# ---- design 1 ----
File: src/rtl/v_pkg.sv
// Shared types for the query/response path: key, volume and list-size fields
// plus the packed response record carried by the response queue.
package v_pkg;

  typedef logic [15:0] key_t;
  typedef logic [15:0] volume_t;
  typedef logic [3:0]  listsize_t;

  typedef struct packed {
    key_t      key;
    volume_t   volume;
    logic      error;
    listsize_t listsize;
  } rsp_t;

  localparam int unsigned RSP_Q_DEPTH_DEFAULT = 4;

endpackage

File: src/rtl/v_rsp_fifo.sv
// Generic FIFO with the head read straight from registered storage.
// A push and a pop may share a cycle at any occupancy, including full.
module v_rsp_fifo #(
  parameter int unsigned WIDTH = 8,
  parameter int unsigned DEPTH = 4
) (
  input  logic             clk,
  input  logic             arst_n,
  input  logic             push,
  input  logic [WIDTH-1:0] push_data,
  input  logic             pop,
  output logic [WIDTH-1:0] head,
  output logic             full,
  output logic             empty
);

  localparam int unsigned PTR_W = (DEPTH > 1) ? $clog2(DEPTH) : 1;
  localparam int unsigned CNT_W = $clog2(DEPTH + 1);

  logic [WIDTH-1:0] mem [DEPTH];
  logic [PTR_W-1:0] wr_ptr;
  logic [PTR_W-1:0] rd_ptr;
  logic [CNT_W-1:0] count;
  logic             do_push;
  logic             do_pop;

  assign full    = (count == CNT_W'(DEPTH));
  assign empty   = (count == '0);
  assign do_pop  = pop & ~empty;
  // A pop frees the head slot at the same edge, so a full FIFO can still accept.
  assign do_push = push & (~full | do_pop);
  assign head    = mem[rd_ptr];

  // NOTE: payload storage has no reset; entries are only observed once the
  // counter marks them valid, so resetting them would only cost flop area.
  always_ff @(posedge clk) begin
    if (do_push) mem[wr_ptr] <= push_data;
  end

  // NOTE: state registers use non-blocking assignments so every flop samples
  // pre-edge values, independent of statement order.
  always_ff @(posedge clk or negedge arst_n) begin
    if (!arst_n) begin
      wr_ptr <= '0;
      rd_ptr <= '0;
      count  <= '0;
    end else begin
      // DEPTH is a power of two, so plain increments wrap modulo DEPTH.
      if (do_push) wr_ptr <= wr_ptr + PTR_W'(1);
      if (do_pop)  rd_ptr <= rd_ptr + PTR_W'(1);
      case ({do_push, do_pop})
        2'b10:   count <= count + CNT_W'(1);
        2'b01:   count <= count - CNT_W'(1);
        default: count <= count;
      endcase
    end
  end

  a_no_push_when_full : assert property (
    @(posedge clk) disable iff (!arst_n) !(push && full && !pop)
  );

endmodule

File: src/rtl/v_query_rsp_q.sv
// Credit-controlled response queue behind a non-stallable one-cycle query pipe;
// only results of credited issues are stored, anything else flags overflow.
module v_query_rsp_q
  import v_pkg::*;
#(
  parameter int unsigned DEPTH = RSP_Q_DEPTH_DEFAULT
) (
  input  logic      clk,
  input  logic      arst_n,
  input  logic      i_lut_vld,
  output logic      o_lut_ready,
  input  logic      i_lut_vld_r,
  input  key_t      i_lut_key,
  input  volume_t   i_lut_size,
  input  logic      i_lut_error,
  input  listsize_t i_lut_listsize,
  output logic      o_rsp_vld,
  output key_t      o_rsp_key,
  output volume_t   o_rsp_size,
  output logic      o_rsp_error,
  output listsize_t o_rsp_listsize,
  input  logic      i_rsp_accept,
  output logic      o_overflow_r
);

  localparam int unsigned CNT_W = $clog2(DEPTH + 1);

  logic [CNT_W-1:0] cred_cnt;
  logic             lut_pend_r;
  logic             issue;
  logic             pop;
  logic             rsp_wr;
  logic             fifo_full;
  logic             fifo_empty;
  rsp_t             wr_rsp;
  rsp_t             head_rsp;

  // Ready comes from the credit flop alone so the issuer never sees a path
  // from the consumer's accept.
  assign o_lut_ready = (cred_cnt < CNT_W'(DEPTH));
  assign issue       = i_lut_vld & o_lut_ready;
  assign pop         = o_rsp_vld & i_rsp_accept;
  assign rsp_wr      = i_lut_vld_r & lut_pend_r;
  assign o_rsp_vld   = ~fifo_empty;

  assign wr_rsp = '{key: i_lut_key, volume: i_lut_size,
                    error: i_lut_error, listsize: i_lut_listsize};

  assign o_rsp_key      = head_rsp.key;
  assign o_rsp_size     = head_rsp.volume;
  assign o_rsp_error    = head_rsp.error;
  assign o_rsp_listsize = head_rsp.listsize;

  always_ff @(posedge clk or negedge arst_n) begin
    if (!arst_n) begin
      cred_cnt     <= '0;
      lut_pend_r   <= 1'b0;
      o_overflow_r <= 1'b0;
    end else begin
      case ({issue, pop})
        2'b10:   cred_cnt <= cred_cnt + CNT_W'(1);
        2'b01:   cred_cnt <= cred_cnt - CNT_W'(1);
        default: cred_cnt <= cred_cnt;
      endcase
      // Marks whether next cycle's pipe result belongs to a credited issue;
      // clearing it on reset drops any result still in the pipe.
      lut_pend_r   <= issue;
      o_overflow_r <= o_overflow_r
                    | (i_lut_vld & ~o_lut_ready)
                    | (i_lut_vld_r & ~lut_pend_r);
    end
  end

  v_rsp_fifo #(
    .WIDTH ($bits(rsp_t)),
    .DEPTH (DEPTH)
  ) u_fifo (
    .clk       (clk),
    .arst_n    (arst_n),
    .push      (rsp_wr),
    .push_data (wr_rsp),
    .pop       (pop),
    .head      (head_rsp),
    .full      (fifo_full),
    .empty     (fifo_empty)
  );

  // Credits cap queued plus in-flight entries at DEPTH, so a credited result
  // can never meet a full queue.
  a_no_write_when_full : assert property (
    @(posedge clk) disable iff (!arst_n) !(rsp_wr && fifo_full)
  );

endmodule

File: config.mk
export PLATFORM = sky130hd
export DESIGN_NAME = v_query_rsp_q
export DESIGN_NICKNAME = d
export VERILOG_FILES = /design/src/rtl/v_pkg.sv /design/src/rtl/v_rsp_fifo.sv /design/src/rtl/v_query_rsp_q.sv
export SDC_FILE = /design/constraint.sdc
export NUM_CORES = 1
export LEC_CHECK = 0
export CELL_PAD_IN_SITES_DETAIL_PLACEMENT = 0
export CELL_PAD_IN_SITES_GLOBAL_PLACEMENT = 1
export CORE_ASPECT_RATIO = 1.25
export CORE_MARGIN = 8
export CORE_UTILIZATION = 47
export DETAILED_ROUTE_END_ITERATION = 7
export GPL_ROUTABILITY_DRIVEN = 1
export PLACE_DENSITY = 0.89
export SLEW_MARGIN = 20
export SYNTH_ARGS = -nofsm -noshare
export SYNTH_HDL_FRONTEND = slang
export SYNTH_SLANG_ARGS = --single-unit
File: constraint.sdc
create_clock -name clk -period 2.5 [get_ports clk]
set_clock_uncertainty 0.15 [all_clocks]
set_input_delay 0.375 -clock clk [delete_from_list [all_inputs] [get_ports clk]]
set_output_delay 0.375 -clock clk [all_outputs]
set_load 0.02 [all_outputs]
Figure 1. Wires at chosen ports, followed through buffers (design 1).
Bar = 20 um.
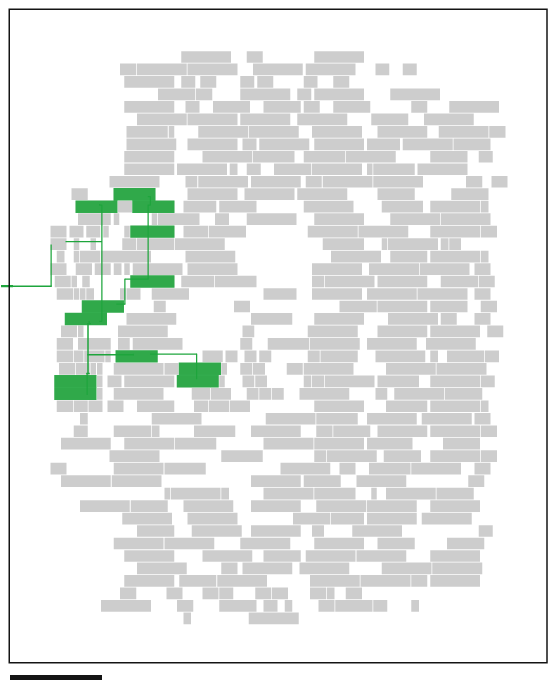
green -> `arst_n`  # bits 1, direction input, edge left, end cells 12, buffers 1, wire 125 um
Top Ports: 82
number of port buffers: 81

Figure 2. Routed metal per tile (design 1).
The die is cut into 23 by 28 equal tiles; dark blue is low, red is high, scaled to the fullest tile. Values are wire area over tile area, all layers added.
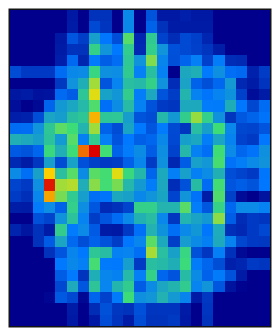
tiles over half the peak = 5.9%
nearly empty tiles = 18%
densest ninth of the die = left middle
mean over tiles = 0.11
Overall Global Routing Usage: 13.8%
via count: 2839

==> reports/metrics.cfg <==
[pwr]
pg_comb_mw=2.90

[routing]
totalWireLength_mm=11.2
firstDrtPassIters=5
drc=0
vias_per_cell=5.14

[critical_path]
path_class=register to output port
endpoint=o_rsp_listsize[3]
regToRegStartpoint=u_fifo.count[0]$_DFFE_PN0P_

[logic_synthesis]
edf_count=148
async_flop_share_pct=7.50
most_common_cell=edfxtp_1
syn_area_sq_um=5980

[status]
status=complete, no violations

[layout]
comb_area_share_pct=14.7
nNetsFinal=421

[sta]
fmax_mhz=405
final_max_slew_viol_count=0
layout_setup_ws_ns=0.0311

[min_path]
holdCritPathClass=input pin to asynchronous set/reset pin

[die]
num_rows=46
dieWidth_um=117
core-area_sq_um=12500

[global_route]
grt_pass1_wl_mm=16.6
grt_pass1_vias=3077

[cts]
cts_sinks=160
cts_made_buffers=17

[place]
dp_hpwl_mm=6.90

-- per-layer routing --
layer  wire [um]  global-route usage, %  vias up
met1        4480                   15.6     1476
met2        5990                   23.9       71
met3         539                   4.29       16
met5          23                      0        -
li1            -                      -     1272
met4         130                   5.14        4
-- repair_timing --
action / in CTS / in global routing
endpoints found under the setup margin: 37 / 37
setup buffers: 0 / 10
gates cloned: 1 / 2
gates resized: 39 / 33
-- kinds of logic after synthesis --
logic type | count (synthesis) | synth area share [%]
buf+inv | 20 | 1.69
fa+ha+maj | 8 | 1.92
flops | 160 | 79.3
simple gates | 13 | 1.11
compound gates | 4 | 0.397
xor+xnor | 9 | 1.32
mux | 39 | 14.3
-- worst min path at each step --
stage                                    start                          end
after global routing                    arst_n      cred_cnt[2]$_DFFE_PN0P_
final                                   arst_n      cred_cnt[2]$_DFFE_PN0P_
after CTS                               arst_n  u_fifo.count[1]$_DFFE_PN0P_
after detailed placement  lut_pend_r$_DFF_PN0_       o_overflow_r$_DFF_PN0_
after global placement    lut_pend_r$_DFF_PN0_       o_overflow_r$_DFF_PN0_
after floorplan                         arst_n      cred_cnt[0]$_DFFE_PN0P_

# ---- design 2 ----
Figure 3. Supply network (design 2).
Bar = 50 um. Pins as bars on the die edge. Tap cells in grey.
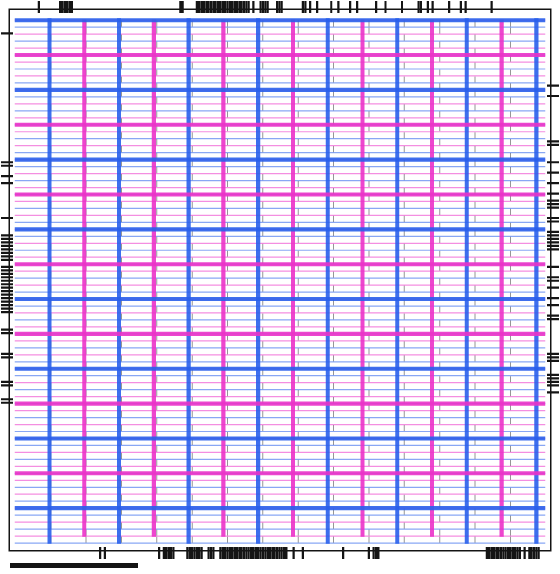
Figure 4. Cell placement (design 2).
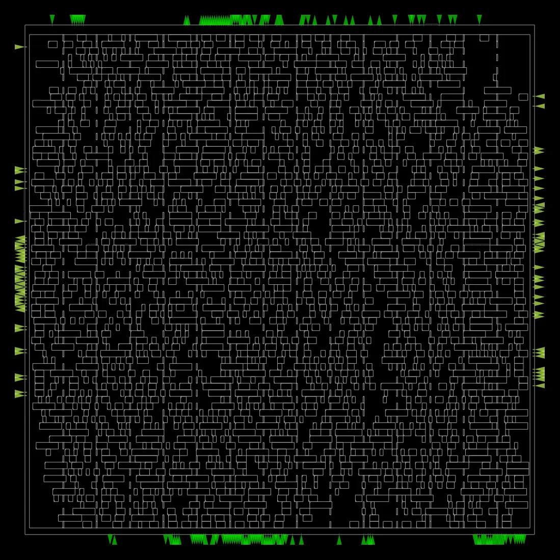
--- src/rtl/open_list_expander_if.sv ---
// Handshake bundle between the A* open-list expander and its neighbours:
// popped-node input, occupancy-map lookup and open-list write port.
interface open_list_expander_if #(
    parameter int DATA_WIDTH = 32,
    parameter int MAP_WIDTH  = 16,
    parameter int MAP_HEIGHT = 16
);
    logic                  i_start;
    logic                  o_ready;
    logic [DATA_WIDTH-1:0] i_node_g;
    logic [MAP_WIDTH-1:0]  i_node_i;
    logic [MAP_HEIGHT-1:0] i_node_j;
    logic [MAP_WIDTH-1:0]  i_goal_i;
    logic [MAP_HEIGHT-1:0] i_goal_j;
    logic                  o_map_rd;
    logic [MAP_WIDTH-1:0]  o_map_i;
    logic [MAP_HEIGHT-1:0] o_map_j;
    logic                  i_map_blocked;
    logic                  i_full;
    logic                  o_wrt;
    logic [DATA_WIDTH-1:0] o_node_f;
    logic [MAP_WIDTH-1:0]  o_node_i;
    logic [MAP_HEIGHT-1:0] o_node_j;
    logic                  o_done;
    logic [3:0]            o_count;

    modport slave (
        input  i_start, i_node_g, i_node_i, i_node_j, i_goal_i, i_goal_j,
        input  i_map_blocked, i_full,
        output o_ready, o_map_rd, o_map_i, o_map_j,
        output o_wrt, o_node_f, o_node_i, o_node_j, o_done, o_count
    );

    modport master (
        output i_start, i_node_g, i_node_i, i_node_j, i_goal_i, i_goal_j,
        output i_map_blocked, i_full,
        input  o_ready, o_map_rd, o_map_i, o_map_j,
        input  o_wrt, o_node_f, o_node_i, o_node_j, o_done, o_count
    );
endinterface

--- src/rtl/open_list_expander.sv ---
// A* expansion stage: generates in-bounds, unblocked grid neighbours of a popped node and writes f=g+1+h to the open list.
// Define OPEN_LIST_EXPANDER_DIAGONAL_EN for 8-way moves with Chebyshev h; default is 4-way with Manhattan h.
module open_list_expander #(
    parameter int DATA_WIDTH = 32,
    parameter int MAP_WIDTH  = 16,
    parameter int MAP_HEIGHT = 16,
    parameter int GRID_I     = 16,
    parameter int GRID_J     = 16
) (
    input logic                 CLK,
    input logic                 RSTn,
    open_list_expander_if.slave bus
);
`ifdef OPEN_LIST_EXPANDER_DIAGONAL_EN
    localparam int NUM_DIRS = 8;
`else
    localparam int NUM_DIRS = 4;
`endif
    localparam logic [2:0]          LAST_DIR = 3'(NUM_DIRS - 1);
    localparam int                  H_W      = ((MAP_WIDTH > MAP_HEIGHT) ? MAP_WIDTH : MAP_HEIGHT) + 1;
    localparam int                  F_W      = DATA_WIDTH + 2;
    localparam logic [MAP_WIDTH:0]  I_MAX    = (MAP_WIDTH + 1)'(GRID_I - 1);
    localparam logic [MAP_HEIGHT:0] J_MAX    = (MAP_HEIGHT + 1)'(GRID_J - 1);
    localparam logic [MAP_WIDTH:0]  I_ONE    = (MAP_WIDTH + 1)'(1);
    localparam logic [MAP_HEIGHT:0] J_ONE    = (MAP_HEIGHT + 1)'(1);

    typedef enum logic [2:0] {S_IDLE, S_BOUND, S_CHECK, S_EMIT, S_NEXT, S_DONE} state_t;

    state_t                state_q, state_d;
    logic [DATA_WIDTH-1:0] node_g_q, node_g_d;
    logic [MAP_WIDTH-1:0]  node_i_q, node_i_d;
    logic [MAP_HEIGHT-1:0] node_j_q, node_j_d;
    logic [MAP_WIDTH-1:0]  goal_i_q, goal_i_d;
    logic [MAP_HEIGHT-1:0] goal_j_q, goal_j_d;
    logic [2:0]            dir_q, dir_d;
    logic [MAP_WIDTH-1:0]  cand_i_q, cand_i_d;
    logic [MAP_HEIGHT-1:0] cand_j_q, cand_j_d;
    logic                  map_rd_q, map_rd_d;
    logic [DATA_WIDTH-1:0] node_f_q, node_f_d;
    logic [MAP_WIDTH-1:0]  out_i_q, out_i_d;
    logic [MAP_HEIGHT-1:0] out_j_q, out_j_d;
    logic [3:0]            count_q, count_d;
    logic                  done_q, done_d;
    logic                  ready_q, ready_d;

    logic [MAP_WIDTH:0]    cand_i_ext;
    logic [MAP_HEIGHT:0]   cand_j_ext;
    logic                  cand_ok;
    logic [MAP_WIDTH-1:0]  dist_i;
    logic [MAP_HEIGHT-1:0] dist_j;
    logic [H_W-1:0]        h_cost;
    logic [F_W-1:0]        f_wide;
    logic [DATA_WIDTH-1:0] f_sat;

    always_comb begin
        state_d  = state_q;
        node_g_d = node_g_q;
        node_i_d = node_i_q;
        node_j_d = node_j_q;
        goal_i_d = goal_i_q;
        goal_j_d = goal_j_q;
        dir_d    = dir_q;
        node_f_d = node_f_q;
        out_i_d  = out_i_q;
        out_j_d  = out_j_q;
        count_d  = count_q;
        case (state_q)
            S_IDLE: if (bus.i_start) begin
                node_g_d = bus.i_node_g;
                node_i_d = bus.i_node_i;
                node_j_d = bus.i_node_j;
                goal_i_d = bus.i_goal_i;
                goal_j_d = bus.i_goal_j;
                dir_d    = 3'd0;
                count_d  = 4'd0;
                state_d  = S_BOUND;
            end
            S_BOUND: state_d = map_rd_q ? S_CHECK : S_NEXT;
            S_CHECK: if (bus.i_map_blocked) begin
                state_d = S_NEXT;
            end else begin
                node_f_d = f_sat;
                out_i_d  = cand_i_q;
                out_j_d  = cand_j_q;
                state_d  = S_EMIT;
            end
            S_EMIT: if (!bus.i_full) begin
                count_d = count_q + 4'd1;
                state_d = S_NEXT;
            end
            S_NEXT: if (dir_q == LAST_DIR) begin
                state_d = S_DONE;
            end else begin
                dir_d   = dir_q + 3'd1;
                state_d = S_BOUND;
            end
            S_DONE:  state_d = S_IDLE;
            default: state_d = S_IDLE;
        endcase
    end

    // The lookup is launched from the candidate the FSM is about to enter BOUND with,
    // so o_map_rd is a register that is high exactly during the BOUND cycle.
    always_comb begin
        cand_i_ext = {1'b0, node_i_d};
        cand_j_ext = {1'b0, node_j_d};
        case (dir_d)
            3'd0: cand_i_ext = cand_i_ext + I_ONE;
            3'd1: cand_i_ext = cand_i_ext - I_ONE;
            3'd2: cand_j_ext = cand_j_ext + J_ONE;
            3'd3: cand_j_ext = cand_j_ext - J_ONE;
`ifdef OPEN_LIST_EXPANDER_DIAGONAL_EN
            3'd4: begin cand_i_ext = cand_i_ext + I_ONE; cand_j_ext = cand_j_ext + J_ONE; end
            3'd5: begin cand_i_ext = cand_i_ext + I_ONE; cand_j_ext = cand_j_ext - J_ONE; end
            3'd6: begin cand_i_ext = cand_i_ext - I_ONE; cand_j_ext = cand_j_ext + J_ONE; end
            3'd7: begin cand_i_ext = cand_i_ext - I_ONE; cand_j_ext = cand_j_ext - J_ONE; end
`endif
            default: ;
        endcase
        cand_ok  = (cand_i_ext <= I_MAX) && (cand_j_ext <= J_MAX);
        cand_i_d = cand_i_q;
        cand_j_d = cand_j_q;
        map_rd_d = 1'b0;
        if (state_d == S_BOUND) begin
            cand_i_d = cand_i_ext[MAP_WIDTH-1:0];
            cand_j_d = cand_j_ext[MAP_HEIGHT-1:0];
            map_rd_d = cand_ok;
        end
        ready_d = (state_d == S_IDLE);
        done_d  = (state_d == S_DONE);
    end

    // f = g + 1 + h with two guard bits so any carry saturates instead of wrapping.
    always_comb begin
        dist_i = (goal_i_q >= cand_i_q) ? (goal_i_q - cand_i_q) : (cand_i_q - goal_i_q);
        dist_j = (goal_j_q >= cand_j_q) ? (goal_j_q - cand_j_q) : (cand_j_q - goal_j_q);
`ifdef OPEN_LIST_EXPANDER_DIAGONAL_EN
        h_cost = (H_W'(dist_i) >= H_W'(dist_j)) ? H_W'(dist_i) : H_W'(dist_j);
`else
        h_cost = H_W'(dist_i) + H_W'(dist_j);
`endif
        f_wide = {2'b00, node_g_q} + F_W'(1) + F_W'(h_cost);
        f_sat  = (|f_wide[F_W-1:DATA_WIDTH]) ? '1 : f_wide[DATA_WIDTH-1:0];
    end

    always_ff @(posedge CLK or posedge RSTn) begin
        if (RSTn) begin
            state_q  <= S_IDLE;
            node_g_q <= '0;
            node_i_q <= '0;
            node_j_q <= '0;
            goal_i_q <= '0;
            goal_j_q <= '0;
            dir_q    <= '0;
            cand_i_q <= '0;
            cand_j_q <= '0;
            map_rd_q <= 1'b0;
            node_f_q <= '0;
            out_i_q  <= '0;
            out_j_q  <= '0;
            count_q  <= '0;
            done_q   <= 1'b0;
            ready_q  <= 1'b1;
        end else begin
            state_q  <= state_d;
            node_g_q <= node_g_d;
            node_i_q <= node_i_d;
            node_j_q <= node_j_d;
            goal_i_q <= goal_i_d;
            goal_j_q <= goal_j_d;
            dir_q    <= dir_d;
            cand_i_q <= cand_i_d;
            cand_j_q <= cand_j_d;
            map_rd_q <= map_rd_d;
            node_f_q <= node_f_d;
            out_i_q  <= out_i_d;
            out_j_q  <= out_j_d;
            count_q  <= count_d;
            done_q   <= done_d;
            ready_q  <= ready_d;
        end
    end

    // The write strobe follows i_full combinationally so a full queue stalls in the same cycle.
    assign bus.o_wrt    = (state_q == S_EMIT) && !bus.i_full;
    assign bus.o_ready  = ready_q;
    assign bus.o_map_rd = map_rd_q;
    assign bus.o_map_i  = cand_i_q;
    assign bus.o_map_j  = cand_j_q;
    assign bus.o_node_f = node_f_q;
    assign bus.o_node_i = out_i_q;
    assign bus.o_node_j = out_j_q;
    assign bus.o_done   = done_q;
    assign bus.o_count  = count_q;
endmodule

--- src/flat_wrapper.sv ---
// flat-port wrapper written by rule: the top's interface ports become plain ports
module open_list_expander_flat 
#(
    parameter int DATA_WIDTH = 32,
    parameter int MAP_WIDTH  = 16,
    parameter int MAP_HEIGHT = 16,
    parameter int GRID_I     = 16,
    parameter int GRID_J     = 16
)
  (CLK, RSTn, bus_i_start, bus_i_node_g, bus_i_node_i, bus_i_node_j, bus_i_goal_i, bus_i_goal_j, bus_i_map_blocked, bus_i_full, bus_o_ready, bus_o_map_rd, bus_o_map_i, bus_o_map_j, bus_o_wrt, bus_o_node_f, bus_o_node_i, bus_o_node_j, bus_o_done, bus_o_count);
  open_list_expander_if #(.DATA_WIDTH(DATA_WIDTH), .MAP_WIDTH(MAP_WIDTH), .MAP_HEIGHT(MAP_HEIGHT)) bus_i ();
  input logic CLK;
  input logic RSTn;
  input wire logic [$bits(bus_i.i_start)-1:0] bus_i_start;
  input wire logic [$bits(bus_i.i_node_g)-1:0] bus_i_node_g;
  input wire logic [$bits(bus_i.i_node_i)-1:0] bus_i_node_i;
  input wire logic [$bits(bus_i.i_node_j)-1:0] bus_i_node_j;
  input wire logic [$bits(bus_i.i_goal_i)-1:0] bus_i_goal_i;
  input wire logic [$bits(bus_i.i_goal_j)-1:0] bus_i_goal_j;
  input wire logic [$bits(bus_i.i_map_blocked)-1:0] bus_i_map_blocked;
  input wire logic [$bits(bus_i.i_full)-1:0] bus_i_full;
  output wire logic [$bits(bus_i.o_ready)-1:0] bus_o_ready;
  output wire logic [$bits(bus_i.o_map_rd)-1:0] bus_o_map_rd;
  output wire logic [$bits(bus_i.o_map_i)-1:0] bus_o_map_i;
  output wire logic [$bits(bus_i.o_map_j)-1:0] bus_o_map_j;
  output wire logic [$bits(bus_i.o_wrt)-1:0] bus_o_wrt;
  output wire logic [$bits(bus_i.o_node_f)-1:0] bus_o_node_f;
  output wire logic [$bits(bus_i.o_node_i)-1:0] bus_o_node_i;
  output wire logic [$bits(bus_i.o_node_j)-1:0] bus_o_node_j;
  output wire logic [$bits(bus_i.o_done)-1:0] bus_o_done;
  output wire logic [$bits(bus_i.o_count)-1:0] bus_o_count;
  assign bus_i.i_start = bus_i_start;
  assign bus_i.i_node_g = bus_i_node_g;
  assign bus_i.i_node_i = bus_i_node_i;
  assign bus_i.i_node_j = bus_i_node_j;
  assign bus_i.i_goal_i = bus_i_goal_i;
  assign bus_i.i_goal_j = bus_i_goal_j;
  assign bus_i.i_map_blocked = bus_i_map_blocked;
  assign bus_i.i_full = bus_i_full;
  assign bus_o_ready = bus_i.o_ready;
  assign bus_o_map_rd = bus_i.o_map_rd;
  assign bus_o_map_i = bus_i.o_map_i;
  assign bus_o_map_j = bus_i.o_map_j;
  assign bus_o_wrt = bus_i.o_wrt;
  assign bus_o_node_f = bus_i.o_node_f;
  assign bus_o_node_i = bus_i.o_node_i;
  assign bus_o_node_j = bus_i.o_node_j;
  assign bus_o_done = bus_i.o_done;
  assign bus_o_count = bus_i.o_count;
  open_list_expander #(.DATA_WIDTH(DATA_WIDTH), .MAP_WIDTH(MAP_WIDTH), .MAP_HEIGHT(MAP_HEIGHT), .GRID_I(GRID_I), .GRID_J(GRID_J)) u_core (.CLK(CLK), .RSTn(RSTn), .bus(bus_i));
endmodule
--- config.mk ---
export PLATFORM = sky130hd
export DESIGN_NAME = open_list_expander_flat
export DESIGN_NICKNAME = d
export VERILOG_FILES = /design/src/rtl/open_list_expander_if.sv /design/src/rtl/open_list_expander.sv /design/src/flat_wrapper.sv
export SDC_FILE = /design/constraint.sdc
export NUM_CORES = 1
export LEC_CHECK = 0
export ABC_CLOCK_PERIOD_IN_PS = 8600
export CAP_MARGIN = 20
export CELL_PAD_IN_SITES_DETAIL_PLACEMENT = 2
export CELL_PAD_IN_SITES_GLOBAL_PLACEMENT = 2
export CORE_MARGIN = 1.5
export CORE_UTILIZATION = 34
export DETAILED_ROUTE_END_ITERATION = 8
export PLACE_DENSITY_LB_ADDON = 0.1
export SETUP_SLACK_MARGIN = 0.2
export SLEW_MARGIN = 20
export SYNTH_ARGS = -nofsm -noshare
export SYNTH_HDL_FRONTEND = slang
export SYNTH_SLANG_ARGS = --single-unit
export TNS_END_PERCENT = 10
--- constraint.sdc ---
create_clock -name CLK -period 8.6 [get_ports CLK]
set_input_delay 1.29 -clock CLK [delete_from_list [all_inputs] [get_ports CLK]]
set_output_delay 1.29 -clock CLK [all_outputs]
set_load 0.01 [all_outputs]
==> reports/metrics.cfg <==
[status]
status=complete, no violations

[min_path]
min_delay_path_depth=1

[critical_path]
reg2reg_to=u_core.bus.o_node_f[3]$_DFFE_PP0P_
regToRegStartpoint=u_core.goal_i_q[0]$_DFFE_PP0P_
crit_path_start_kind=register

[cts]
clockBufferDepth=3
insertion_delay_ns=0.58
cts_tree=done
post_cts_buffers=0

[routing]
drc=0
firstDrtPassIters=4
via_count=12800
wl_per_cell_um=21.5

[logic_synthesis]
syn_nets=1875
ys_cells=1652

[layout]
ff_latch_area_sq_um=5130

[sta]
layout_setup_ws_ns=1.21

[global_route]
grt_max_degree=71

[die]
io_pins=205

Notes on Figure 3 above:
blue -> VSS
magenta -> VDD
met5 straps = 15
tap cells = 539
signal pins = 205
rows = 75

Notes on Figure 4 above:
total core area: 42200 sq um
Flops: 205
flop share of the area: 28.2%
fill count: 4699

[kinds of logic after synthesis]
| kind of cell | count (synthesis) | share of synthesized area, % |
|---|---|---|
| mux | 80 | 5.90 |
| flops | 205 | 35.0 |
| xor+xnor | 112 | 6.69 |
| buf+inv | 194 | 5.34 |
| compound gates | 407 | 18.8 |
| simple gates | 530 | 16.6 |
| fa+ha+maj | 124 | 11.7 |
[critical path: cells and delay by family, from the launching register on]
family | cells | cell delay (ns)
multiplexers | 1 | 0.31
AND-OR/OR-AND | 13 | 2.93
AND/OR/NAND/NOR | 4 | 1.12
adder cells (fa/ha/maj) | 4 | 1.40
XOR/XNOR | 1 | 0.18
buffers and inverters | 6 | 0.95
flip-flops | 1 | 0.39
[per-layer routing]
layer / wire, um / track usage [%]
met1: 23400 / 30.4
met2: 25500 / 41.0
met3: 1340 / 2.65
met4: 1080 / 4.95
met5: 0 / 0

# ---- design 3 ----
Figure 5. Routed metal per tile (design 3).
The die is cut into 9 by 9 equal tiles; dark blue is low, red is high, scaled to the fullest tile. Values are wire area over tile area, all layers added.
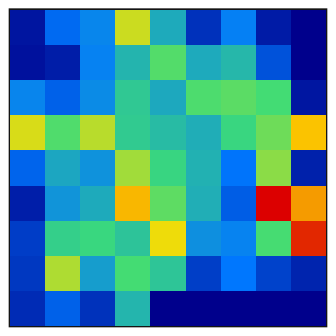
Figure 6. Cell placement (design 3).
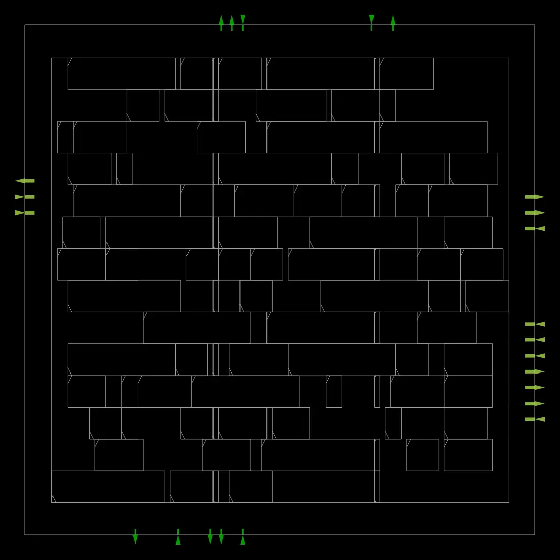
Figure 7. Cell classes on the final placement (design 3).
Fill, decap, tap and diode cells in grey.
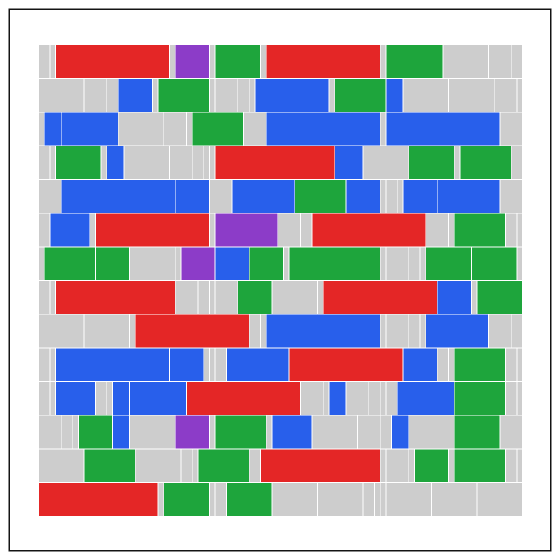
==> config.mk <==
export PLATFORM = sky130hd
export DESIGN_NAME = edge_fsm_array
export DESIGN_NICKNAME = d
export VERILOG_FILES = /design/src/rtl/fsm_pkg.sv /design/src/rtl/edge_fsm_chan.sv /design/src/rtl/edge_fsm_array.sv
export SDC_FILE = /design/constraint.sdc
export NUM_CORES = 1
export LEC_CHECK = 0
export CAP_MARGIN = 15
export CORE_MARGIN = 2
export CORE_UTILIZATION = 37
export DETAILED_ROUTE_END_ITERATION = 10
export PLACE_DENSITY_LB_ADDON = 0.05
export SLEW_MARGIN = 5
export SYNTH_ARGS = -nofsm -noshare
export SYNTH_HDL_FRONTEND = slang
export SYNTH_HIERARCHICAL = 1
export SYNTH_SLANG_ARGS = --single-unit
==> constraint.sdc <==
create_clock -name clk -period 1 [get_ports clk]
set_clock_uncertainty 0.05 [all_clocks]
set_input_delay 0.25 -clock clk [delete_from_list [all_inputs] [get_ports clk]]
set_output_delay 0.25 -clock clk [all_outputs]
set_load 0.02 [all_outputs]
==> src/rtl/fsm_pkg.sv <==
// Shared definitions for the per-channel transition-detecting FSM.
package fsm_pkg;

    // Gray-adjacent encoding; bit 1 is the debounced level.
    typedef enum logic [1:0] {
        ST_LOW   = 2'b00,
        ST_CHK_H = 2'b01,
        ST_HIGH  = 2'b11,
        ST_CHK_L = 2'b10
    } state_t;

    // Bits needed to hold a count of 0..hold (ceil(log2(hold+1))), minimum 1.
    function automatic int unsigned cnt_width(input int unsigned hold);
        int unsigned w;
        w = 1;
        for (int unsigned i = 1; i < 32; i++) begin
            if ((33'd1 << i) <= 33'(hold)) begin
                w = i + 1;
            end
        end
        return w;
    endfunction

endpackage

==> src/rtl/edge_fsm_chan.sv <==
// One channel: debounce FSM with hold counter and registered k1/k2/lvl.
module edge_fsm_chan
    import fsm_pkg::*;
#(
    parameter int unsigned HOLD = 1
) (
    input  logic clk,
    input  logic reset,
    input  logic a,
    input  logic sticky,
    input  logic clr,
    output logic k1,
    output logic k2,
    output logic lvl
);

    localparam int unsigned     CW     = cnt_width(HOLD);
    localparam logic [CW-1:0]   HOLD_C = CW'(HOLD);
    localparam logic [CW-1:0]   ONE_C  = CW'(1);
    localparam logic [CW-1:0]   ZERO_C = CW'(0);

    state_t          r_state;
    state_t          w_state_nxt;
    logic [CW-1:0]   r_cnt;
    logic [CW-1:0]   w_cnt_nxt;
    logic [CW-1:0]   w_cnt_inc;
    logic            w_done;
    logic            w_rise;
    logic            w_fall;
    logic            r_k1;
    logic            r_k2;
    logic            w_k1_nxt;
    logic            w_k2_nxt;

    assign w_cnt_inc = r_cnt + ONE_C;
    assign w_done    = (w_cnt_inc == HOLD_C);

    // State, counter and event registers; reset discards any check in progress.
    always_ff @(posedge clk or negedge reset) begin
        if (!reset) begin
            r_state <= ST_LOW;
            r_cnt   <= ZERO_C;
            r_k1    <= 1'b0;
            r_k2    <= 1'b0;
        end else begin
            r_state <= w_state_nxt;
            r_cnt   <= w_cnt_nxt;
            r_k1    <= w_k1_nxt;
            r_k2    <= w_k2_nxt;
        end
    end

    // Next-state, counter and event decode.
    always_comb begin
        w_state_nxt = r_state;
        w_cnt_nxt   = r_cnt;
        w_rise      = 1'b0;
        w_fall      = 1'b0;

        case (r_state)
            ST_LOW: begin
                if (a) begin
                    if (HOLD == 1) begin
                        w_state_nxt = ST_HIGH;
                        w_cnt_nxt   = ZERO_C;
                        w_rise      = 1'b1;
                    end else begin
                        w_state_nxt = ST_CHK_H;
                        w_cnt_nxt   = ONE_C;
                    end
                end
            end
            ST_CHK_H: begin
                if (!a) begin
                    w_state_nxt = ST_LOW;
                    w_cnt_nxt   = ZERO_C;
                end else if (w_done) begin
                    w_state_nxt = ST_HIGH;
                    w_cnt_nxt   = ZERO_C;
                    w_rise      = 1'b1;
                end else if (r_cnt != HOLD_C) begin
                    w_cnt_nxt   = w_cnt_inc;
                end
            end
            ST_HIGH: begin
                if (!a) begin
                    if (HOLD == 1) begin
                        w_state_nxt = ST_LOW;
                        w_cnt_nxt   = ZERO_C;
                        w_fall      = 1'b1;
                    end else begin
                        w_state_nxt = ST_CHK_L;
                        w_cnt_nxt   = ONE_C;
                    end
                end
            end
            ST_CHK_L: begin
                if (a) begin
                    w_state_nxt = ST_HIGH;
                    w_cnt_nxt   = ZERO_C;
                end else if (w_done) begin
                    w_state_nxt = ST_LOW;
                    w_cnt_nxt   = ZERO_C;
                    w_fall      = 1'b1;
                end else if (r_cnt != HOLD_C) begin
                    w_cnt_nxt   = w_cnt_inc;
                end
            end
            default: begin
                w_state_nxt = ST_LOW;
                w_cnt_nxt   = ZERO_C;
            end
        endcase

        // A new event always sets its bit, so it wins over a same-edge clear.
        w_k1_nxt = w_fall | (sticky & r_k1 & ~clr);
        w_k2_nxt = w_rise | (sticky & r_k2 & ~clr);
    end

    assign k1  = r_k1;
    assign k2  = r_k2;
    assign lvl = r_state[1];

endmodule

==> src/rtl/edge_fsm_array.sv <==
// Array of independent debounce/transition-detect channels.
module edge_fsm_array #(
    parameter int unsigned CHANNELS = 4,
    parameter int unsigned HOLD     = 1
) (
    input  logic                clk,
    input  logic                reset,
    input  logic [CHANNELS-1:0] a,
    input  logic                sticky,
    input  logic [CHANNELS-1:0] clr,
    output logic [CHANNELS-1:0] k1,
    output logic [CHANNELS-1:0] k2,
    output logic [CHANNELS-1:0] lvl
);

    // One identical FSM per input channel.
    for (genvar i = 0; i < int'(CHANNELS); i++) begin : g_chan
        edge_fsm_chan #(
            .HOLD (HOLD)
        ) u_chan (
            .clk    (clk),
            .reset  (reset),
            .a      (a[i]),
            .sticky (sticky),
            .clr    (clr[i]),
            .k1     (k1[i]),
            .k2     (k2[i]),
            .lvl    (lvl[i])
        );
    end

endmodule
==> reports/metrics.cfg <==
[sta]
finalSetupTns_ns=-1.55
layout_setup_ws_ns=-0.123
setup_violations=21
finalHoldWorstSlack_ns=0.253

[pwr]
clock_power_share_pct=14.0
p_sw_share_pct=34.8
pg_comb_mw=1.54
power.leakage_nw=0.541
power_mw=2.77

[status]
status=finished, violations left
violations=negative setup slack

[cts]
cts_tree=done
cts-root-buf=clkbuf_4
path_clk_slew_ns=0.08
cts_made_buffers=3
post_cts_resize_count=72
clockBufferDepth=2

[layout]
logic_area_sq_um=320
instances_no_fill=93
dominant_cells=combinational gates

[die]
fp.dieH_um=43.6
dieWidth_um=43.6
io_pins=23

[critical_path]
crit_path_end_kind=output port
reg2reg_to=g_chan[0].u_chan/r_state[0]$_DFFE_PN0P_
path_max_fanout=2
crit_family=flip-flops
cp_slowest_stage_delay_ns=0.42
path_depth=1

[logic_synthesis]
syn_nets=63
yosys_warnings=6
avgSynthCellArea_sq_um=13.2

[place]
port_buffers=22
preCtsSetupSlack_ns=-0.341

[global_route]
overflow=0
grt_max_degree=13
grt_pass1_vias=426
grt_pass1_wl_mm=1.72

[routing]
firstDrtPassIters=3

About Figure 5:
mean over tiles = 0.086
nearly empty tiles = 8.6%
emptiest ninth of the die = top left
tiles over half the peak = 26%
fullest tile = 0.25
Avg WL per Cell: 11.2 um
total routed wirelength: 1.04 mm
Overall Global Routing Usage: 12.5%
via count: 418

About Figure 6:
total core area: 1490 sq um
Flops: 12
# Taps: 16
# rows: 14

About Figure 7:
green -> remaining buffers and delay cells  # cells 29
red -> sequential cells  # cells 12
blue -> remaining logic cells  # cells 32
purple -> clock drivers and dummy loads  # cells 4
flop share of the area: 29.9%
post-layout util: 68.6%

[cell usage after synthesis, drive strengths merged]
library cell,count
inv,8
nor2b,4
a21o,8
ha,8
dfrtp,12
xnor2,4
[logic make-up after synthesis]
| kind of cell | after synthesis | synth area share [%] |
|---|---|---|
| flip-flops | 12 | 51.7 |
| AND-OR/OR-AND | 8 | 10.3 |
| buffers and inverters | 8 | 5.17 |
| adder cells (fa/ha/maj) | 8 | 17.2 |
| XOR/XNOR | 4 | 6.03 |
| AND/OR/NAND/NOR | 4 | 9.48 |
[sequential cells by signal, indices dropped and copies added, names as in the netlist]
register,count
g_chan.u_chan/r_state,4
g_chan.u_chan/k2,4
g_chan.u_chan/k1,4
[routing by layer]
metal | up-vias | global-route usage (%) | wire length, um
met5 | - | 0 | 0
met4 | 0 | 7.27 | 0
met3 | 0 | 2.50 | 69
met2 | 13 | 20.3 | 538
met1 | 201 | 15.3 | 434
li1 | 204 | - | -
[cells in the final DEF (no fill, tap or decap), drive strengths merged]
cell type and instances:
buf 19, dfrtp 12, clkdlybuf4s50 9, a21o 8, inv 8, ha 8
nor2b 4, clkbuf 4, xnor2 4, dlymetal6s2s 1

# ---- design 4 ----
Figure 8. Routed metal per tile (design 4).
The die is cut into 9 by 9 equal tiles; dark blue is low, red is high, scaled to the fullest tile. Values are wire area over tile area, all layers added.
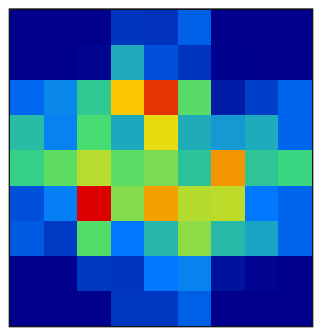
Figure 9. Supply network (design 4).
Bar = 10 um. Pins as bars on the die edge. Tap cells in grey.
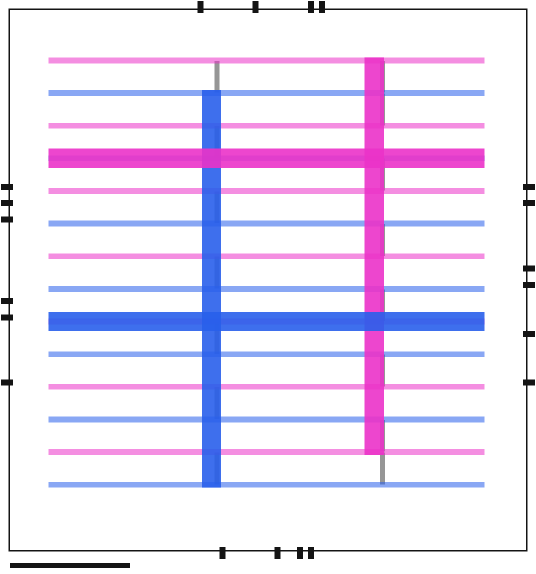
Figure 10. Wires at chosen ports, followed through buffers (design 4).
Bar = 10 um.
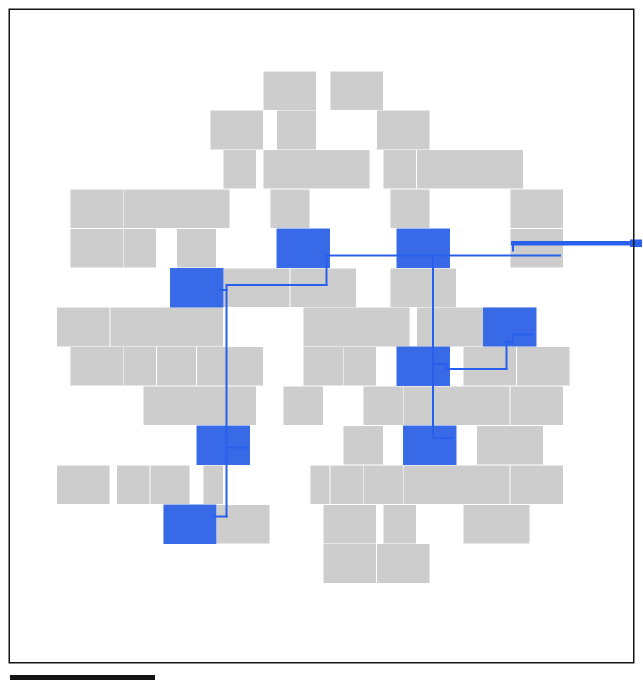
[config.mk]
export PLATFORM = sky130hd
export DESIGN_NAME = program_counter
export DESIGN_NICKNAME = d
export VERILOG_FILES = /design/src/rtl/program_counter_pkg.sv /design/src/rtl/program_counter_incrementer_n.sv /design/src/rtl/program_counter.sv
export SDC_FILE = /design/constraint.sdc
export NUM_CORES = 1
export LEC_CHECK = 0
export CORE_AREA = 3 3 40 42
export DETAILED_ROUTE_END_ITERATION = 7
export DIE_AREA = 0 0 43 45
export HOLD_SLACK_MARGIN = 0.12
export PLACE_DENSITY = 0.74
export SETUP_SLACK_MARGIN = 0.4
export SLEW_MARGIN = 20
export SYNTH_ARGS = -nofsm -noshare
export SYNTH_HDL_FRONTEND = slang
export SYNTH_HIERARCHICAL = 1
export SYNTH_SLANG_ARGS = --single-unit
export TNS_END_PERCENT = 5
[constraint.sdc]
create_clock -name clk -period 2.6 [get_ports clk]
set_input_delay 0.39 -clock clk [delete_from_list [all_inputs] [get_ports clk]]
set_output_delay 0.39 -clock clk [all_outputs]
set_load 0.03 [all_outputs]
[src/rtl/program_counter_pkg.sv]
// program_counter_pkg: shared defaults and legal width range for the program counter
package program_counter_pkg;
  localparam int PC_WIDTH_DEFAULT     = 8;
  localparam int PC_RESET_VEC_DEFAULT = 0;
  localparam int PC_WIDTH_MIN         = 2;
  localparam int PC_WIDTH_MAX         = 16;
endpackage

[src/rtl/program_counter_incrementer_n.sv]
// incrementer_n: ripple half-adder chain adding one to a_i, with carry-out
module incrementer_n #(
  parameter int WIDTH = 8
) (
  input  logic [WIDTH-1:0] a_i,
  output wire  [WIDTH-1:0] sum_o,
  output wire              co_o
);
  wire [WIDTH:0] c;
  assign c[0] = 1'b1;
  for (genvar i = 0; i < WIDTH; i++) begin : g_ha
    xor u_s (sum_o[i], a_i[i], c[i]);
    and u_c (c[i+1], a_i[i], c[i]);
  end
  assign co_o = c[WIDTH];
endmodule

[src/rtl/program_counter.sv]
// program_counter: registered PC with reset > load > inc > hold priority
// Optional pc_wrap pulse output when PC_WRAP_FLAG_EN is defined.
module program_counter
  import program_counter_pkg::*;
#(
  parameter int          WIDTH     = PC_WIDTH_DEFAULT,
  parameter int unsigned RESET_VEC = PC_RESET_VEC_DEFAULT
) (
  input  logic             clk,
  input  logic             reset,
  input  logic             pc_load,
  input  logic [WIDTH-1:0] pc_load_val,
  input  logic             pc_inc,
  output logic [WIDTH-1:0] pc_out
`ifdef PC_WRAP_FLAG_EN
  ,
  output logic             pc_wrap
`endif
);
  localparam logic [WIDTH-1:0] RV = RESET_VEC[WIDTH-1:0];
  logic [WIDTH-1:0] pc_q;
  wire  [WIDTH-1:0] pc_d;
  wire  [WIDTH-1:0] sum;
  wire              co;
  wire              n_ld, n_inc, sel_inc, sel_hold;
  incrementer_n #(.WIDTH(WIDTH)) u_inc (
    .a_i  (pc_q),
    .sum_o(sum),
    .co_o (co)
  );
  not u_nld  (n_ld, pc_load);
  not u_ninc (n_inc, pc_inc);
  and u_sinc (sel_inc, n_ld, pc_inc);
  and u_shld (sel_hold, n_ld, n_inc);
  // one-hot select of load / increment / hold, OR-combined per bit
  for (genvar i = 0; i < WIDTH; i++) begin : g_mux
    wire t_ld, t_inc, t_hld;
    and u_ld  (t_ld, pc_load, pc_load_val[i]);
    and u_in  (t_inc, sel_inc, sum[i]);
    and u_hd  (t_hld, sel_hold, pc_q[i]);
    or  u_or  (pc_d[i], t_ld, t_inc, t_hld);
  end
  always_ff @(posedge clk)
    pc_q <= reset ? RV : pc_d;
  assign pc_out = pc_q;
`ifdef PC_WRAP_FLAG_EN
  logic wrap_q;
  wire  wrap_d;
  and u_wrap (wrap_d, sel_inc, co);
  always_ff @(posedge clk)
    wrap_q <= reset ? 1'b0 : wrap_d;
  assign pc_wrap = wrap_q;
`else
  wire unused_co;
  assign unused_co = co;
`endif
endmodule
==> reports/metrics.cfg <==
[global_route]
track_usage_pct=11.7
use_met3_pct=3.98
grt_pass1_wl_mm=1.63
grt_pass1_vias=394

[critical_path]
path_max_fanout=4
required_ns=2.73

[cts]
holdBufCountCts=0
cts_htree_levels=1

[routing]
wl_per_cell_um=11.5
ant_nets=0
drtIter0Drc=0
drc=0

[layout]
finalInstanceArea_sq_um=679
synthToLayoutAreaGrowth_pct=47.6
final_cell_mix=clkdlybuf4s50_1, mux2i_1, nor2b_1, a211oi_1, ha_1

[logic_synthesis]
edf_count=0
synth-compound-area-share_pct=13.0
ys_area_sq_um=460
top_area_cell=dfxtp_1
yosysSeqAreaShare_pct=34.8
yosys_warnings=6

[sta]
maxSlewHeadroom_pct=68.8
hold_viol=0
finalCritPeriodShare_pct=80.0
final_max_slew_viol_count=0
fmax_mhz=481

[place]
port_buffers=19
place.gp.congestion=0.652
preCtsSetupSlack_ns=0.502

[status]
status=complete, no violations

[die]
die_area_sq_um=1940
fp_util_pct=35.8

[pwr]
pg_comb_mw=0.0883
comb_power_share_pct=27.2

About Figure 8:
tiles over half the peak = 21%
densest ninth of the die = middle
mean over tiles = 0.077
fullest tile = 0.28
nearly empty tiles = 27%
emptiest ninth of the die = top right

About Figure 9:
magenta -> VDD
blue -> VSS
met5 straps = 2
met4 straps = 2
rows = 13
met1 rails = 14
total core area: 1280 sq um
Die Y: 45 um
Die W: 43 um
VDD IR max: 0.243 mV

About Figure 10:
blue -> `pc_inc`  # bits 1, direction input, edge right, end cells 8, buffers 1, wire 75.9 um

==> path summary, 6_finish.rpt <==
check             cells past startpoint                   end  slack [ns]                  from
setup / recovery                      9  pc_out[7]$_SDFF_PP0_        0.52  pc_out[0]$_SDFF_PP0_
hold / removal                        2  pc_out[0]$_SDFF_PP0_        0.57  pc_out[0]$_SDFF_PP0_
setup reg to reg                      9  pc_out[7]$_SDFF_PP0_        0.52  pc_out[0]$_SDFF_PP0_
hold reg to reg                       2  pc_out[0]$_SDFF_PP0_        0.57  pc_out[0]$_SDFF_PP0_
==> worst max-delay path, stage by stage (launching register included) <==
cell	delay (ns)
dfxtp_2	0.33
ha_1	0.19
ha_1	0.18
ha_1	0.18
ha_1	0.18
ha_1	0.18
ha_1	0.18
ha_1	0.27
mux2i_1	0.18
a211oi_1	0.09
==> layout make-up <==
type / count / area (sq um) / share of cell area, %
Clock buffer: 3 / 22.5 / 3.31
Sequential cell: 8 / 163 / 23.9
Inverter: 2 / 7.51 / 1.10
Multi-Input combinational cell: 31 / 278 / 40.9
Timing Repair Buffer: 19 / 190 / 28.0
Tap cell: 15 / 18.8 / 2.76

# ---- design 5 ----
Figure 11. Cell classes on the final placement (design 5).
Fill, decap, tap and diode cells in grey.
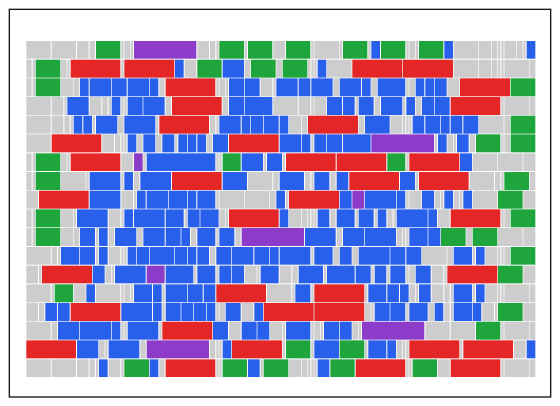
Figure 12. Supply network (design 5).
Bar = 20 um. Pins as bars on the die edge. Tap cells in grey.
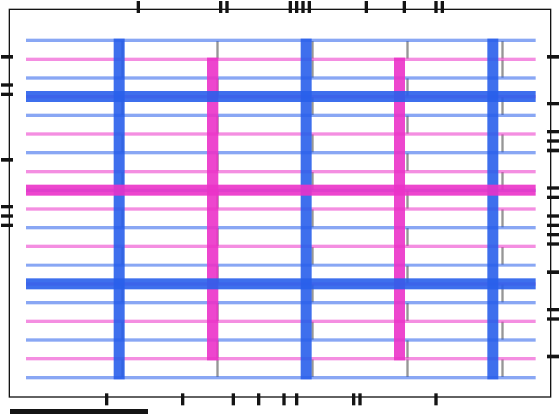
[src/rtl/iloveyou_flow_gen.sv]
// rtl/iloveyou_flow_gen.sv - two-lane "ILoveYou" character source; optional decoy gaps via ILY_DECOY_EN
module iloveyou_flow_gen #(
  parameter int          HOLD    = 1,
  parameter int          GAP     = 2,
  parameter int          MSG_GAP = 4,
  parameter logic [7:0]  FILL    = 8'h5F
) (
  input  logic        clk,
  input  logic        rst,
  input  logic        start,
  input  logic        repeat_en,
  output logic [7:0]  cap_flow,
  output logic [7:0]  low_flow,
  output logic [3:0]  char_idx,
  output logic        busy,
  output logic        done,
  output logic [15:0] msg_cnt
);

  localparam int MAXP = (HOLD > GAP) ? ((HOLD > MSG_GAP) ? HOLD : MSG_GAP)
                                     : ((GAP > MSG_GAP) ? GAP : MSG_GAP);
  localparam int CW   = $clog2(MAXP + 1);

  localparam logic [CW-1:0] HOLD_LAST = CW'(HOLD - 1);
  localparam logic [CW-1:0] GAP_LAST  = CW'(GAP - 1);
  localparam logic [CW-1:0] TAIL_LAST = CW'(MSG_GAP - 1);
  // done is loaded one edge early so it is visible during the last TAIL cycle
  localparam logic [CW-1:0] TAIL_DONE = CW'(MSG_GAP - 2);

  typedef enum logic [1:0] {S_IDLE, S_EMIT, S_GAP, S_TAIL} state_t;

  state_t        r_state;
  logic [CW-1:0] r_cnt;
  logic [2:0]    r_idx;
  logic [7:0]    r_cap;
  logic [7:0]    r_low;
  logic          r_busy;
  logic          r_done;
  logic [15:0]   r_msg_cnt;

  function automatic logic [7:0] msg_char(input logic [2:0] i);
    case (i)
      3'd0:    msg_char = 8'h49; // I
      3'd1:    msg_char = 8'h4C; // L
      3'd2:    msg_char = 8'h6F; // o
      3'd3:    msg_char = 8'h76; // v
      3'd4:    msg_char = 8'h65; // e
      3'd5:    msg_char = 8'h59; // Y
      3'd6:    msg_char = 8'h6F; // o
      default: msg_char = 8'h75; // u
    endcase
  endfunction

  function automatic logic msg_is_cap(input logic [2:0] i);
    msg_is_cap = (i == 3'd0) || (i == 3'd1) || (i == 3'd5);
  endfunction

  logic [7:0] w_dec_cap;
  logic [7:0] w_dec_low;

`ifdef ILY_DECOY_EN
  logic [7:0] r_lfsr;
  logic [7:0] w_lfsr_next;
  logic [4:0] w_rnd;

  // x^8+x^6+x^5+x^4+1 Fibonacci form; outputs use the value the LFSR holds next cycle
  assign w_lfsr_next = {r_lfsr[6:0], r_lfsr[7] ^ r_lfsr[5] ^ r_lfsr[4] ^ r_lfsr[3]};
  assign w_rnd       = w_lfsr_next[4:0];
  assign w_dec_cap   = (w_rnd < 5'd26) ? (8'h41 + {3'b000, w_rnd}) : FILL;
  assign w_dec_low   = (w_rnd < 5'd26) ? (8'h61 + {3'b000, w_rnd}) : FILL;

  // free-running decoy generator
  always_ff @(posedge clk) begin
    if (rst) r_lfsr <= 8'hA5;
    else     r_lfsr <= w_lfsr_next;
  end
`else
  assign w_dec_cap = FILL;
  assign w_dec_low = FILL;
`endif

  // a decoy must never look like the character the checker is waiting for
  logic [7:0] w_exp_gap;
  logic [7:0] w_gcap, w_glow, w_tcap, w_tlow;

  assign w_exp_gap = msg_char(3'(r_idx + 3'd1));
  assign w_gcap    = (w_dec_cap == w_exp_gap) ? FILL : w_dec_cap;
  assign w_glow    = (w_dec_low == w_exp_gap) ? FILL : w_dec_low;
  assign w_tcap    = (w_dec_cap == 8'h49)     ? FILL : w_dec_cap;
  assign w_tlow    = (w_dec_low == 8'h49)     ? FILL : w_dec_low;

  // message sequencer; every output is loaded with its value for the coming cycle
  always_ff @(posedge clk) begin
    if (rst) begin
      r_state   <= S_IDLE;
      r_cnt     <= '0;
      r_idx     <= 3'd0;
      r_cap     <= FILL;
      r_low     <= FILL;
      r_busy    <= 1'b0;
      r_done    <= 1'b0;
      r_msg_cnt <= 16'd0;
    end else begin
      r_done <= 1'b0;
      case (r_state)
        S_IDLE: begin
          r_cap <= FILL;
          r_low <= FILL;
          if (start) begin
            r_state <= S_EMIT;
            r_cnt   <= '0;
            r_idx   <= 3'd0;
            r_busy  <= 1'b1;
            r_cap   <= msg_char(3'd0);
          end
        end
        S_EMIT: begin
          if (r_cnt == HOLD_LAST) begin
            r_cnt <= '0;
            if (r_idx != 3'd7) begin
              r_state <= S_GAP;
              r_cap   <= w_gcap;
              r_low   <= w_glow;
            end else begin
              r_state <= S_TAIL;
              r_cap   <= w_tcap;
              r_low   <= w_tlow;
            end
          end else begin
            r_cnt <= r_cnt + CW'(1);
          end
        end
        S_GAP: begin
          if (r_cnt == GAP_LAST) begin
            r_cnt   <= '0;
            r_idx   <= 3'(r_idx + 3'd1);
            r_state <= S_EMIT;
            r_cap   <= msg_is_cap(3'(r_idx + 3'd1)) ? w_exp_gap : FILL;
            r_low   <= msg_is_cap(3'(r_idx + 3'd1)) ? FILL : w_exp_gap;
          end else begin
            r_cnt <= r_cnt + CW'(1);
            r_cap <= w_gcap;
            r_low <= w_glow;
          end
        end
        default: begin // S_TAIL
          if (r_cnt == TAIL_LAST) begin
            r_cnt <= '0;
            r_idx <= 3'd0;
            if (repeat_en) begin
              r_state <= S_EMIT;
              r_cap   <= msg_char(3'd0);
              r_low   <= FILL;
            end else begin
              r_state <= S_IDLE;
              r_busy  <= 1'b0;
              r_cap   <= FILL;
              r_low   <= FILL;
            end
          end else begin
            r_cnt <= r_cnt + CW'(1);
            r_cap <= w_tcap;
            r_low <= w_tlow;
            if (r_cnt == TAIL_DONE) begin
              r_done    <= 1'b1;
              r_msg_cnt <= r_msg_cnt + 16'd1;
            end
          end
        end
      endcase
    end
  end

  assign cap_flow = r_cap;
  assign low_flow = r_low;
  assign char_idx = {1'b0, r_idx};
  assign busy     = r_busy;
  assign done     = r_done;
  assign msg_cnt  = r_msg_cnt;

endmodule

[config.mk]
export PLATFORM = sky130hd
export DESIGN_NAME = iloveyou_flow_gen
export DESIGN_NICKNAME = d
export VERILOG_FILES = /design/src/rtl/iloveyou_flow_gen.sv
export SDC_FILE = /design/constraint.sdc
export NUM_CORES = 1
export LEC_CHECK = 0
export CORE_ASPECT_RATIO = 0.7
export CORE_MARGIN = 2
export CORE_UTILIZATION = 55
export CTS_BUF_LIST = sky130_fd_sc_hd__clkbuf_16
export DETAILED_ROUTE_END_ITERATION = 6
export PLACE_DENSITY = 0.84
export SLEW_MARGIN = 5
export SYNTH_ARGS = -nofsm -noshare
export SYNTH_HDL_FRONTEND = slang
export SYNTH_SLANG_ARGS = --single-unit
[constraint.sdc]
create_clock -name clk -period 4.06 [get_ports clk]
set_clock_uncertainty 0.15 [all_clocks]
set_input_delay 1.218 -clock clk [delete_from_list [all_inputs] [get_ports clk]]
set_output_delay 1.218 -clock clk [all_outputs]
set_load 0.01 [all_outputs]
==> reports/metrics.cfg <==
[sta]
layout_setup_ws_ns=1.29
setup_violations=0
maxSlewHeadroom_pct=56.5
fmax_mhz=360
worst_pin_slew_ns=0.647

[run]
drv_cap=0

[logic_synthesis]
async_flop_share_pct=0
ys.flops=38
adder_share_pct=9.97
top_area_cell=dfxtp_1
synthMuxAreaShare_pct=1.99
ys_area_sq_um=2130
avgSynthCellArea_sq_um=8.60
top_cells_by_count=dfxtp_1, nor2_1, ha_1
yosysSeqAreaShare_pct=35.7
ys_cells=248

[critical_path]
reg2reg_to=msg_cnt[15]$_SDFFE_PP0P_
reg2regPathDepth=6
regToRegStartpoint=r_cnt[2]$_SDFFE_PP0N_
crit_start=r_idx[0]$_SDFFE_PP0P_
crit_path_start_kind=register
required_ns=2.69
cp_data_arrival_time_ns=1.41
cpMaxStageDelayCell=clkdlybuf4s50_1

[status]
status=complete, no violations

[pwr]
p_sw_share_pct=33.0
seqPwrFrac_pct=37.6
comb_power_share_pct=30.5

[cts]
cts-root-buf=clkbuf_16
cts_made_buffers=5
cts_sinks=38

[place]
dpl_cell_area_sq_um=2520
dp_hpwl_mm=3.36

[layout]
nNetsFinal=304

[min_path]
holdCritPathClass=register to register

[routing]
drtIter0Drc=124

About Figure 11:
purple -> clock drivers and dummy loads  # cells 8
blue -> remaining logic cells  # cells 199
red -> sequential cells  # cells 38
green -> remaining buffers and delay cells  # cells 39
Post-Layout Inst Area: 2660 sq um
# rows: 18
flop share of the area: 28.6%
post-layout util: 73.4%

About Figure 12:
magenta -> VDD
blue -> VSS
tap cells = 50
rows = 18
Die Y: 56.1 um
total core area: 3630 sq um
Die W: 78.4 um
VDD IR max: 0.382 mV

final cells by class:
| class | count | area, sq um | share of cell area [%] |
|---|---|---|---|
| Multi-Input combinational cell | 187 | 1270 | 47.6 |
| Tap cell | 50 | 62.6 | 2.35 |
| Timing Repair Buffer | 39 | 383 | 14.4 |
| Clock inverter | 3 | 16.3 | 0.611 |
| Clock buffer | 5 | 125 | 4.70 |
| Sequential cell | 38 | 761 | 28.6 |
| Inverter | 12 | 45.0 | 1.69 |
power by group through the flow:
stage                     clock, mW  sequential [mW]  combinational [mW]
after CTS                     0.382            0.446               0.357
after global placement            0            0.452               0.348
after detailed placement          0            0.452               0.352
after floorplan                   0            0.458               0.238
after global routing          0.397            0.452               0.398
final                         0.380            0.447               0.362
registers in the layout (all words and copies together), names as in the netlist:
signal	flops
r_idx	3
msg_cnt	16
low_flow	6
cap_flow	6
r_state	2
r_cnt	3
busy	1
done	1
layer usage:
layer  routed length (um)  track usage [%]  vias to the layer above
li1                     -                -                      962
met1                 2230             31.5                      875
met2                 2080             33.5                       83
met3                  411             7.14                       14
met4                  136             12.8                        0
met5                    0                0                        -

# ---- design 6 ----
Figure 13. Wires at chosen ports, followed through buffers (design 6).
Bar = 50 um.
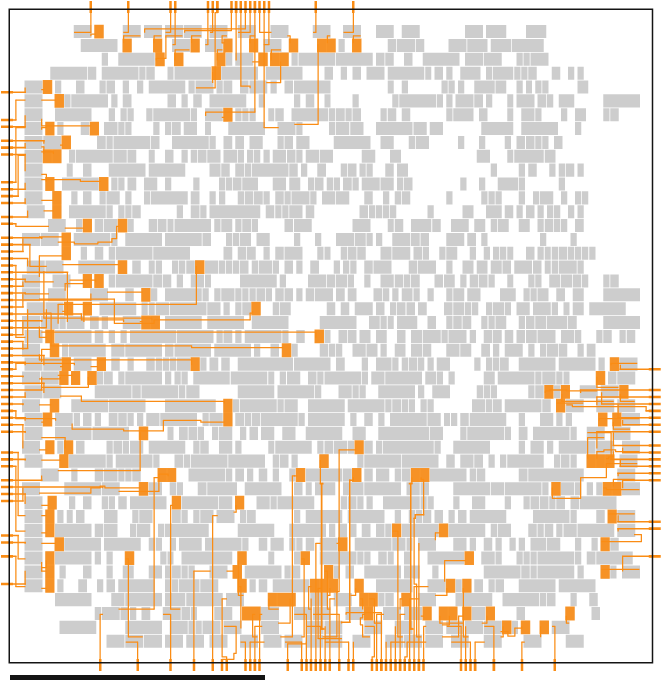
Figure 14. Routed metal per tile (design 6).
The die is cut into 25 by 26 equal tiles; dark blue is low, red is high, scaled to the fullest tile. Values are wire area over tile area, all layers added.
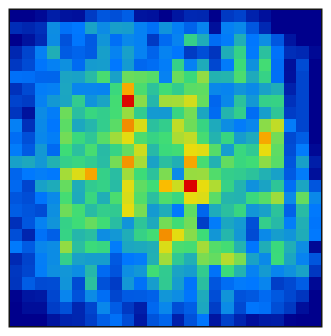
Figure 15. Supply network (design 6).
Bar = 50 um. Pins as bars on the die edge. Tap cells in grey.
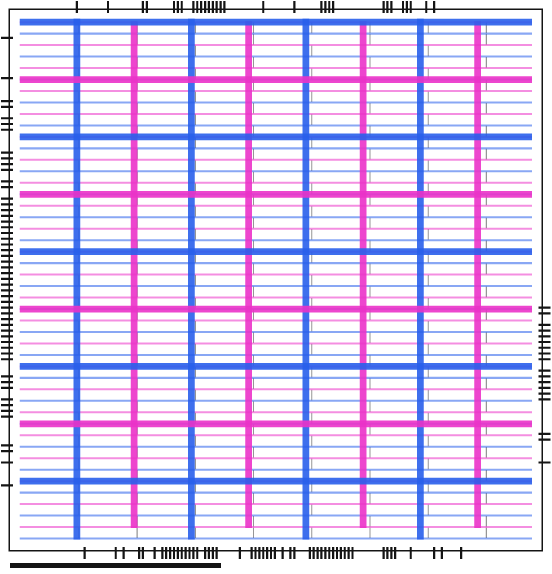
==> src/rtl/systolic_drain_pkg.sv <==
// systolic_pkg: shared types and constants for the systolic drain stage.
//   drain_state_t   : drain FSM state encoding (IDLE, DRAIN)
//   DEF_DATA_WIDTH  : default output sample width
//   DEF_ACC_WIDTH   : default PE accumulator width (4x sample width)
//   sat_max()       : largest unsigned value representable in 'width' bits
package systolic_pkg;

    typedef enum logic {IDLE, DRAIN} drain_state_t;

    localparam int DEF_DATA_WIDTH = 8;
    localparam int DEF_ACC_WIDTH  = 4 * DEF_DATA_WIDTH;

    function automatic logic [63:0] sat_max(input int unsigned width);
        if (width >= 64) begin
            sat_max = '1;
        end else begin
            sat_max = (64'd1 << width) - 64'd1;
        end
    endfunction

endpackage

==> src/rtl/systolic_drain_if.sv <==
// systolic_drain_if: result stream from the drain stage to the output buffer.
//   out_valid : sample on out_data is valid           (master -> slave)
//   out_ready : downstream can accept a sample        (slave -> master)
//   out_data  : requantised sample                    (master -> slave)
//   out_last  : sample is the final element of column (master -> slave)
// Handshake: a transfer happens on a rising clk edge where out_valid and
// out_ready are both high. Once out_valid is raised, out_valid, out_data and
// out_last stay unchanged until that transfer; out_ready may toggle freely.
interface systolic_drain_if #(
    parameter int DATA_WIDTH = 8
);
    logic                  out_valid;
    logic                  out_ready;
    logic [DATA_WIDTH-1:0] out_data;
    logic                  out_last;

    modport master (
        output out_valid,
        output out_data,
        output out_last,
        input  out_ready
    );

    modport slave (
        input  out_valid,
        input  out_data,
        input  out_last,
        output out_ready
    );
endinterface

==> src/rtl/systolic_drain_requant_sat.sv <==
// requant_sat: combinational requantiser. Right-shifts an unsigned
// accumulator by shamt and saturates the result to DATA_WIDTH bits.
//   acc   : unsigned accumulator value
//   shamt : right-shift amount; any amount >= ACC_WIDTH yields 0
//   data  : saturated result
// Build option: SYSTOLIC_DRAIN_ROUND_EN adds round-half-up before the shift.
module requant_sat
    import systolic_pkg::*;
#(
    parameter int ACC_WIDTH  = DEF_ACC_WIDTH,
    parameter int DATA_WIDTH = DEF_DATA_WIDTH,
    parameter int SHIFT_W    = 6
) (
    input  logic [ACC_WIDTH-1:0]  acc,
    input  logic [SHIFT_W-1:0]    shamt,
    output logic [DATA_WIDTH-1:0] data
);
    // One extra bit so the rounding add can never wrap.
    localparam logic [ACC_WIDTH:0] MAX_OUT = (ACC_WIDTH+1)'(sat_max(DATA_WIDTH));

    logic [ACC_WIDTH:0] sum;
    logic [ACC_WIDTH:0] y;

    always_comb begin
        sum = {1'b0, acc};
`ifdef SYSTOLIC_DRAIN_ROUND_EN
        if (shamt != '0) begin
            sum = {1'b0, acc} + ((ACC_WIDTH+1)'(1) << (shamt - SHIFT_W'(1)));
        end
`endif
        // Oversized shifts flush to zero in both rounding modes.
        if (int'(shamt) >= ACC_WIDTH) begin
            y = '0;
        end else begin
            y = sum >> shamt;
        end
        if (y > MAX_OUT) begin
            data = '1;
        end else begin
            data = y[DATA_WIDTH-1:0];
        end
    end
endmodule

==> src/rtl/systolic_drain.sv <==
// systolic_drain: captures a column of N PE accumulators on 'load', clears
// the PE array, and streams the requantised results out one per transfer.
//   clk, rst  : clock, synchronous active-high reset
//   acc_in    : N unsigned accumulators, element i at [i*ACC_WIDTH +: ACC_WIDTH]
//   load      : capture request; accepted in IDLE or on the final transfer
//   shift     : requantisation shift, sampled with an accepted load
//   out_if    : result stream (valid/ready/data/last)
//   clr_pe    : one-cycle PE clear after a capture
//   busy      : high while draining
//   overrun   : one-cycle pulse when a load is rejected
//   state_dbg : current FSM state
// Build option: SYSTOLIC_DRAIN_ROUND_EN enables round-half-up in requant_sat.
module systolic_drain
    import systolic_pkg::*;
#(
    parameter int DATA_WIDTH = DEF_DATA_WIDTH,
    parameter int N          = 4,
    parameter int ACC_WIDTH  = 4 * DATA_WIDTH,
    parameter int SHIFT_W    = 6
) (
    input  logic                   clk,
    input  logic                   rst,
    input  logic [N*ACC_WIDTH-1:0] acc_in,
    input  logic                   load,
    input  logic [SHIFT_W-1:0]     shift,
    systolic_drain_if.master       out_if,
    output logic                   clr_pe,
    output logic                   busy,
    output logic                   overrun,
    output drain_state_t           state_dbg
);
    localparam int IDX_W = (N > 1) ? $clog2(N) : 1;
    localparam logic [IDX_W-1:0] LAST_IDX = IDX_W'(N - 1);

    drain_state_t         state_q, state_d;
    logic [IDX_W-1:0]     idx_q, idx_d;
    logic [SHIFT_W-1:0]   shift_q, shift_d;
    logic [ACC_WIDTH-1:0] shadow_q [N];
    logic [ACC_WIDTH-1:0] shadow_d [N];
    logic                 clr_pe_q, clr_pe_d;
    logic                 overrun_q, overrun_d;

    logic out_valid;
    logic at_last;
    logic fire;
    logic accept;

    // The stream is valid for exactly as long as the FSM sits in DRAIN.
    assign out_valid = (state_q == DRAIN);
    assign at_last   = (idx_q == LAST_IDX);
    assign fire      = out_valid & out_if.out_ready;
    // Accepting on the final transfer gives back-to-back columns with no bubble.
    assign accept    = load & ((state_q == IDLE) | (fire & at_last));

    always_comb begin
        state_d   = state_q;
        idx_d     = idx_q;
        shift_d   = shift_q;
        shadow_d  = shadow_q;
        clr_pe_d  = 1'b0;
        overrun_d = load & ~accept;

        if (accept) begin
            for (int i = 0; i < N; i++) begin
                shadow_d[i] = acc_in[i*ACC_WIDTH +: ACC_WIDTH];
            end
            shift_d  = shift;
            idx_d    = '0;
            state_d  = DRAIN;
            clr_pe_d = 1'b1;
        end else if (fire) begin
            if (at_last) begin
                idx_d   = '0;
                state_d = IDLE;
            end else begin
                idx_d = idx_q + IDX_W'(1);
            end
        end
    end

    always_ff @(posedge clk) begin
        if (rst) begin
            state_q   <= IDLE;
            idx_q     <= '0;
            shift_q   <= '0;
            clr_pe_q  <= 1'b0;
            overrun_q <= 1'b0;
            for (int i = 0; i < N; i++) begin
                shadow_q[i] <= '0;
            end
        end else begin
            state_q   <= state_d;
            idx_q     <= idx_d;
            shift_q   <= shift_d;
            clr_pe_q  <= clr_pe_d;
            overrun_q <= overrun_d;
            shadow_q  <= shadow_d;
        end
    end

    requant_sat #(
        .ACC_WIDTH (ACC_WIDTH),
        .DATA_WIDTH(DATA_WIDTH),
        .SHIFT_W   (SHIFT_W)
    ) u_requant (
        .acc  (shadow_q[idx_q]),
        .shamt(shift_q),
        .data (out_if.out_data)
    );

    assign out_if.out_valid = out_valid;
    assign out_if.out_last  = out_valid & at_last;
    assign clr_pe           = clr_pe_q;
    assign busy             = out_valid;
    assign overrun          = overrun_q;
    assign state_dbg        = state_q;
endmodule

==> src/flat_wrapper.sv <==
// flat-port wrapper written by rule: the top's interface ports become plain ports
module systolic_drain_flat import systolic_pkg::*;
#(
    parameter int DATA_WIDTH = DEF_DATA_WIDTH,
    parameter int N          = 4,
    parameter int ACC_WIDTH  = 4 * DATA_WIDTH,
    parameter int SHIFT_W    = 6
)
  (clk, rst, acc_in, load, shift, clr_pe, busy, overrun, state_dbg, out_if_out_valid, out_if_out_data, out_if_out_last, out_if_out_ready);
  systolic_drain_if #(.DATA_WIDTH(DATA_WIDTH)) out_if_i ();
  input  logic clk;
  input  logic rst;
  input  logic [N*ACC_WIDTH-1:0] acc_in;
  input  logic load;
  input  logic [SHIFT_W-1:0] shift;
  output logic clr_pe;
  output logic busy;
  output logic overrun;
  output drain_state_t state_dbg;
  output wire logic [$bits(out_if_i.out_valid)-1:0] out_if_out_valid;
  output wire logic [$bits(out_if_i.out_data)-1:0] out_if_out_data;
  output wire logic [$bits(out_if_i.out_last)-1:0] out_if_out_last;
  input wire logic [$bits(out_if_i.out_ready)-1:0] out_if_out_ready;
  assign out_if_out_valid = out_if_i.out_valid;
  assign out_if_out_data = out_if_i.out_data;
  assign out_if_out_last = out_if_i.out_last;
  assign out_if_i.out_ready = out_if_out_ready;
  systolic_drain #(.DATA_WIDTH(DATA_WIDTH), .N(N), .ACC_WIDTH(ACC_WIDTH), .SHIFT_W(SHIFT_W)) u_core (.clk(clk), .rst(rst), .acc_in(acc_in), .load(load), .shift(shift), .out_if(out_if_i), .clr_pe(clr_pe), .busy(busy), .overrun(overrun), .state_dbg(state_dbg));
endmodule
==> config.mk <==
export PLATFORM = sky130hd
export DESIGN_NAME = systolic_drain_flat
export DESIGN_NICKNAME = d
export VERILOG_FILES = /design/src/rtl/systolic_drain_pkg.sv /design/src/rtl/systolic_drain_if.sv /design/src/rtl/systolic_drain_requant_sat.sv /design/src/rtl/systolic_drain.sv /design/src/flat_wrapper.sv
export SDC_FILE = /design/constraint.sdc
export NUM_CORES = 1
export LEC_CHECK = 0
export ABC_AREA = 1
export CAP_MARGIN = 25
export CORE_AREA = 2 2 124 126
export CTS_BUF_LIST = sky130_fd_sc_hd__clkbuf_2
export DETAILED_ROUTE_END_ITERATION = 7
export DIE_AREA = 0 0 126 128
export GPL_TIMING_DRIVEN = 1
export PLACE_DENSITY_LB_ADDON = 0.2
export SLEW_MARGIN = 20
export SYNTH_ARGS = -nofsm -noshare
export SYNTH_HDL_FRONTEND = slang
export SYNTH_HIERARCHICAL = 1
export SYNTH_SLANG_ARGS = --single-unit
==> constraint.sdc <==
create_clock -name clk -period 3.85 [get_ports clk]
set_input_delay 0.5775 -clock clk [delete_from_list [all_inputs] [get_ports clk]]
set_output_delay 0.5775 -clock clk [all_outputs]
set_load 0.03 [all_outputs]
==> reports/metrics.cfg <==
[sta]
setup_violations=8
finalCritPeriodShare_pct=101
layout_setup_ws_ns=-0.0556
finalHoldWorstSlack_ns=0.356
maxSlewHeadroom_pct=34.5

[cts]
holdBufCountCts=0
cts_tree=done
post_cts_buffers=5

[status]
status=finished, violations left
violations=negative setup slack

[pwr]
power_switching_mw=1.27
comb_power_share_pct=29.2

[layout]
drive_above_1_share_pct=11.5
final_cell_mix=nand2_1, nand3_1, clkdlybuf4s50_1
finalInstanceArea_sq_um=10100

[routing]
firstDrtPassIters=8

[critical_path]
cpMaxStageDelayCell=dfxtp_4
timing.critical_path.mode_cell=nand2_1
required_ns=3.27
crit_path_start_kind=register
cp_data_arrival_time_ns=3.33

[logic_synthesis]
yosys_warnings=6
syn_area_sq_um=8050
ys_types=25
avgSynthCellArea_sq_um=6.47
synth_cells=1243
most_common_cell=nand2_1

[run]
openroad.warnings=34

[die]
fp_util_pct=54.1

[global_route]
grt_pass1_wl_mm=38.7

[place]
place.gp.congestion=0.910
place_inst=1490

Notes on Figure 13 above:
orange -> `acc_in`  # bits 128, direction input, edge 52 left, 41 bottom, 18 top, 17 right, end cells 128, buffers 128, wire 2420 um
number of port buffers: 151
Top Ports: 152

Notes on Figure 14 above:
nearly empty tiles = 5.7%
densest ninth of the die = middle
fullest tile = 0.77
mean over tiles = 0.25
tiles over half the peak = 19%

Notes on Figure 15 above:
blue -> VSS
magenta -> VDD
tap cells = 188
met1 rails = 46
met4 straps = 8
rows = 45
signal pins = 152
VDD IR max: 0.223 mV
Die W: 126 um

flip-flops by register name (all words and copies together) (netlist names):
register / count
u_core/busy: 1
u_core/clr_pe: 1
u_core/idx_q: 2
u_core/overrun: 1
u_core/shadow_q: 128
u_core/shift_q: 6
layout make-up:
class                           instances  area (sq um)
Inverter                               90           355
Clock buffer                           17          85.1
Multi-Input combinational cell        908          4530
Clock inverter                         15           163
Fill cell                            1369          4720
Timing Repair Buffer                  180          1980
Sequential cell                       139          2790
Tap cell                              188           235
Antenna cell                            1          2.50
final timing paths:
check                                   from                          endpoint
max reg2reg     u_core/idx_q[1]$_SDFFE_PP0N_    u_core/shift_q[5]$_SDFFE_PP0P_
max             u_core/idx_q[0]$_SDFFE_PP0N_                out_if_out_data[7]
min reg2reg  u_core/shadow_q[6]$_SDFFE_PP0P_   u_core/shadow_q[6]$_SDFFE_PP0P_
min                               acc_in[84]  u_core/shadow_q[52]$_SDFFE_PP0P_
logic make-up after synthesis:
family / synth area share, %
AND-OR/OR-AND: 8.58
adder cells (fa/ha/maj): 0.155
buffers and inverters: 12.2
flip-flops: 34.6
multiplexers: 0.124
AND/OR/NAND/NOR: 44.4

# ---- design 7 ----
==> src/rtl/event_stretch.sv <==
// event_stretch: turns single-cycle event pulses into human-visible LED pulses.
// Each accepted event yields one ON_CYCLES-long LED window followed by a
// GAP_CYCLES-long dark gap. Events arriving while a pulse is in progress are
// queued in a saturating pending counter; a sticky overflow flag records any
// event dropped because the queue was full.
module event_stretch #(
    parameter int unsigned ON_CYCLES  = 10_000_000,
    parameter int unsigned GAP_CYCLES = 5_000_000,
    parameter int unsigned PEND_W     = 4
) (
    input  logic              clk,
    input  logic              rst_n,
    input  logic              evt_in,
    input  logic              clr_ovf,
    output logic              led_out,
    output logic              busy,
    output logic [PEND_W-1:0] pending,
    output logic              overflow
);

    localparam int unsigned MAX_CYC = (ON_CYCLES > GAP_CYCLES) ? ON_CYCLES : GAP_CYCLES;
    localparam int unsigned TMR_W   = (MAX_CYC > 1) ? $clog2(MAX_CYC) : 1;

    localparam logic [TMR_W-1:0]  ON_LOAD  = TMR_W'(ON_CYCLES - 1);
    localparam logic [TMR_W-1:0]  GAP_LOAD = TMR_W'(GAP_CYCLES - 1);
    localparam logic [PEND_W-1:0] PEND_MAX = '1;

    typedef enum logic [1:0] {
        S_IDLE = 2'd0,
        S_ON   = 2'd1,
        S_GAP  = 2'd2
    } state_t;

    state_t            r_state;
    state_t            w_state_nxt;
    logic [TMR_W-1:0]  r_timer;
    logic [TMR_W-1:0]  w_timer_nxt;
    logic [PEND_W-1:0] r_pend;
    logic [PEND_W-1:0] w_pend_nxt;
    logic              r_ovf;
    logic              w_ovf_nxt;
    logic              r_led;

    logic              w_timer_zero;
    logic              w_gap_end;
    logic              w_pend_zero;
    logic              w_inc;
    logic              w_dec;

    // Decode the events that drive the pending counter this cycle.
    // An event on the final gap edge with nothing queued starts the next
    // pulse directly, so it is not counted as a queued event.
    always_comb begin
        w_timer_zero = (r_timer == '0);
        w_pend_zero  = (r_pend == '0);
        w_gap_end    = (r_state == S_GAP) && w_timer_zero;
        w_inc        = evt_in && (r_state != S_IDLE) && !(w_gap_end && w_pend_zero);
        w_dec        = w_gap_end && !w_pend_zero;
    end

    // Next-state and timer logic for the IDLE -> ON -> GAP sequence.
    always_comb begin
        w_state_nxt = r_state;
        w_timer_nxt = r_timer;
        unique case (r_state)
            S_IDLE: begin
                if (evt_in) begin
                    w_state_nxt = S_ON;
                    w_timer_nxt = ON_LOAD;
                end
            end
            S_ON: begin
                if (!w_timer_zero) begin
                    w_timer_nxt = r_timer - 1'b1;
                end else begin
                    w_state_nxt = S_GAP;
                    w_timer_nxt = GAP_LOAD;
                end
            end
            S_GAP: begin
                if (!w_timer_zero) begin
                    w_timer_nxt = r_timer - 1'b1;
                end else if (!w_pend_zero || evt_in) begin
                    w_state_nxt = S_ON;
                    w_timer_nxt = ON_LOAD;
                end else begin
                    w_state_nxt = S_IDLE;
                    w_timer_nxt = '0;
                end
            end
            default: begin
                w_state_nxt = S_IDLE;
                w_timer_nxt = '0;
            end
        endcase
    end

    // Saturating pending counter and sticky overflow; a new overflow wins
    // over a simultaneous clear.
    always_comb begin
        w_pend_nxt = r_pend;
        w_ovf_nxt  = r_ovf && !clr_ovf;
        if (w_inc && !w_dec) begin
            if (r_pend == PEND_MAX) begin
                w_ovf_nxt = 1'b1;
            end else begin
                w_pend_nxt = r_pend + 1'b1;
            end
        end else if (w_dec && !w_inc) begin
            w_pend_nxt = r_pend - 1'b1;
        end
    end

    // State, timer, counters and the registered LED output.
    always_ff @(posedge clk or negedge rst_n) begin
        if (!rst_n) begin
            r_state <= S_IDLE;
            r_timer <= '0;
            r_pend  <= '0;
            r_ovf   <= 1'b0;
            r_led   <= 1'b0;
        end else begin
            r_state <= w_state_nxt;
            r_timer <= w_timer_nxt;
            r_pend  <= w_pend_nxt;
            r_ovf   <= w_ovf_nxt;
            r_led   <= (w_state_nxt == S_ON);
        end
    end

    assign led_out  = r_led;
    assign busy     = (r_state != S_IDLE);
    assign pending  = r_pend;
    assign overflow = r_ovf;

endmodule
==> config.mk <==
export PLATFORM = sky130hd
export DESIGN_NAME = event_stretch
export DESIGN_NICKNAME = d
export VERILOG_FILES = /design/src/rtl/event_stretch.sv
export SDC_FILE = /design/constraint.sdc
export NUM_CORES = 1
export LEC_CHECK = 0
export CAP_MARGIN = 0
export CORE_MARGIN = 4
export CORE_UTILIZATION = 36
export CTS_CLUSTER_DIAMETER = 80
export DETAILED_ROUTE_END_ITERATION = 12
export PLACE_DENSITY_LB_ADDON = 0.2
export SKIP_CTS_REPAIR_TIMING = 1
export SYNTH_ARGS = -nofsm -noshare
export SYNTH_HDL_FRONTEND = slang
export SYNTH_SLANG_ARGS = --single-unit
==> constraint.sdc <==
create_clock -name clk -period 5.1 [get_ports clk]
set_clock_uncertainty 0.05 [all_clocks]
set_input_delay 1.02 -clock clk [delete_from_list [all_inputs] [get_ports clk]]
set_output_delay 1.02 -clock clk [all_outputs]
set_load 0.02 [all_outputs]
Figure 16. Routed metal per tile (design 7).
The die is cut into 17 by 17 equal tiles; dark blue is low, red is high, scaled to the fullest tile. Values are wire area over tile area, all layers added.
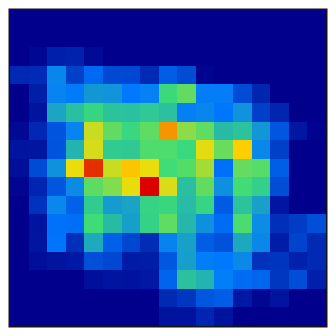
tiles over half the peak = 11%
nearly empty tiles = 37%
densest ninth of the die = middle
mean over tiles = 0.12
emptiest ninth of the die = top right
fullest tile = 0.66
Avg WL per Cell: 16.9 um
total routed wirelength: 5.67 mm
via count: 2043
Overall Global Routing Usage: 16.8%

Figure 17. Supply network (design 7).
Bar = 20 um. Pins as bars on the die edge. Tap cells in grey.
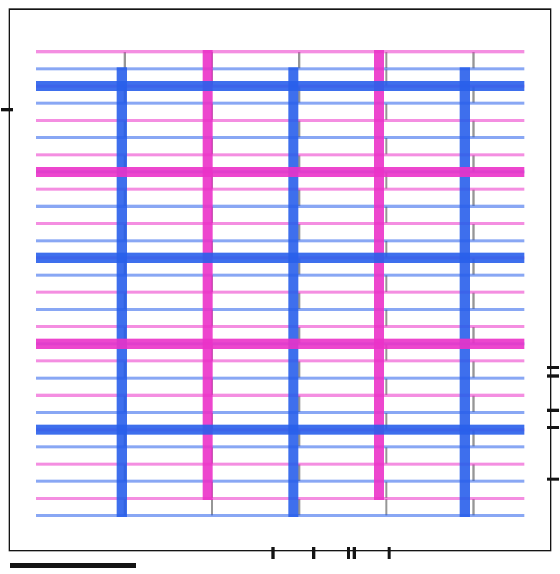
blue -> VSS
magenta -> VDD
signal pins = 11
met5 straps = 5

==> reports/metrics.cfg <==
[cts]
cts_tree=done
path_clk_slew_ns=0.06
insertion_delay_ns=0.29

[routing]
vias_per_cell=6.10
ant_nets=0

[sta]
rsz0062_at_grt=no
finalCritPeriodShare_pct=68.6

[pwr]
ir_drop_mv=0.177

[critical_path]
path_class=register to output port

[global_route]
gr-usage-met2_pct=25.1
use_met3_pct=2.91

[die]
core-area_sq_um=5680
fp.dieH_um=85.5

[place]
dp_hpwl_mm=3.94
place.gp.congestion=0.900

[status]
status=complete, no violations

[min_path]
hold_end=r_timer[21]$_DFFE_PN0P_

[layout]
nNetsFinal=271

==> critical path: stages, from the launching register on <==
cell and delay, ns:
dfrtp_1 0.57, nor2_1 0.57, inv_1 0.37, clkdlybuf4s50_1 0.63
==> cells by family (layout without fill, tap and decap cells) <==
| kind of cell | count (synthesis) | in the layout | share of synthesized area (%) |
|---|---|---|---|
| fa+ha+maj | 5 | 5 | 3.24 |
| buf+inv | 16 | 23 | 3.59 |
| mux | 3 | 3 | 1.45 |
| flops | 32 | 32 | 37.1 |
| xor+xnor | 5 | 5 | 2.03 |
| compound gates | 82 | 82 | 24.3 |
| simple gates | 113 | 113 | 28.3 |
==> registers in the layout, summed over array words and instances (netlist names) <==
signal    cells
r_state       2
led_out       1
pending       4
overflow      1
r_timer      24
==> final cells by class <==
| cell class | count | area [sq um] |
|---|---|---|
| clock buffer | 8 | 90.1 |
| inverter | 4 | 15.0 |
| tap | 72 | 90.1 |
| timing repair buffer | 11 | 108 |
| fill | 581 | 3290 |
| sequential | 32 | 801 |
| multi-input combinational | 208 | 1280 |
==> power breakdown <==
group          switching, mW  leakage, nW  internal [mW]
sequential            0.0909        0.363          0.309
clock                 0.0984       0.0455          0.110
combinational          0.136        0.452          0.138

# ---- design 8 ----
Figure 18. Supply network (design 8).
Bar = 20 um. Pins as bars on the die edge. Tap cells in grey.
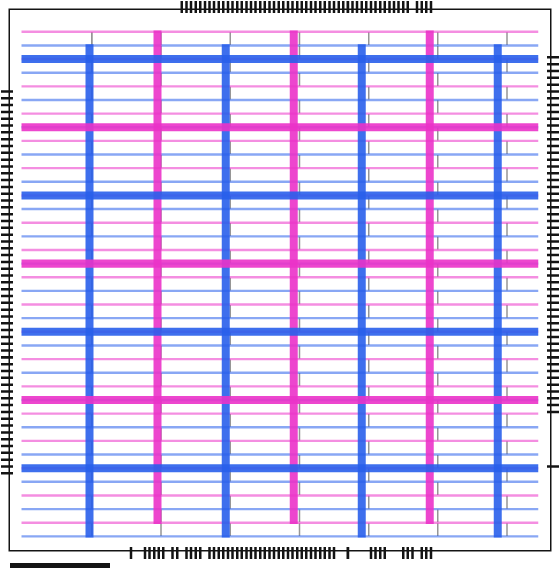
===== config.mk =====
export PLATFORM = sky130hd
export DESIGN_NAME = mdu_issue
export DESIGN_NICKNAME = d
export VERILOG_FILES = /design/src/rtl/mdu_issue.sv
export SDC_FILE = /design/constraint.sdc
export NUM_CORES = 1
export LEC_CHECK = 0
export CAP_MARGIN = 0
export CORE_MARGIN = 2
export CORE_UTILIZATION = 46
export DETAILED_ROUTE_END_ITERATION = 10
export PLACE_DENSITY = 0.87
export SLEW_MARGIN = 20
export SYNTH_ARGS = -nofsm -noshare
export SYNTH_HDL_FRONTEND = slang
export SYNTH_SLANG_ARGS = --single-unit

===== constraint.sdc =====
create_clock -name clk -period 5.93 [get_ports clk]
set_clock_uncertainty 0.2 [all_clocks]
set_input_delay 0.593 -clock clk [delete_from_list [all_inputs] [get_ports clk]]
set_output_delay 0.593 -clock clk [all_outputs]
set_load 0.05 [all_outputs]

===== src/rtl/mdu_issue.sv =====
// Issue/interlock stage between decode and the multiply/divide unit.
// Tracks HI/LO occupancy, stalls dependent MDU ops and captures GPR-writing MDU results.
module mdu_issue #(
  parameter int unsigned MULT_LAT = 4,
  parameter int unsigned MADD_LAT = 5,
  parameter int unsigned DIV_LAT  = 32
) (
  input  logic        clk,
  input  logic        rst_n,
  input  logic        valid_in,
  input  logic [5:0]  opcode,
  input  logic [5:0]  funct,
  input  logic [31:0] rs_val,
  input  logic [31:0] rt_val,
  input  logic [31:0] muu_out,
  input  logic        div_zero,
  output logic [31:0] muu_rs,
  output logic [31:0] muu_rt,
  output logic [3:0]  muu_op,
  output logic        stall,
  output logic [31:0] result,
  output logic        result_valid,
  output logic        busy,
  output logic        exc_div_zero
);

  localparam int unsigned CNT_W  = 6;
  localparam int unsigned OP_W   = 4;
  localparam int unsigned DATA_W = 32;

  localparam logic [OP_W-1:0] OP_MUL   = 4'b0000;
  localparam logic [OP_W-1:0] OP_MULT  = 4'b0001;
  localparam logic [OP_W-1:0] OP_MADD  = 4'b0010;
  localparam logic [OP_W-1:0] OP_DIV   = 4'b0011;
  localparam logic [OP_W-1:0] OP_DIVU  = 4'b0100;
  localparam logic [OP_W-1:0] OP_MFHI  = 4'b0101;
  localparam logic [OP_W-1:0] OP_MFLO  = 4'b0110;
  localparam logic [OP_W-1:0] OP_MULTU = 4'b0111;
  localparam logic [OP_W-1:0] OP_NOP   = 4'b1111;

  typedef enum logic [1:0] {
    IDLE      = 2'd0,
    READ      = 2'd1,
    HILO_BUSY = 2'd2
  } state_e;

  state_e            state_q;
  logic [CNT_W-1:0]  cnt_q;
  logic [OP_W-1:0]   op_q;
  logic [DATA_W-1:0] rs_q;
  logic [DATA_W-1:0] rt_q;
  logic [DATA_W-1:0] result_q;
  logic              rvalid_q;
  logic              busy_q;
  logic              exc_q;

  logic [OP_W-1:0]   dec_op;
  logic [CNT_W-1:0]  dec_lat;
  logic              is_mdu;
  logic              is_read;
  logic              op_is_div;

  // Opcode/funct to MDU operation code; anything unrecognised decodes to NOP.
  always_comb begin
    dec_op = OP_NOP;
    if (opcode == 6'b000000) begin
      case (funct)
        6'b011000: dec_op = OP_MULT;
        6'b011001: dec_op = OP_MULTU;
        6'b011010: dec_op = OP_DIV;
        6'b011011: dec_op = OP_DIVU;
        6'b010000: dec_op = OP_MFHI;
        6'b010010: dec_op = OP_MFLO;
        default:   dec_op = OP_NOP;
      endcase
    end else if (opcode == 6'b011100) begin
      case (funct)
        6'b000010: dec_op = OP_MUL;
        6'b000000: dec_op = OP_MADD;
        default:   dec_op = OP_NOP;
      endcase
    end
  end

  // HI/LO occupancy for the decoded operation.
  always_comb begin
    dec_lat = CNT_W'(MULT_LAT);
    case (dec_op)
      OP_MADD:         dec_lat = CNT_W'(MADD_LAT);
      OP_DIV, OP_DIVU: dec_lat = CNT_W'(DIV_LAT);
      default:         dec_lat = CNT_W'(MULT_LAT);
    endcase
  end

  assign is_mdu    = (dec_op != OP_NOP);
  assign is_read   = (dec_op == OP_MUL) || (dec_op == OP_MFHI) || (dec_op == OP_MFLO);
  assign op_is_div = (op_q == OP_DIV) || (op_q == OP_DIVU);

  always_ff @(posedge clk) begin
    if (!rst_n) begin
      state_q  <= IDLE;
      cnt_q    <= '0;
      op_q     <= OP_NOP;
      rs_q     <= '0;
      rt_q     <= '0;
      result_q <= '0;
      rvalid_q <= 1'b0;
      busy_q   <= 1'b0;
      exc_q    <= 1'b0;
    end else begin
      rvalid_q <= 1'b0;
      exc_q    <= 1'b0;
      case (state_q)
        IDLE: begin
          if (valid_in && is_mdu) begin
            rs_q <= rs_val;
            rt_q <= rt_val;
            op_q <= dec_op;
            if (is_read) begin
              state_q <= READ;
            end else begin
              state_q <= HILO_BUSY;
              cnt_q   <= dec_lat;
              busy_q  <= 1'b1;
            end
          end
        end
        READ: begin
          result_q <= muu_out;
          rvalid_q <= 1'b1;
          op_q     <= OP_NOP;
          rs_q     <= '0;
          rt_q     <= '0;
          state_q  <= IDLE;
        end
        HILO_BUSY: begin
          cnt_q <= cnt_q - CNT_W'(1);
          // Final busy cycle: release HI/LO and report a divide by zero.
          if (cnt_q == CNT_W'(1)) begin
            state_q <= IDLE;
            op_q    <= OP_NOP;
            rs_q    <= '0;
            rt_q    <= '0;
            busy_q  <= 1'b0;
            exc_q   <= op_is_div & div_zero;
          end
        end
        default: state_q <= IDLE;
      endcase
    end
  end

  assign stall        = valid_in & is_mdu & (state_q != IDLE);
  assign muu_rs       = rs_q;
  assign muu_rt       = rt_q;
  assign muu_op       = op_q;
  assign result       = result_q;
  assign result_valid = rvalid_q;
  assign busy         = busy_q;
  assign exc_div_zero = exc_q;

endmodule

==> reports/metrics.cfg <==
[status]
status=complete, no violations

[sta]
setup_violations=0

[layout]
finalInstanceArea_sq_um=7320
lay_top_count=clkdlybuf4s50_1
clkCellAreaFrac_pct=3.13

[critical_path]
rrSetupSlack_ns=2.97

[logic_synthesis]
yosys.area.top_type_share_pct=44.9
yosysSeqAreaShare_pct=44.9
top_logic_kind=simple AND/OR/NAND/NOR gates
synth-compound-area-share_pct=15.8

[run]
openroad.warnings=30

[pwr]
seqPwrFrac_pct=50.9
maxPowerGroup=registers

[routing]
wl_per_cell_um=15.8

[global_route]
track_usage_pct=23.3

Notes on Figure 18 above:
magenta -> VDD
blue -> VSS
met5 straps = 7
signal pins = 216
rows = 37

==> path summary, 6_finish.rpt <==
| kind | startpoint | to |
|---|---|---|
| worst max-delay path | funct[3] | stall |
| worst min-delay path | muu_rs[13]$_SDFFE_PN0P_ | muu_rs[13]$_SDFFE_PN0P_ |
| worst max register to register | state_q[0]$_SDFFE_PN0P_ | muu_rt[11]$_SDFFE_PN0P_ |
| worst min register to register | muu_rs[13]$_SDFFE_PN0P_ | muu_rs[13]$_SDFFE_PN0P_ |
==> synthesized netlist by cell type (all sizes together) <==
cell type	instances
o21ai	15
or3b	1
o31ai	1
and2	3
dfxtp	111
o211ai	4
o32ai	1
nor2	14
a21boi	67
mux2	1
inv	9
or4b	1
nand2b	1
a31oi	2
nor3	9
or3	1
o2111ai	1
nor4b	1
o22ai	4
nand4	1
a31o	1
mux2i	34
a21oi	7
buf	13
o2111a	1
nor4	2
a2bb2oi	1
clkbuf	32
nand3b	65
ha	6
nor2b	35
nor3b	3
and3	3
nand2	80
a2111o	1
xor2	1
and4b	2
o31a	1
a22oi	1
nand3	3

# ---- design 9 ----
Figure 19. Wires at chosen ports, followed through buffers (design 9).
Bar = 20 um.
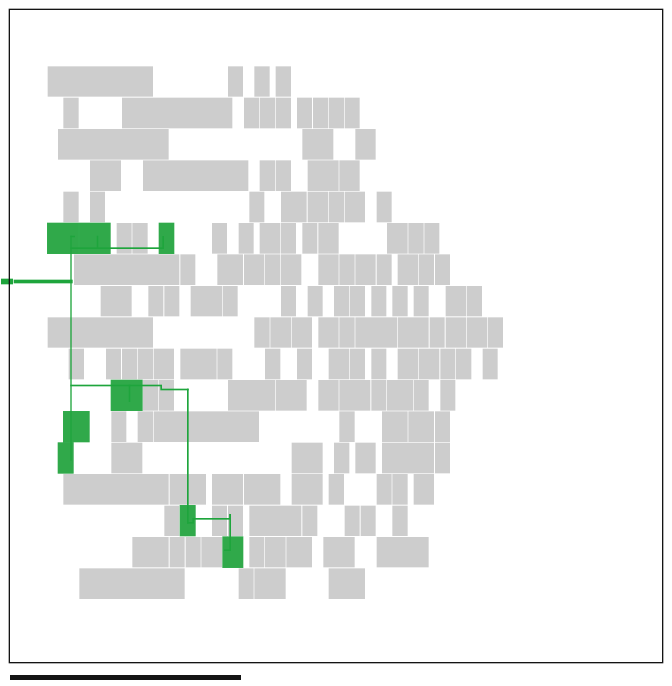
Figure 20. Routed metal per tile (design 9).
The die is cut into 11 by 11 equal tiles; dark blue is low, red is high, scaled to the fullest tile. Values are wire area over tile area, all layers added.
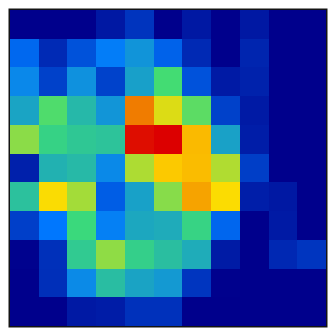
--- src/rtl/inc_param.sv ---
// inc_param: loadable up/down counter over 0..MAXVAL with wrap or saturate at the range ends.
module inc_param #(
    parameter int              WIDTH  = 8,
    parameter logic [WIDTH-1:0] MAXVAL = {WIDTH{1'b1}},
    parameter bit              SAT    = 1'b0
) (
    input  logic             clk,
    input  logic             rst,
    input  logic             ld,
    input  logic             en,
    input  logic             up,
    input  logic [WIDTH-1:0] data,
    output logic [WIDTH-1:0] cnt,
    output logic             tc,
    output logic             ovf
);
    logic             at_top, at_bot, bnd;
    logic [WIDTH-1:0] inc, dec, nxt;
    always_comb begin
        at_top = cnt == MAXVAL;
        at_bot = cnt == '0;
        tc     = up ? at_top : at_bot;
        bnd    = en && tc;
        inc    = at_top ? (SAT ? MAXVAL : '0) : cnt + WIDTH'(1);
        dec    = at_bot ? (SAT ? '0 : MAXVAL) : cnt - WIDTH'(1);
        nxt    = ld ? (data > MAXVAL ? MAXVAL : data) : !en ? cnt : up ? inc : dec;
    end
    // a load edge never reports a boundary step, even if en would have hit one
    always_ff @(posedge clk or posedge rst)
        if (rst) begin
            cnt <= '0;
            ovf <= 1'b0;
        end else begin
            cnt <= nxt;
            ovf <= !ld && bnd;
        end
endmodule

--- config.mk ---
export PLATFORM = sky130hd
export DESIGN_NAME = inc_param
export DESIGN_NICKNAME = d
export VERILOG_FILES = /design/src/rtl/inc_param.sv
export SDC_FILE = /design/constraint.sdc
export NUM_CORES = 1
export LEC_CHECK = 0
export ABC_AREA = 1
export CORE_MARGIN = 3
export CORE_UTILIZATION = 35
export DETAILED_ROUTE_END_ITERATION = 6
export DONT_BUFFER_PORTS = 1
export PLACE_DENSITY = 0.57
export SLEW_MARGIN = 30
export SYNTH_ARGS = -nofsm -noshare
export SYNTH_HDL_FRONTEND = slang
export SYNTH_SLANG_ARGS = --single-unit
export TNS_END_PERCENT = 5
--- constraint.sdc ---
create_clock -name clk -period 2.3 [get_ports clk]
set_input_delay 0.69 -clock clk [delete_from_list [all_inputs] [get_ports clk]]
set_output_delay 0.69 -clock clk [all_outputs]
set_load 0.02 [all_outputs]
==> reports/metrics.cfg <==
[logic_synthesis]
avgSynthCellArea_sq_um=6.04
syn_nets=164
ff_type=dfrtp_1
yosys_warnings=0
top_area_cell=dfrtp_1
ys.flops=9
yosys.area.top_type_share_pct=25.2
syn_area_sq_um=893
ys_cells=148
ys_types=26

[place]
dp_hpwl_mm=1.97
place_inst=179
preCtsSetupSlack_ns=0.253

[die]
die_area_sq_um=3190

[layout]
final_cell_mix=nand2_1, nand3_1, nor2_1
logic_gates=118
lay_top_count=nand2_1
largestRegisters=cnt: 8 flops, ovf: 1 flops
synthToLayoutAreaGrowth_pct=12.3
dominant_cells=combinational gates

[critical_path]
crit_family=flip-flops
crit_path_end_kind=output port
critical_path.cell_chain=inv_1, ha_1, inv_1, nor2_1, nand2_2, inv_2, a21oi_2, inv_2
rrSetupSlack_ns=0.78

[cts]
clockBufferDepth=2
cts_sinks=9
cts-root-buf=clkbuf_4
cts_made_buffers=3

[min_path]
holdCritPathClass=input pin to asynchronous set/reset pin

[routing]
routed.top_layer=met4
drc=0

[global_route]
grt_pass1_vias=903
grt-busiest-layer=met2
use_met3_pct=1.15

[status]
status=complete, no violations

[pwr]
power_mw=0.575

[sta]
finalSetupTns_ns=0
setup_violations=0

[run]
openroad.warnings=28

About Figure 19:
green -> `ld`  # bits 1, direction input, edge left, end cells 8, buffers 0, wire 65.5 um
number of port buffers: 0
Top Ports: 23

About Figure 20:
fullest tile = 0.51
densest ninth of the die = middle
nearly empty tiles = 29%
mean over tiles = 0.12
Avg WL per Cell: 12.9 um
via count: 985
Overall Global Routing Usage: 15.9%
total routed wirelength: 2.41 mm

worst min path at each step:
stage	endpoint	slack, ns	depth (start not counted)
2_1_floorplan	cnt[0]$_DFFE_PP0P_	0.52	1
3_3_place_gp	cnt[6]$_DFFE_PP0P_	0.55	1
3_5_place_dp	cnt[6]$_DFFE_PP0P_	0.56	1
4_1_cts	ovf$_DFF_PP0_	0.28	1
5_1_grt	ovf$_DFF_PP0_	0.29	1
6_report	ovf$_DFF_PP0_	0.28	1
power breakdown:
part / total [mW] / leakage (nW) / internal, mW / switching, mW
Combinational: 0.248 / 0.400 / 0.0903 / 0.158
Sequential: 0.210 / 0.108 / 0.178 / 0.0320
Clock: 0.117 / 0.0150 / 0.0666 / 0.0508
Total: 0.575 / 0.523 / 0.335 / 0.241
cell usage after synthesis, types with 2 or more instances:
cell     number
nor2_1       17
a21oi_1       4
o21ai_0       4
dfrtp_1       9
nor2_2        3
buf_6         2
nand2_1      54
ha_1          3
nand3_1      19
inv_1        13
inv_2         2
xor2_1        2
a22oi_1       3
kinds of logic after synthesis:
kind of cell / share of synthesized area (%)
compound gates: 9.52
xor+xnor: 1.96
fa+ha+maj: 4.20
buf+inv: 11.2
flops: 25.2
simple gates: 47.9

# ---- design 10 ----
Figure 21. Cell classes on the final placement (design 10).
Fill, decap, tap and diode cells in grey.
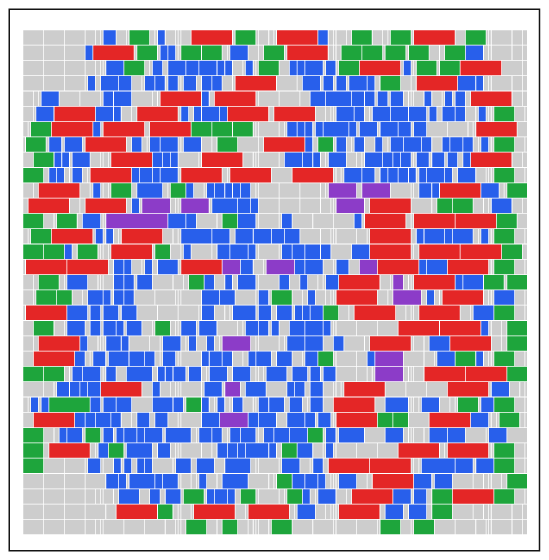
Figure 22. Routed metal per tile (design 10).
The die is cut into 19 by 19 equal tiles; dark blue is low, red is high, scaled to the fullest tile. Values are wire area over tile area, all layers added.
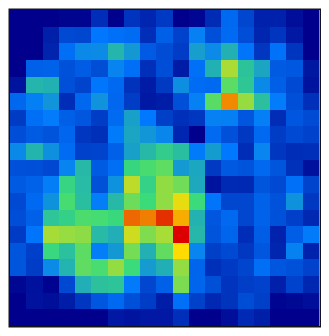
Figure 23. Cell placement (design 10).
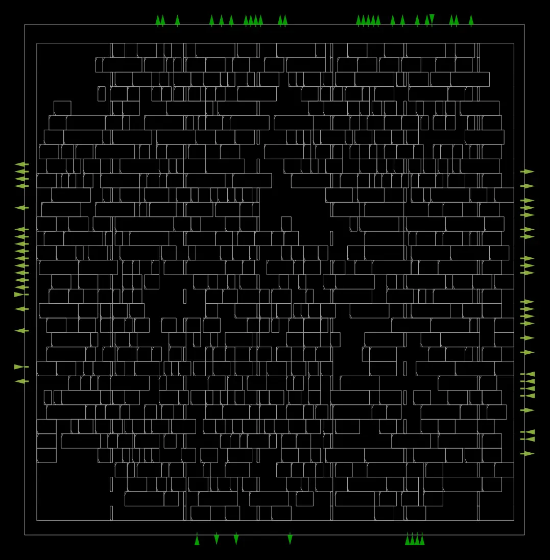
--- config.mk ---
export PLATFORM = sky130hd
export DESIGN_NAME = lutram_stress_seq
export DESIGN_NICKNAME = d
export VERILOG_FILES = /design/src/rtl/lutram_stress_seq.sv
export SDC_FILE = /design/constraint.sdc
export NUM_CORES = 1
export LEC_CHECK = 0
export CAP_MARGIN = 20
export CORE_AREA = 2 2 92 94
export CTS_CLUSTER_SIZE = 20
export DETAILED_ROUTE_END_ITERATION = 6
export DIE_AREA = 0 0 94 96
export GPL_ROUTABILITY_DRIVEN = 1
export GPL_TIMING_DRIVEN = 1
export PLACE_DENSITY = 0.81
export SLEW_MARGIN = 20
export SYNTH_ARGS = -nofsm -noshare
export SYNTH_HDL_FRONTEND = slang
export SYNTH_SLANG_ARGS = --single-unit
--- constraint.sdc ---
create_clock -name clk -period 3 [get_ports clk]
set_clock_uncertainty 0.1 [all_clocks]
set_input_delay 0.45 -clock clk [delete_from_list [all_inputs] [get_ports clk]]
set_output_delay 0.45 -clock clk [all_outputs]
set_load 0.01 [all_outputs]
--- src/rtl/lutram_stress_seq.sv ---
// rtl/lutram_stress_seq.sv - March-test sequencer and read-back checker for the LUTRAM array
module lutram_stress_seq #(
    parameter int         LUTRAM16X10 = 10,
    parameter int         RD_LAT      = 1,
    parameter logic [9:0] SEED        = 10'h2A5,
    localparam int        DEPTH       = LUTRAM16X10 * 16,
    localparam int        AW          = $clog2(DEPTH)
) (
    input  logic          clk,
    input  logic          rst,
    input  logic          start,
    input  logic          loop,
    output logic          busy,
    output logic          done,
    output logic          pass,
    output logic [15:0]   err_cnt,
    output logic [AW-1:0] first_err_addr,
    output logic [15:0]   pass_cnt,
    output logic [AW-1:0] addr,
    output logic          we,
    output logic [9:0]    wdat,
    input  logic [9:0]    rdat
);

    typedef enum logic [2:0] {
        S_IDLE, S_W0, S_R0, S_D0, S_W1, S_R1, S_D1, S_DONE
    } state_t;

    localparam logic [AW-1:0] LAST       = AW'(DEPTH - 1);
    localparam logic [1:0]    DRAIN_LAST = (RD_LAT == 0) ? 2'd0 : 2'(RD_LAT - 1);

    function automatic logic [9:0] pat(input logic [AW-1:0] a);
        return SEED ^ 10'(a);
    endfunction

    state_t        state, state_d;
    logic [AW-1:0] addr_d;
    logic [1:0]    drain, drain_d;
    logic          we_d;
    logic [9:0]    wdat_d;
    logic          clear, pass_end;

    always_comb begin
        state_d  = state;
        addr_d   = addr;
        drain_d  = drain;
        clear    = 1'b0;
        pass_end = 1'b0;
        case (state)
            S_IDLE, S_DONE: begin
                if (start) begin
                    state_d = S_W0;
                    addr_d  = '0;
                    clear   = 1'b1;
                end
            end
            S_W0: begin
                if (addr == LAST) begin
                    state_d = S_R0;
                    addr_d  = '0;
                end else begin
                    addr_d = addr + 1'b1;
                end
            end
            S_R0: begin
                // addr is already DEPTH-1 here, which is where W1 starts
                if (addr == LAST) begin
                    drain_d = '0;
                    state_d = (RD_LAT == 0) ? S_W1 : S_D0;
                end else begin
                    addr_d = addr + 1'b1;
                end
            end
            S_D0: begin
                if (drain == DRAIN_LAST) state_d = S_W1;
                else                     drain_d = drain + 1'b1;
            end
            S_W1: begin
                if (addr == '0) begin
                    state_d = S_R1;
                    addr_d  = LAST;
                end else begin
                    addr_d = addr - 1'b1;
                end
            end
            S_R1: begin
                if (addr == '0) begin
                    drain_d = '0;
                    if (RD_LAT == 0) pass_end = 1'b1;
                    else             state_d  = S_D1;
                end else begin
                    addr_d = addr - 1'b1;
                end
            end
            S_D1: begin
                if (drain == DRAIN_LAST) pass_end = 1'b1;
                else                     drain_d  = drain + 1'b1;
            end
            default: state_d = S_IDLE;
        endcase

        if (pass_end) begin
            state_d = loop ? S_W0 : S_DONE;
            addr_d  = '0;
        end

        we_d   = (state_d == S_W0) || (state_d == S_W1);
        wdat_d = '0;
        if (state_d == S_W0) wdat_d = pat(addr_d);
        if (state_d == S_W1) wdat_d = ~pat(addr_d);
    end

    // Read issue in the current cycle, and the entry that meets rdat at this edge
    logic          issue_v;
    logic [9:0]    issue_exp;
    logic          tap_v;
    logic [9:0]    tap_exp;
    logic [AW-1:0] tap_addr;

    assign issue_v   = (state == S_R0) || (state == S_R1);
    assign issue_exp = (state == S_R1) ? ~pat(addr) : pat(addr);

    generate
        if (RD_LAT == 0) begin : g_direct
            assign tap_v    = issue_v;
            assign tap_exp  = issue_exp;
            assign tap_addr = addr;
        end else begin : g_delay
            logic [RD_LAT-1:0] line_v;
            logic [9:0]        line_exp  [RD_LAT];
            logic [AW-1:0]     line_addr [RD_LAT];

            always_ff @(posedge clk) begin
                if (rst) begin
                    line_v <= '0;
                end else begin
                    line_v[0] <= issue_v;
                    for (int i = 1; i < RD_LAT; i++) line_v[i] <= line_v[i-1];
                end
                line_exp[0]  <= issue_exp;
                line_addr[0] <= addr;
                for (int i = 1; i < RD_LAT; i++) begin
                    line_exp[i]  <= line_exp[i-1];
                    line_addr[i] <= line_addr[i-1];
                end
            end

            assign tap_v    = line_v[RD_LAT-1];
            assign tap_exp  = line_exp[RD_LAT-1];
            assign tap_addr = line_addr[RD_LAT-1];
        end
    endgenerate

    always_ff @(posedge clk) begin
        if (rst) begin
            state          <= S_IDLE;
            addr           <= '0;
            we             <= 1'b0;
            wdat           <= '0;
            drain          <= '0;
            err_cnt        <= '0;
            first_err_addr <= '0;
            pass_cnt       <= '0;
        end else begin
            state <= state_d;
            addr  <= addr_d;
            we    <= we_d;
            wdat  <= wdat_d;
            drain <= drain_d;
            if (clear) begin
                err_cnt        <= '0;
                first_err_addr <= '0;
                pass_cnt       <= '0;
            end else begin
                if (tap_v && (rdat != tap_exp)) begin
                    if (err_cnt != 16'hFFFF) err_cnt <= err_cnt + 16'd1;
                    if (err_cnt == 16'd0)    first_err_addr <= tap_addr;
                end
                if (pass_end) pass_cnt <= pass_cnt + 16'd1;
            end
        end
    end

    assign busy = (state != S_IDLE) && (state != S_DONE);
    assign done = (state == S_DONE);
    assign pass = (err_cnt == 16'd0);

endmodule

==> reports/metrics.cfg <==
[layout]
logic_gates=357
comb_area_share_pct=43.3
logic_area_sq_um=2320

[critical_path]
regToRegStartpoint=addr[1]$_SDFF_PP0_
crit_start=state[1]$_SDFF_PP0_
path_max_fanout=13
endpoint=busy

[pwr]
ir_drop_mv=0.460
seqPwrFrac_pct=51.7
clock_power_share_pct=39.0

[status]
status=complete, no violations

[cts]
post_cts_buffers=0

[routing]
firstDrtPassIters=6
ant_nets=0
drc=0

[logic_synthesis]
edf_count=0
ys_area_sq_um=4170
synthMuxAreaShare_pct=3.24
yosys_warnings=0

[die]
die_area_sq_um=9020
fp.dieH_um=96
dieWidth_um=94

[sta]
finalCriticalPeriod_ns=2.82
rsz0062_at_grt=no
layout_setup_ws_ns=0.183
fmax_mhz=355
hold_viol=0
final_max_slew_viol_count=0

[place]
place_inst=669

[min_path]
hp-start=addr[7]$_SDFF_PP0_
min_delay_path_depth=0

[global_route]
track_usage_pct=24.8

About Figure 21:
purple -> clock drivers and dummy loads  # cells 16
red -> sequential cells  # cells 83
blue -> remaining logic cells  # cells 383
green -> remaining buffers and delay cells  # cells 98

About Figure 22:
emptiest ninth of the die = bottom right
densest ninth of the die = middle
fullest tile = 0.89

About Figure 23:
Flops: 83
# Taps: 105
fill count: 700
final cell count without fillers: 685

-- per-layer routing --
metal  global-route usage (%)  wire length [um]
met2                     40.5              5180
met3                     4.54               935
met4                     8.82               221
met5                        0                 0
met1                     33.1              4880
-- cells in the final DEF (no fill, tap or decap), drive strengths merged, types with 14 or more instances in the layout --
cell type	synthesis	final
nor2	60	60
nor3	19	19
nand3	22	22
dfxtp	83	83
nand4	14	14
inv	26	27
clkdlybuf4s50	0	75
nand2	28	28
xnor2	34	34
buf	9	23
a21oi	20	20
o21ai	16	16
xor2	16	16
-- power by group through the flow --
stage               Sequential [mW]  Combinational, mW  Clock (mW)
floorplan                      1.15              0.109           0
global placement               1.15              0.197           0
detailed placement             1.15              0.197           0
CTS                            1.12              0.199       0.866
global route                   1.12              0.218       0.904
finish                         1.12              0.201       0.845
-- kinds of logic after synthesis --
logic type / Yosys count
DFF: 83
xor gates and xnor gates: 50
and+or+nand+nor: 202
adders and majority gates: 9
muxes: 13
AOI/OAI and AO/OA: 83
buffers and inverters: 51

# ---- design 11 ----
Figure 24. Wires at chosen ports, followed through buffers (design 11).
Bar = 20 um.
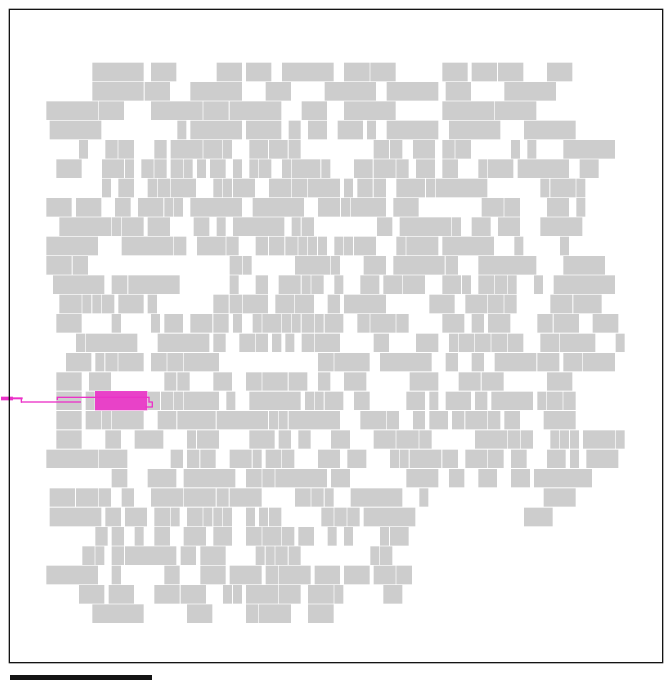
[src/rtl/tennis_match_scorer.sv]
// Tennis scoring: points, games, sets and match for two players.
// Optional tiebreak at GAMES_PER_SET-all is enabled by defining TIEBREAK_EN.
module tennis_match_scorer #(
    parameter int GAMES_PER_SET = 6,
    parameter int SETS_TO_WIN   = 2
) (
    input  logic       new_clk,
    input  logic       reset,
    input  logic       clear,
    input  logic       point_p1,
    input  logic       point_p2,
    output logic [7:0] disp_p1,
    output logic [7:0] disp_p2,
    output logic [3:0] games_p1,
    output logic [3:0] games_p2,
    output logic [1:0] sets_p1,
    output logic [1:0] sets_p2,
    output logic       server,
    output logic       deuce,
    output logic       tiebreak,
    output logic       game_won,
    output logic       set_won,
    output logic       match_over,
    output logic       winner
);
    localparam logic [3:0] GPS = GAMES_PER_SET[3:0];
    localparam logic [1:0] STW = SETS_TO_WIN[1:0];

    typedef enum logic [2:0] {NORMAL, DEUCE, ADV_P1, ADV_P2, TB} state_t;

    state_t      state_q, state_d;
    logic [3:0]  p1_q, p1_d, p2_q, p2_d;
    logic [3:0]  g1_q, g1_d, g2_q, g2_d;
    logic [1:0]  s1_q, s1_d, s2_q, s2_d;
    logic        srv_q, srv_d, tb_srv_q, tb_srv_d;
    logic        tb_clr_q, tb_clr_d;
    logic        gw_q, gw_d, sw_q, sw_d;
    logic        mo_q, mo_d, win_q, win_d;
    logic        dc_q, dc_d, tb_q, tb_d;
    logic [7:0]  d1_q, d1_d, d2_q, d2_d;
    logic        who, game_end, set_end;
    logic [3:0]  g_win, g_lose;

    function automatic logic tb_win(logic [3:0] a, logic [3:0] b);
        return (a == 4'd15) ||
               (a >= 4'd7 && {1'b0, a} >= {1'b0, b} + 5'd2);
    endfunction

    function automatic logic [7:0] pt_disp(logic [3:0] idx);
        unique case (idx)
            4'd0:    return 8'h00;
            4'd1:    return 8'h15;
            4'd2:    return 8'h30;
            default: return 8'h40;
        endcase
    endfunction

    function automatic logic [7:0] bcd(logic [3:0] v);
        return (v >= 4'd10) ? {4'd1, v - 4'd10} : {4'd0, v};
    endfunction

    always_comb begin
        state_d  = state_q;
        p1_d     = p1_q;
        p2_d     = p2_q;
        g1_d     = tb_clr_q ? 4'd0 : g1_q;
        g2_d     = tb_clr_q ? 4'd0 : g2_q;
        s1_d     = s1_q;
        s2_d     = s2_q;
        srv_d    = srv_q;
        tb_srv_d = tb_srv_q;
        tb_clr_d = 1'b0;
        gw_d     = 1'b0;
        sw_d     = 1'b0;
        mo_d     = mo_q;
        win_d    = win_q;
        who      = point_p2;
        game_end = 1'b0;
        set_end  = 1'b0;
        g_win    = 4'd0;
        g_lose   = 4'd0;
        if ((point_p1 ^ point_p2) && !mo_q) begin
            unique case (state_q)
                NORMAL: begin
                    if ((!who && p1_q == 4'd3) || (who && p2_q == 4'd3)) begin
                        game_end = 1'b1;
                    end else begin
                        if (who) p2_d = p2_q + 4'd1;
                        else     p1_d = p1_q + 4'd1;
                        if (p1_d == 4'd3 && p2_d == 4'd3) state_d = DEUCE;
                    end
                end
                DEUCE:  state_d = who ? ADV_P2 : ADV_P1;
                ADV_P1: if (!who) game_end = 1'b1; else state_d = DEUCE;
                ADV_P2: if (who)  game_end = 1'b1; else state_d = DEUCE;
                TB: begin
                    if (who) p2_d = p2_q + 4'd1;
                    else     p1_d = p1_q + 4'd1;
                    if (tb_win(p1_d, p2_d) || tb_win(p2_d, p1_d)) begin
                        game_end = 1'b1;
                    end else if (p1_d[0] ^ p2_d[0]) begin
                        // serve changes after odd point totals: 1, 3, 5, ...
                        srv_d = ~srv_q;
                    end
                end
                default: state_d = NORMAL;
            endcase
        end
        if (game_end) begin
            state_d = NORMAL;
            p1_d    = 4'd0;
            p2_d    = 4'd0;
            gw_d    = 1'b1;
            if (who) g2_d = g2_d + 4'd1;
            else     g1_d = g1_d + 4'd1;
            g_win  = who ? g2_d : g1_d;
            g_lose = who ? g1_d : g2_d;
            if (state_q == TB) begin
                srv_d   = ~tb_srv_q;
                set_end = 1'b1;
            end else begin
                srv_d   = ~srv_q;
                set_end = g_win >= GPS &&
                          {1'b0, g_win} >= {1'b0, g_lose} + 5'd2;
`ifdef TIEBREAK_EN
                if (!set_end && g1_d == GPS && g2_d == GPS) begin
                    state_d  = TB;
                    tb_srv_d = srv_d;
                end
`else
                if (g_win == 4'd15) set_end = 1'b1;
`endif
            end
            if (set_end) begin
                sw_d = 1'b1;
                if (who) s2_d = s2_q + 2'd1;
                else     s1_d = s1_q + 2'd1;
                // a tiebreak set shows its final game score for one tick
                if (state_q == TB) begin
                    tb_clr_d = 1'b1;
                end else begin
                    g1_d = 4'd0;
                    g2_d = 4'd0;
                end
                if ((who ? s2_d : s1_d) == STW) begin
                    mo_d     = 1'b1;
                    win_d    = who;
                    tb_clr_d = 1'b0;
                end
            end
        end
        dc_d = (state_d == DEUCE);
        tb_d = (state_d == TB);
        d1_d = pt_disp(p1_d);
        d2_d = pt_disp(p2_d);
        unique case (state_d)
            DEUCE:  begin d1_d = 8'h40; d2_d = 8'h40; end
            ADV_P1: begin d1_d = 8'hAD; d2_d = 8'h40; end
            ADV_P2: begin d1_d = 8'h40; d2_d = 8'hAD; end
            TB:     begin d1_d = bcd(p1_d); d2_d = bcd(p2_d); end
            default: ;
        endcase
    end

    always_ff @(posedge new_clk) begin
        if (reset || clear) begin
            state_q  <= NORMAL;
            p1_q     <= 4'd0;
            p2_q     <= 4'd0;
            g1_q     <= 4'd0;
            g2_q     <= 4'd0;
            s1_q     <= 2'd0;
            s2_q     <= 2'd0;
            srv_q    <= 1'b0;
            tb_srv_q <= 1'b0;
            tb_clr_q <= 1'b0;
            gw_q     <= 1'b0;
            sw_q     <= 1'b0;
            mo_q     <= 1'b0;
            win_q    <= 1'b0;
            dc_q     <= 1'b0;
            tb_q     <= 1'b0;
            d1_q     <= 8'h00;
            d2_q     <= 8'h00;
        end else begin
            state_q  <= state_d;
            p1_q     <= p1_d;
            p2_q     <= p2_d;
            g1_q     <= g1_d;
            g2_q     <= g2_d;
            s1_q     <= s1_d;
            s2_q     <= s2_d;
            srv_q    <= srv_d;
            tb_srv_q <= tb_srv_d;
            tb_clr_q <= tb_clr_d;
            gw_q     <= gw_d;
            sw_q     <= sw_d;
            mo_q     <= mo_d;
            win_q    <= win_d;
            dc_q     <= dc_d;
            tb_q     <= tb_d;
            d1_q     <= d1_d;
            d2_q     <= d2_d;
        end
    end

    assign disp_p1    = d1_q;
    assign disp_p2    = d2_q;
    assign games_p1   = g1_q;
    assign games_p2   = g2_q;
    assign sets_p1    = s1_q;
    assign sets_p2    = s2_q;
    assign server     = srv_q;
    assign deuce      = dc_q;
    assign tiebreak   = tb_q;
    assign game_won   = gw_q;
    assign set_won    = sw_q;
    assign match_over = mo_q;
    assign winner     = win_q;
endmodule

[config.mk]
export PLATFORM = sky130hd
export DESIGN_NAME = tennis_match_scorer
export DESIGN_NICKNAME = d
export VERILOG_FILES = /design/src/rtl/tennis_match_scorer.sv
export SDC_FILE = /design/constraint.sdc
export NUM_CORES = 1
export LEC_CHECK = 0
export CAP_MARGIN = 20
export CORE_MARGIN = 5
export CORE_UTILIZATION = 50
export CTS_CLUSTER_DIAMETER = 60
export DETAILED_ROUTE_END_ITERATION = 8
export GPL_TIMING_DRIVEN = 0
export PLACE_DENSITY = 0.73
export SYNTH_ARGS = -nofsm -noshare
export SYNTH_HDL_FRONTEND = slang
export SYNTH_SLANG_ARGS = --single-unit
export TNS_END_PERCENT = 50
[constraint.sdc]
create_clock -name new_clk -period 5.4 [get_ports new_clk]
set_input_delay 1.08 -clock new_clk [delete_from_list [all_inputs] [get_ports new_clk]]
set_output_delay 1.08 -clock new_clk [all_outputs]
set_load 0.1 [all_outputs]
==> reports/metrics.cfg <==
[global_route]
overflow=0
grt_max_degree=15

[sta]
rsz0062_at_grt=no
finalSetupTns_ns=0
finalHoldWorstSlack_ns=0.509
layout_setup_ws_ns=0.418
fmax_mhz=201
final_max_slew_viol_count=0
maxSlewHeadroom_pct=34.0
setup_violations=0

[routing]
totalWireLength_mm=8.80
firstDrtPassIters=5
ant_nets=0

[cts]
cts_htree_levels=2
holdBufCountCts=0
cts_tree=done

[place]
place.gp.congestion=0.926

[layout]
logic_gates=318
numSequentialCells=47

[critical_path]
endpoint=disp_p2[2]$_SDFF_PP0_
cpMaxStageDelayCell=clkdlybuf4s50_1
path_buffers=6

[pwr]
p_per_area_nw_per_um2=171
maxPowerGroup=registers

[logic_synthesis]
ys_types=75
ys_cells=407
most_common_cell=dfxtp_1
top_area_cell=dfxtp_1
top_logic_kind=simple AND/OR/NAND/NOR gates
yosysSeqAreaShare_pct=28.2

[die]
num_rows=29

[status]
status=complete, no violations

Notes on Figure 24 above:
magenta -> `winner`  # bits 1, direction output, edge left, end cells 1, buffers 1, wire 25.9 um

-- metal layers --
metal / GRT usage (%) / routed length (um)
met5: 0 / 0
met4: 4.77 / 118
met3: 3.68 / 515
met2: 35.6 / 4060
met1: 28.1 / 4110
-- worst min path at each step --
| stage | cells past startpoint | to | from |
|---|---|---|---|
| 2_1_floorplan | 3 | games_p2[2]$_SDFF_PP0_ | tb_clr_q$_SDFF_PP0_ |
| 3_3_place_gp | 2 | sets_p1[1]$_SDFFE_PP0P_ | sets_p1[1]$_SDFFE_PP0P_ |
| 3_5_place_dp | 2 | sets_p1[1]$_SDFFE_PP0P_ | sets_p1[1]$_SDFFE_PP0P_ |
| 4_1_cts | 2 | sets_p1[1]$_SDFFE_PP0P_ | sets_p1[1]$_SDFFE_PP0P_ |
| 5_1_grt | 2 | sets_p1[1]$_SDFFE_PP0P_ | sets_p1[1]$_SDFFE_PP0P_ |
| 6_report | 2 | games_p1[1]$_SDFF_PP0_ | games_p1[1]$_SDFF_PP0_ |
-- sequential cells by signal, indices dropped and copies added (netlist names), 2 cells and up --
name,cells
p2_q,4
disp_p1,8
games_p1,4
state_q,3
games_p2,4
disp_p2,8
sets_p1,2
p1_q,4
sets_p2,2


==> notes/layouts.md <==
Pictures saved along the way, in no particular order.

Routed metal per tile.
Plate I
The die is cut into 22 by 22 equal tiles; dark blue is low, red is high, scaled to the fullest tile. Values are wire area over tile area, all layers added.
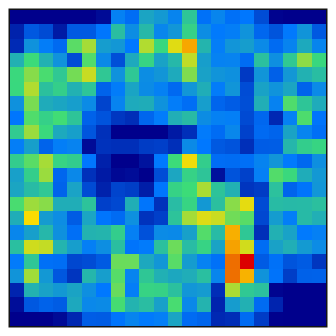
Plate II
The die is cut into 16 by 11 equal tiles; dark blue is low, red is high, scaled to the fullest tile. Values are wire area over tile area, all layers added.
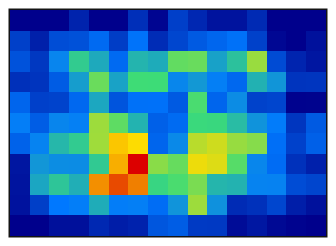
Plate III
The die is cut into 18 by 18 equal tiles; dark blue is low, red is high, scaled to the fullest tile. Values are wire area over tile area, all layers added.
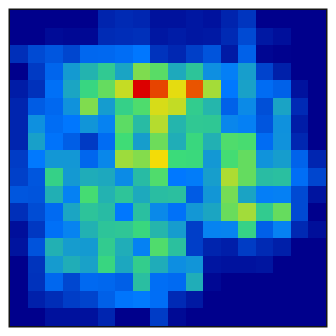
Plate IV
The die is cut into 21 by 21 equal tiles; dark blue is low, red is high, scaled to the fullest tile. Values are wire area over tile area, all layers added.
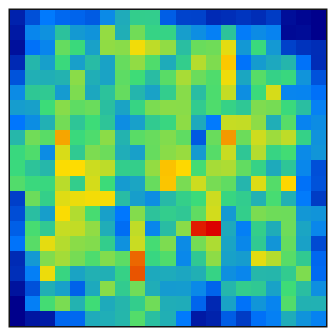
Design 2 is Plate IV.
Design 5 is Plate II.
Design 8 is Plate I.
Design 11 is Plate III.

Key to Plate IV:
tiles over half the peak = 36%
emptiest ninth of the die = top right
fullest tile = 0.41


## Gallery

Cell classes on the final placement.
Fill, decap, tap and diode cells in grey.
shot_01.png
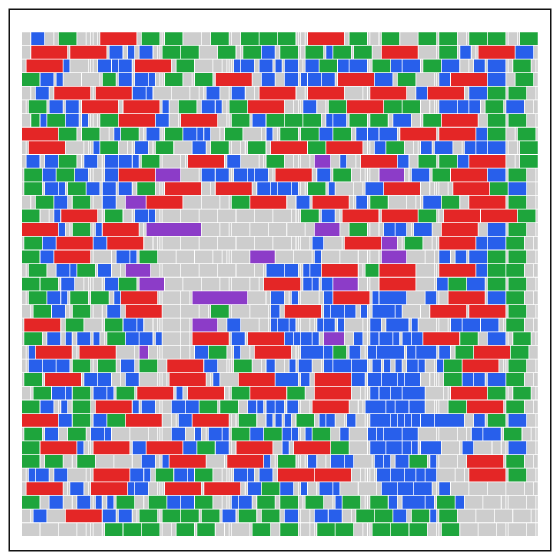
shot_02.png
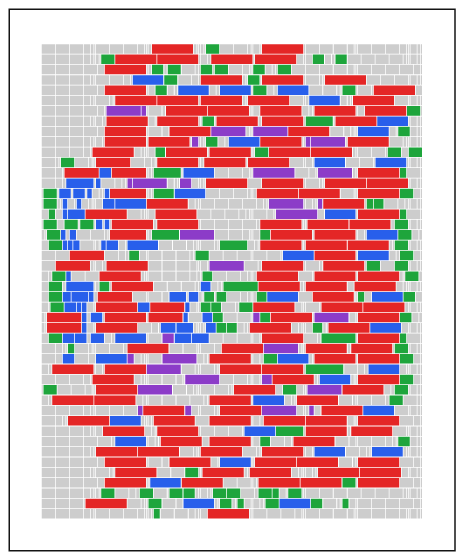
shot_03.png
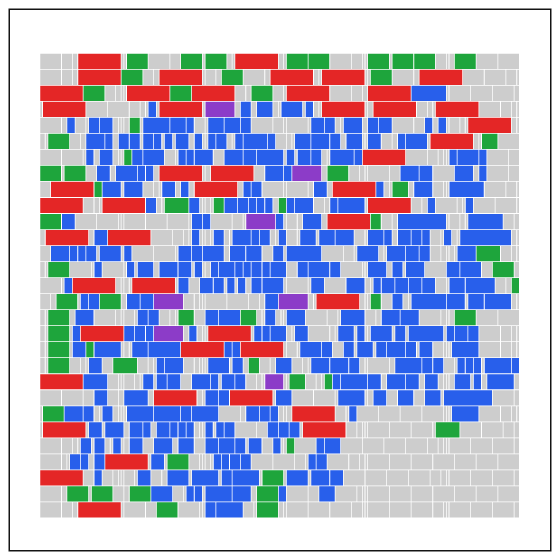
shot_04.png
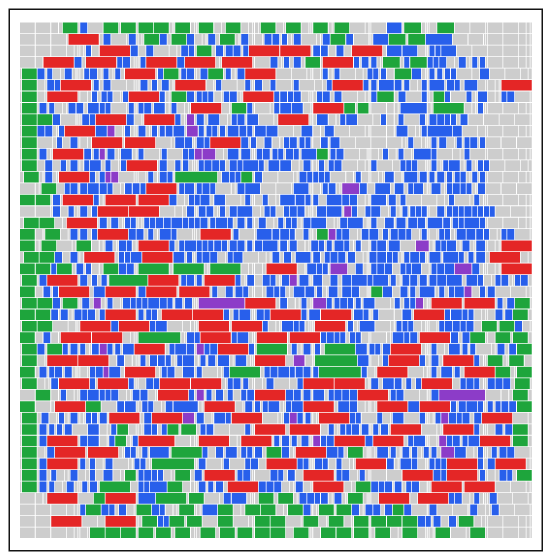
shot_05.png
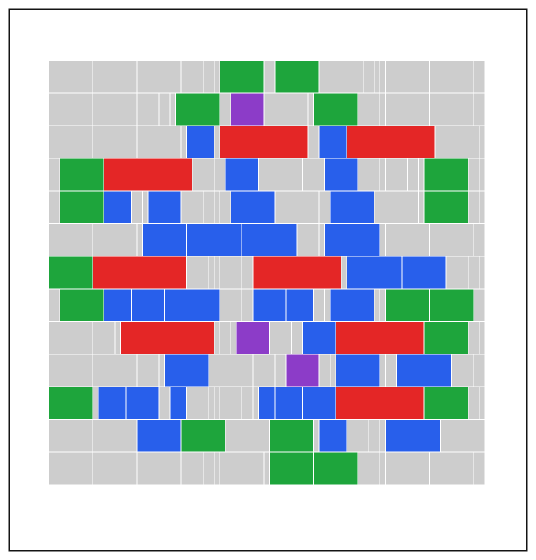
shot_06.png
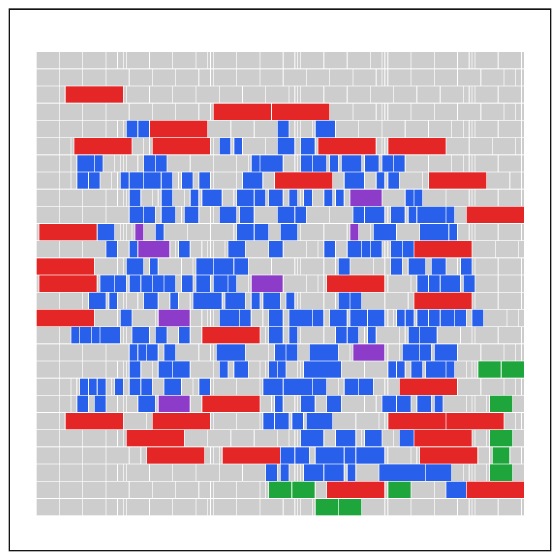
design 11 -> shot_03.png
design 4 -> shot_05.png
design 6 -> shot_04.png
design 1 -> shot_02.png
design 7 -> shot_06.png
design 8 -> shot_01.png

Key to shot_02.png:
green -> remaining buffers and delay cells  # cells 107
purple -> clock drivers and dummy loads  # cells 32
blue -> remaining logic cells  # cells 85
red -> sequential cells  # cells 160

Power is estimated from default activity; no workload was simulated.
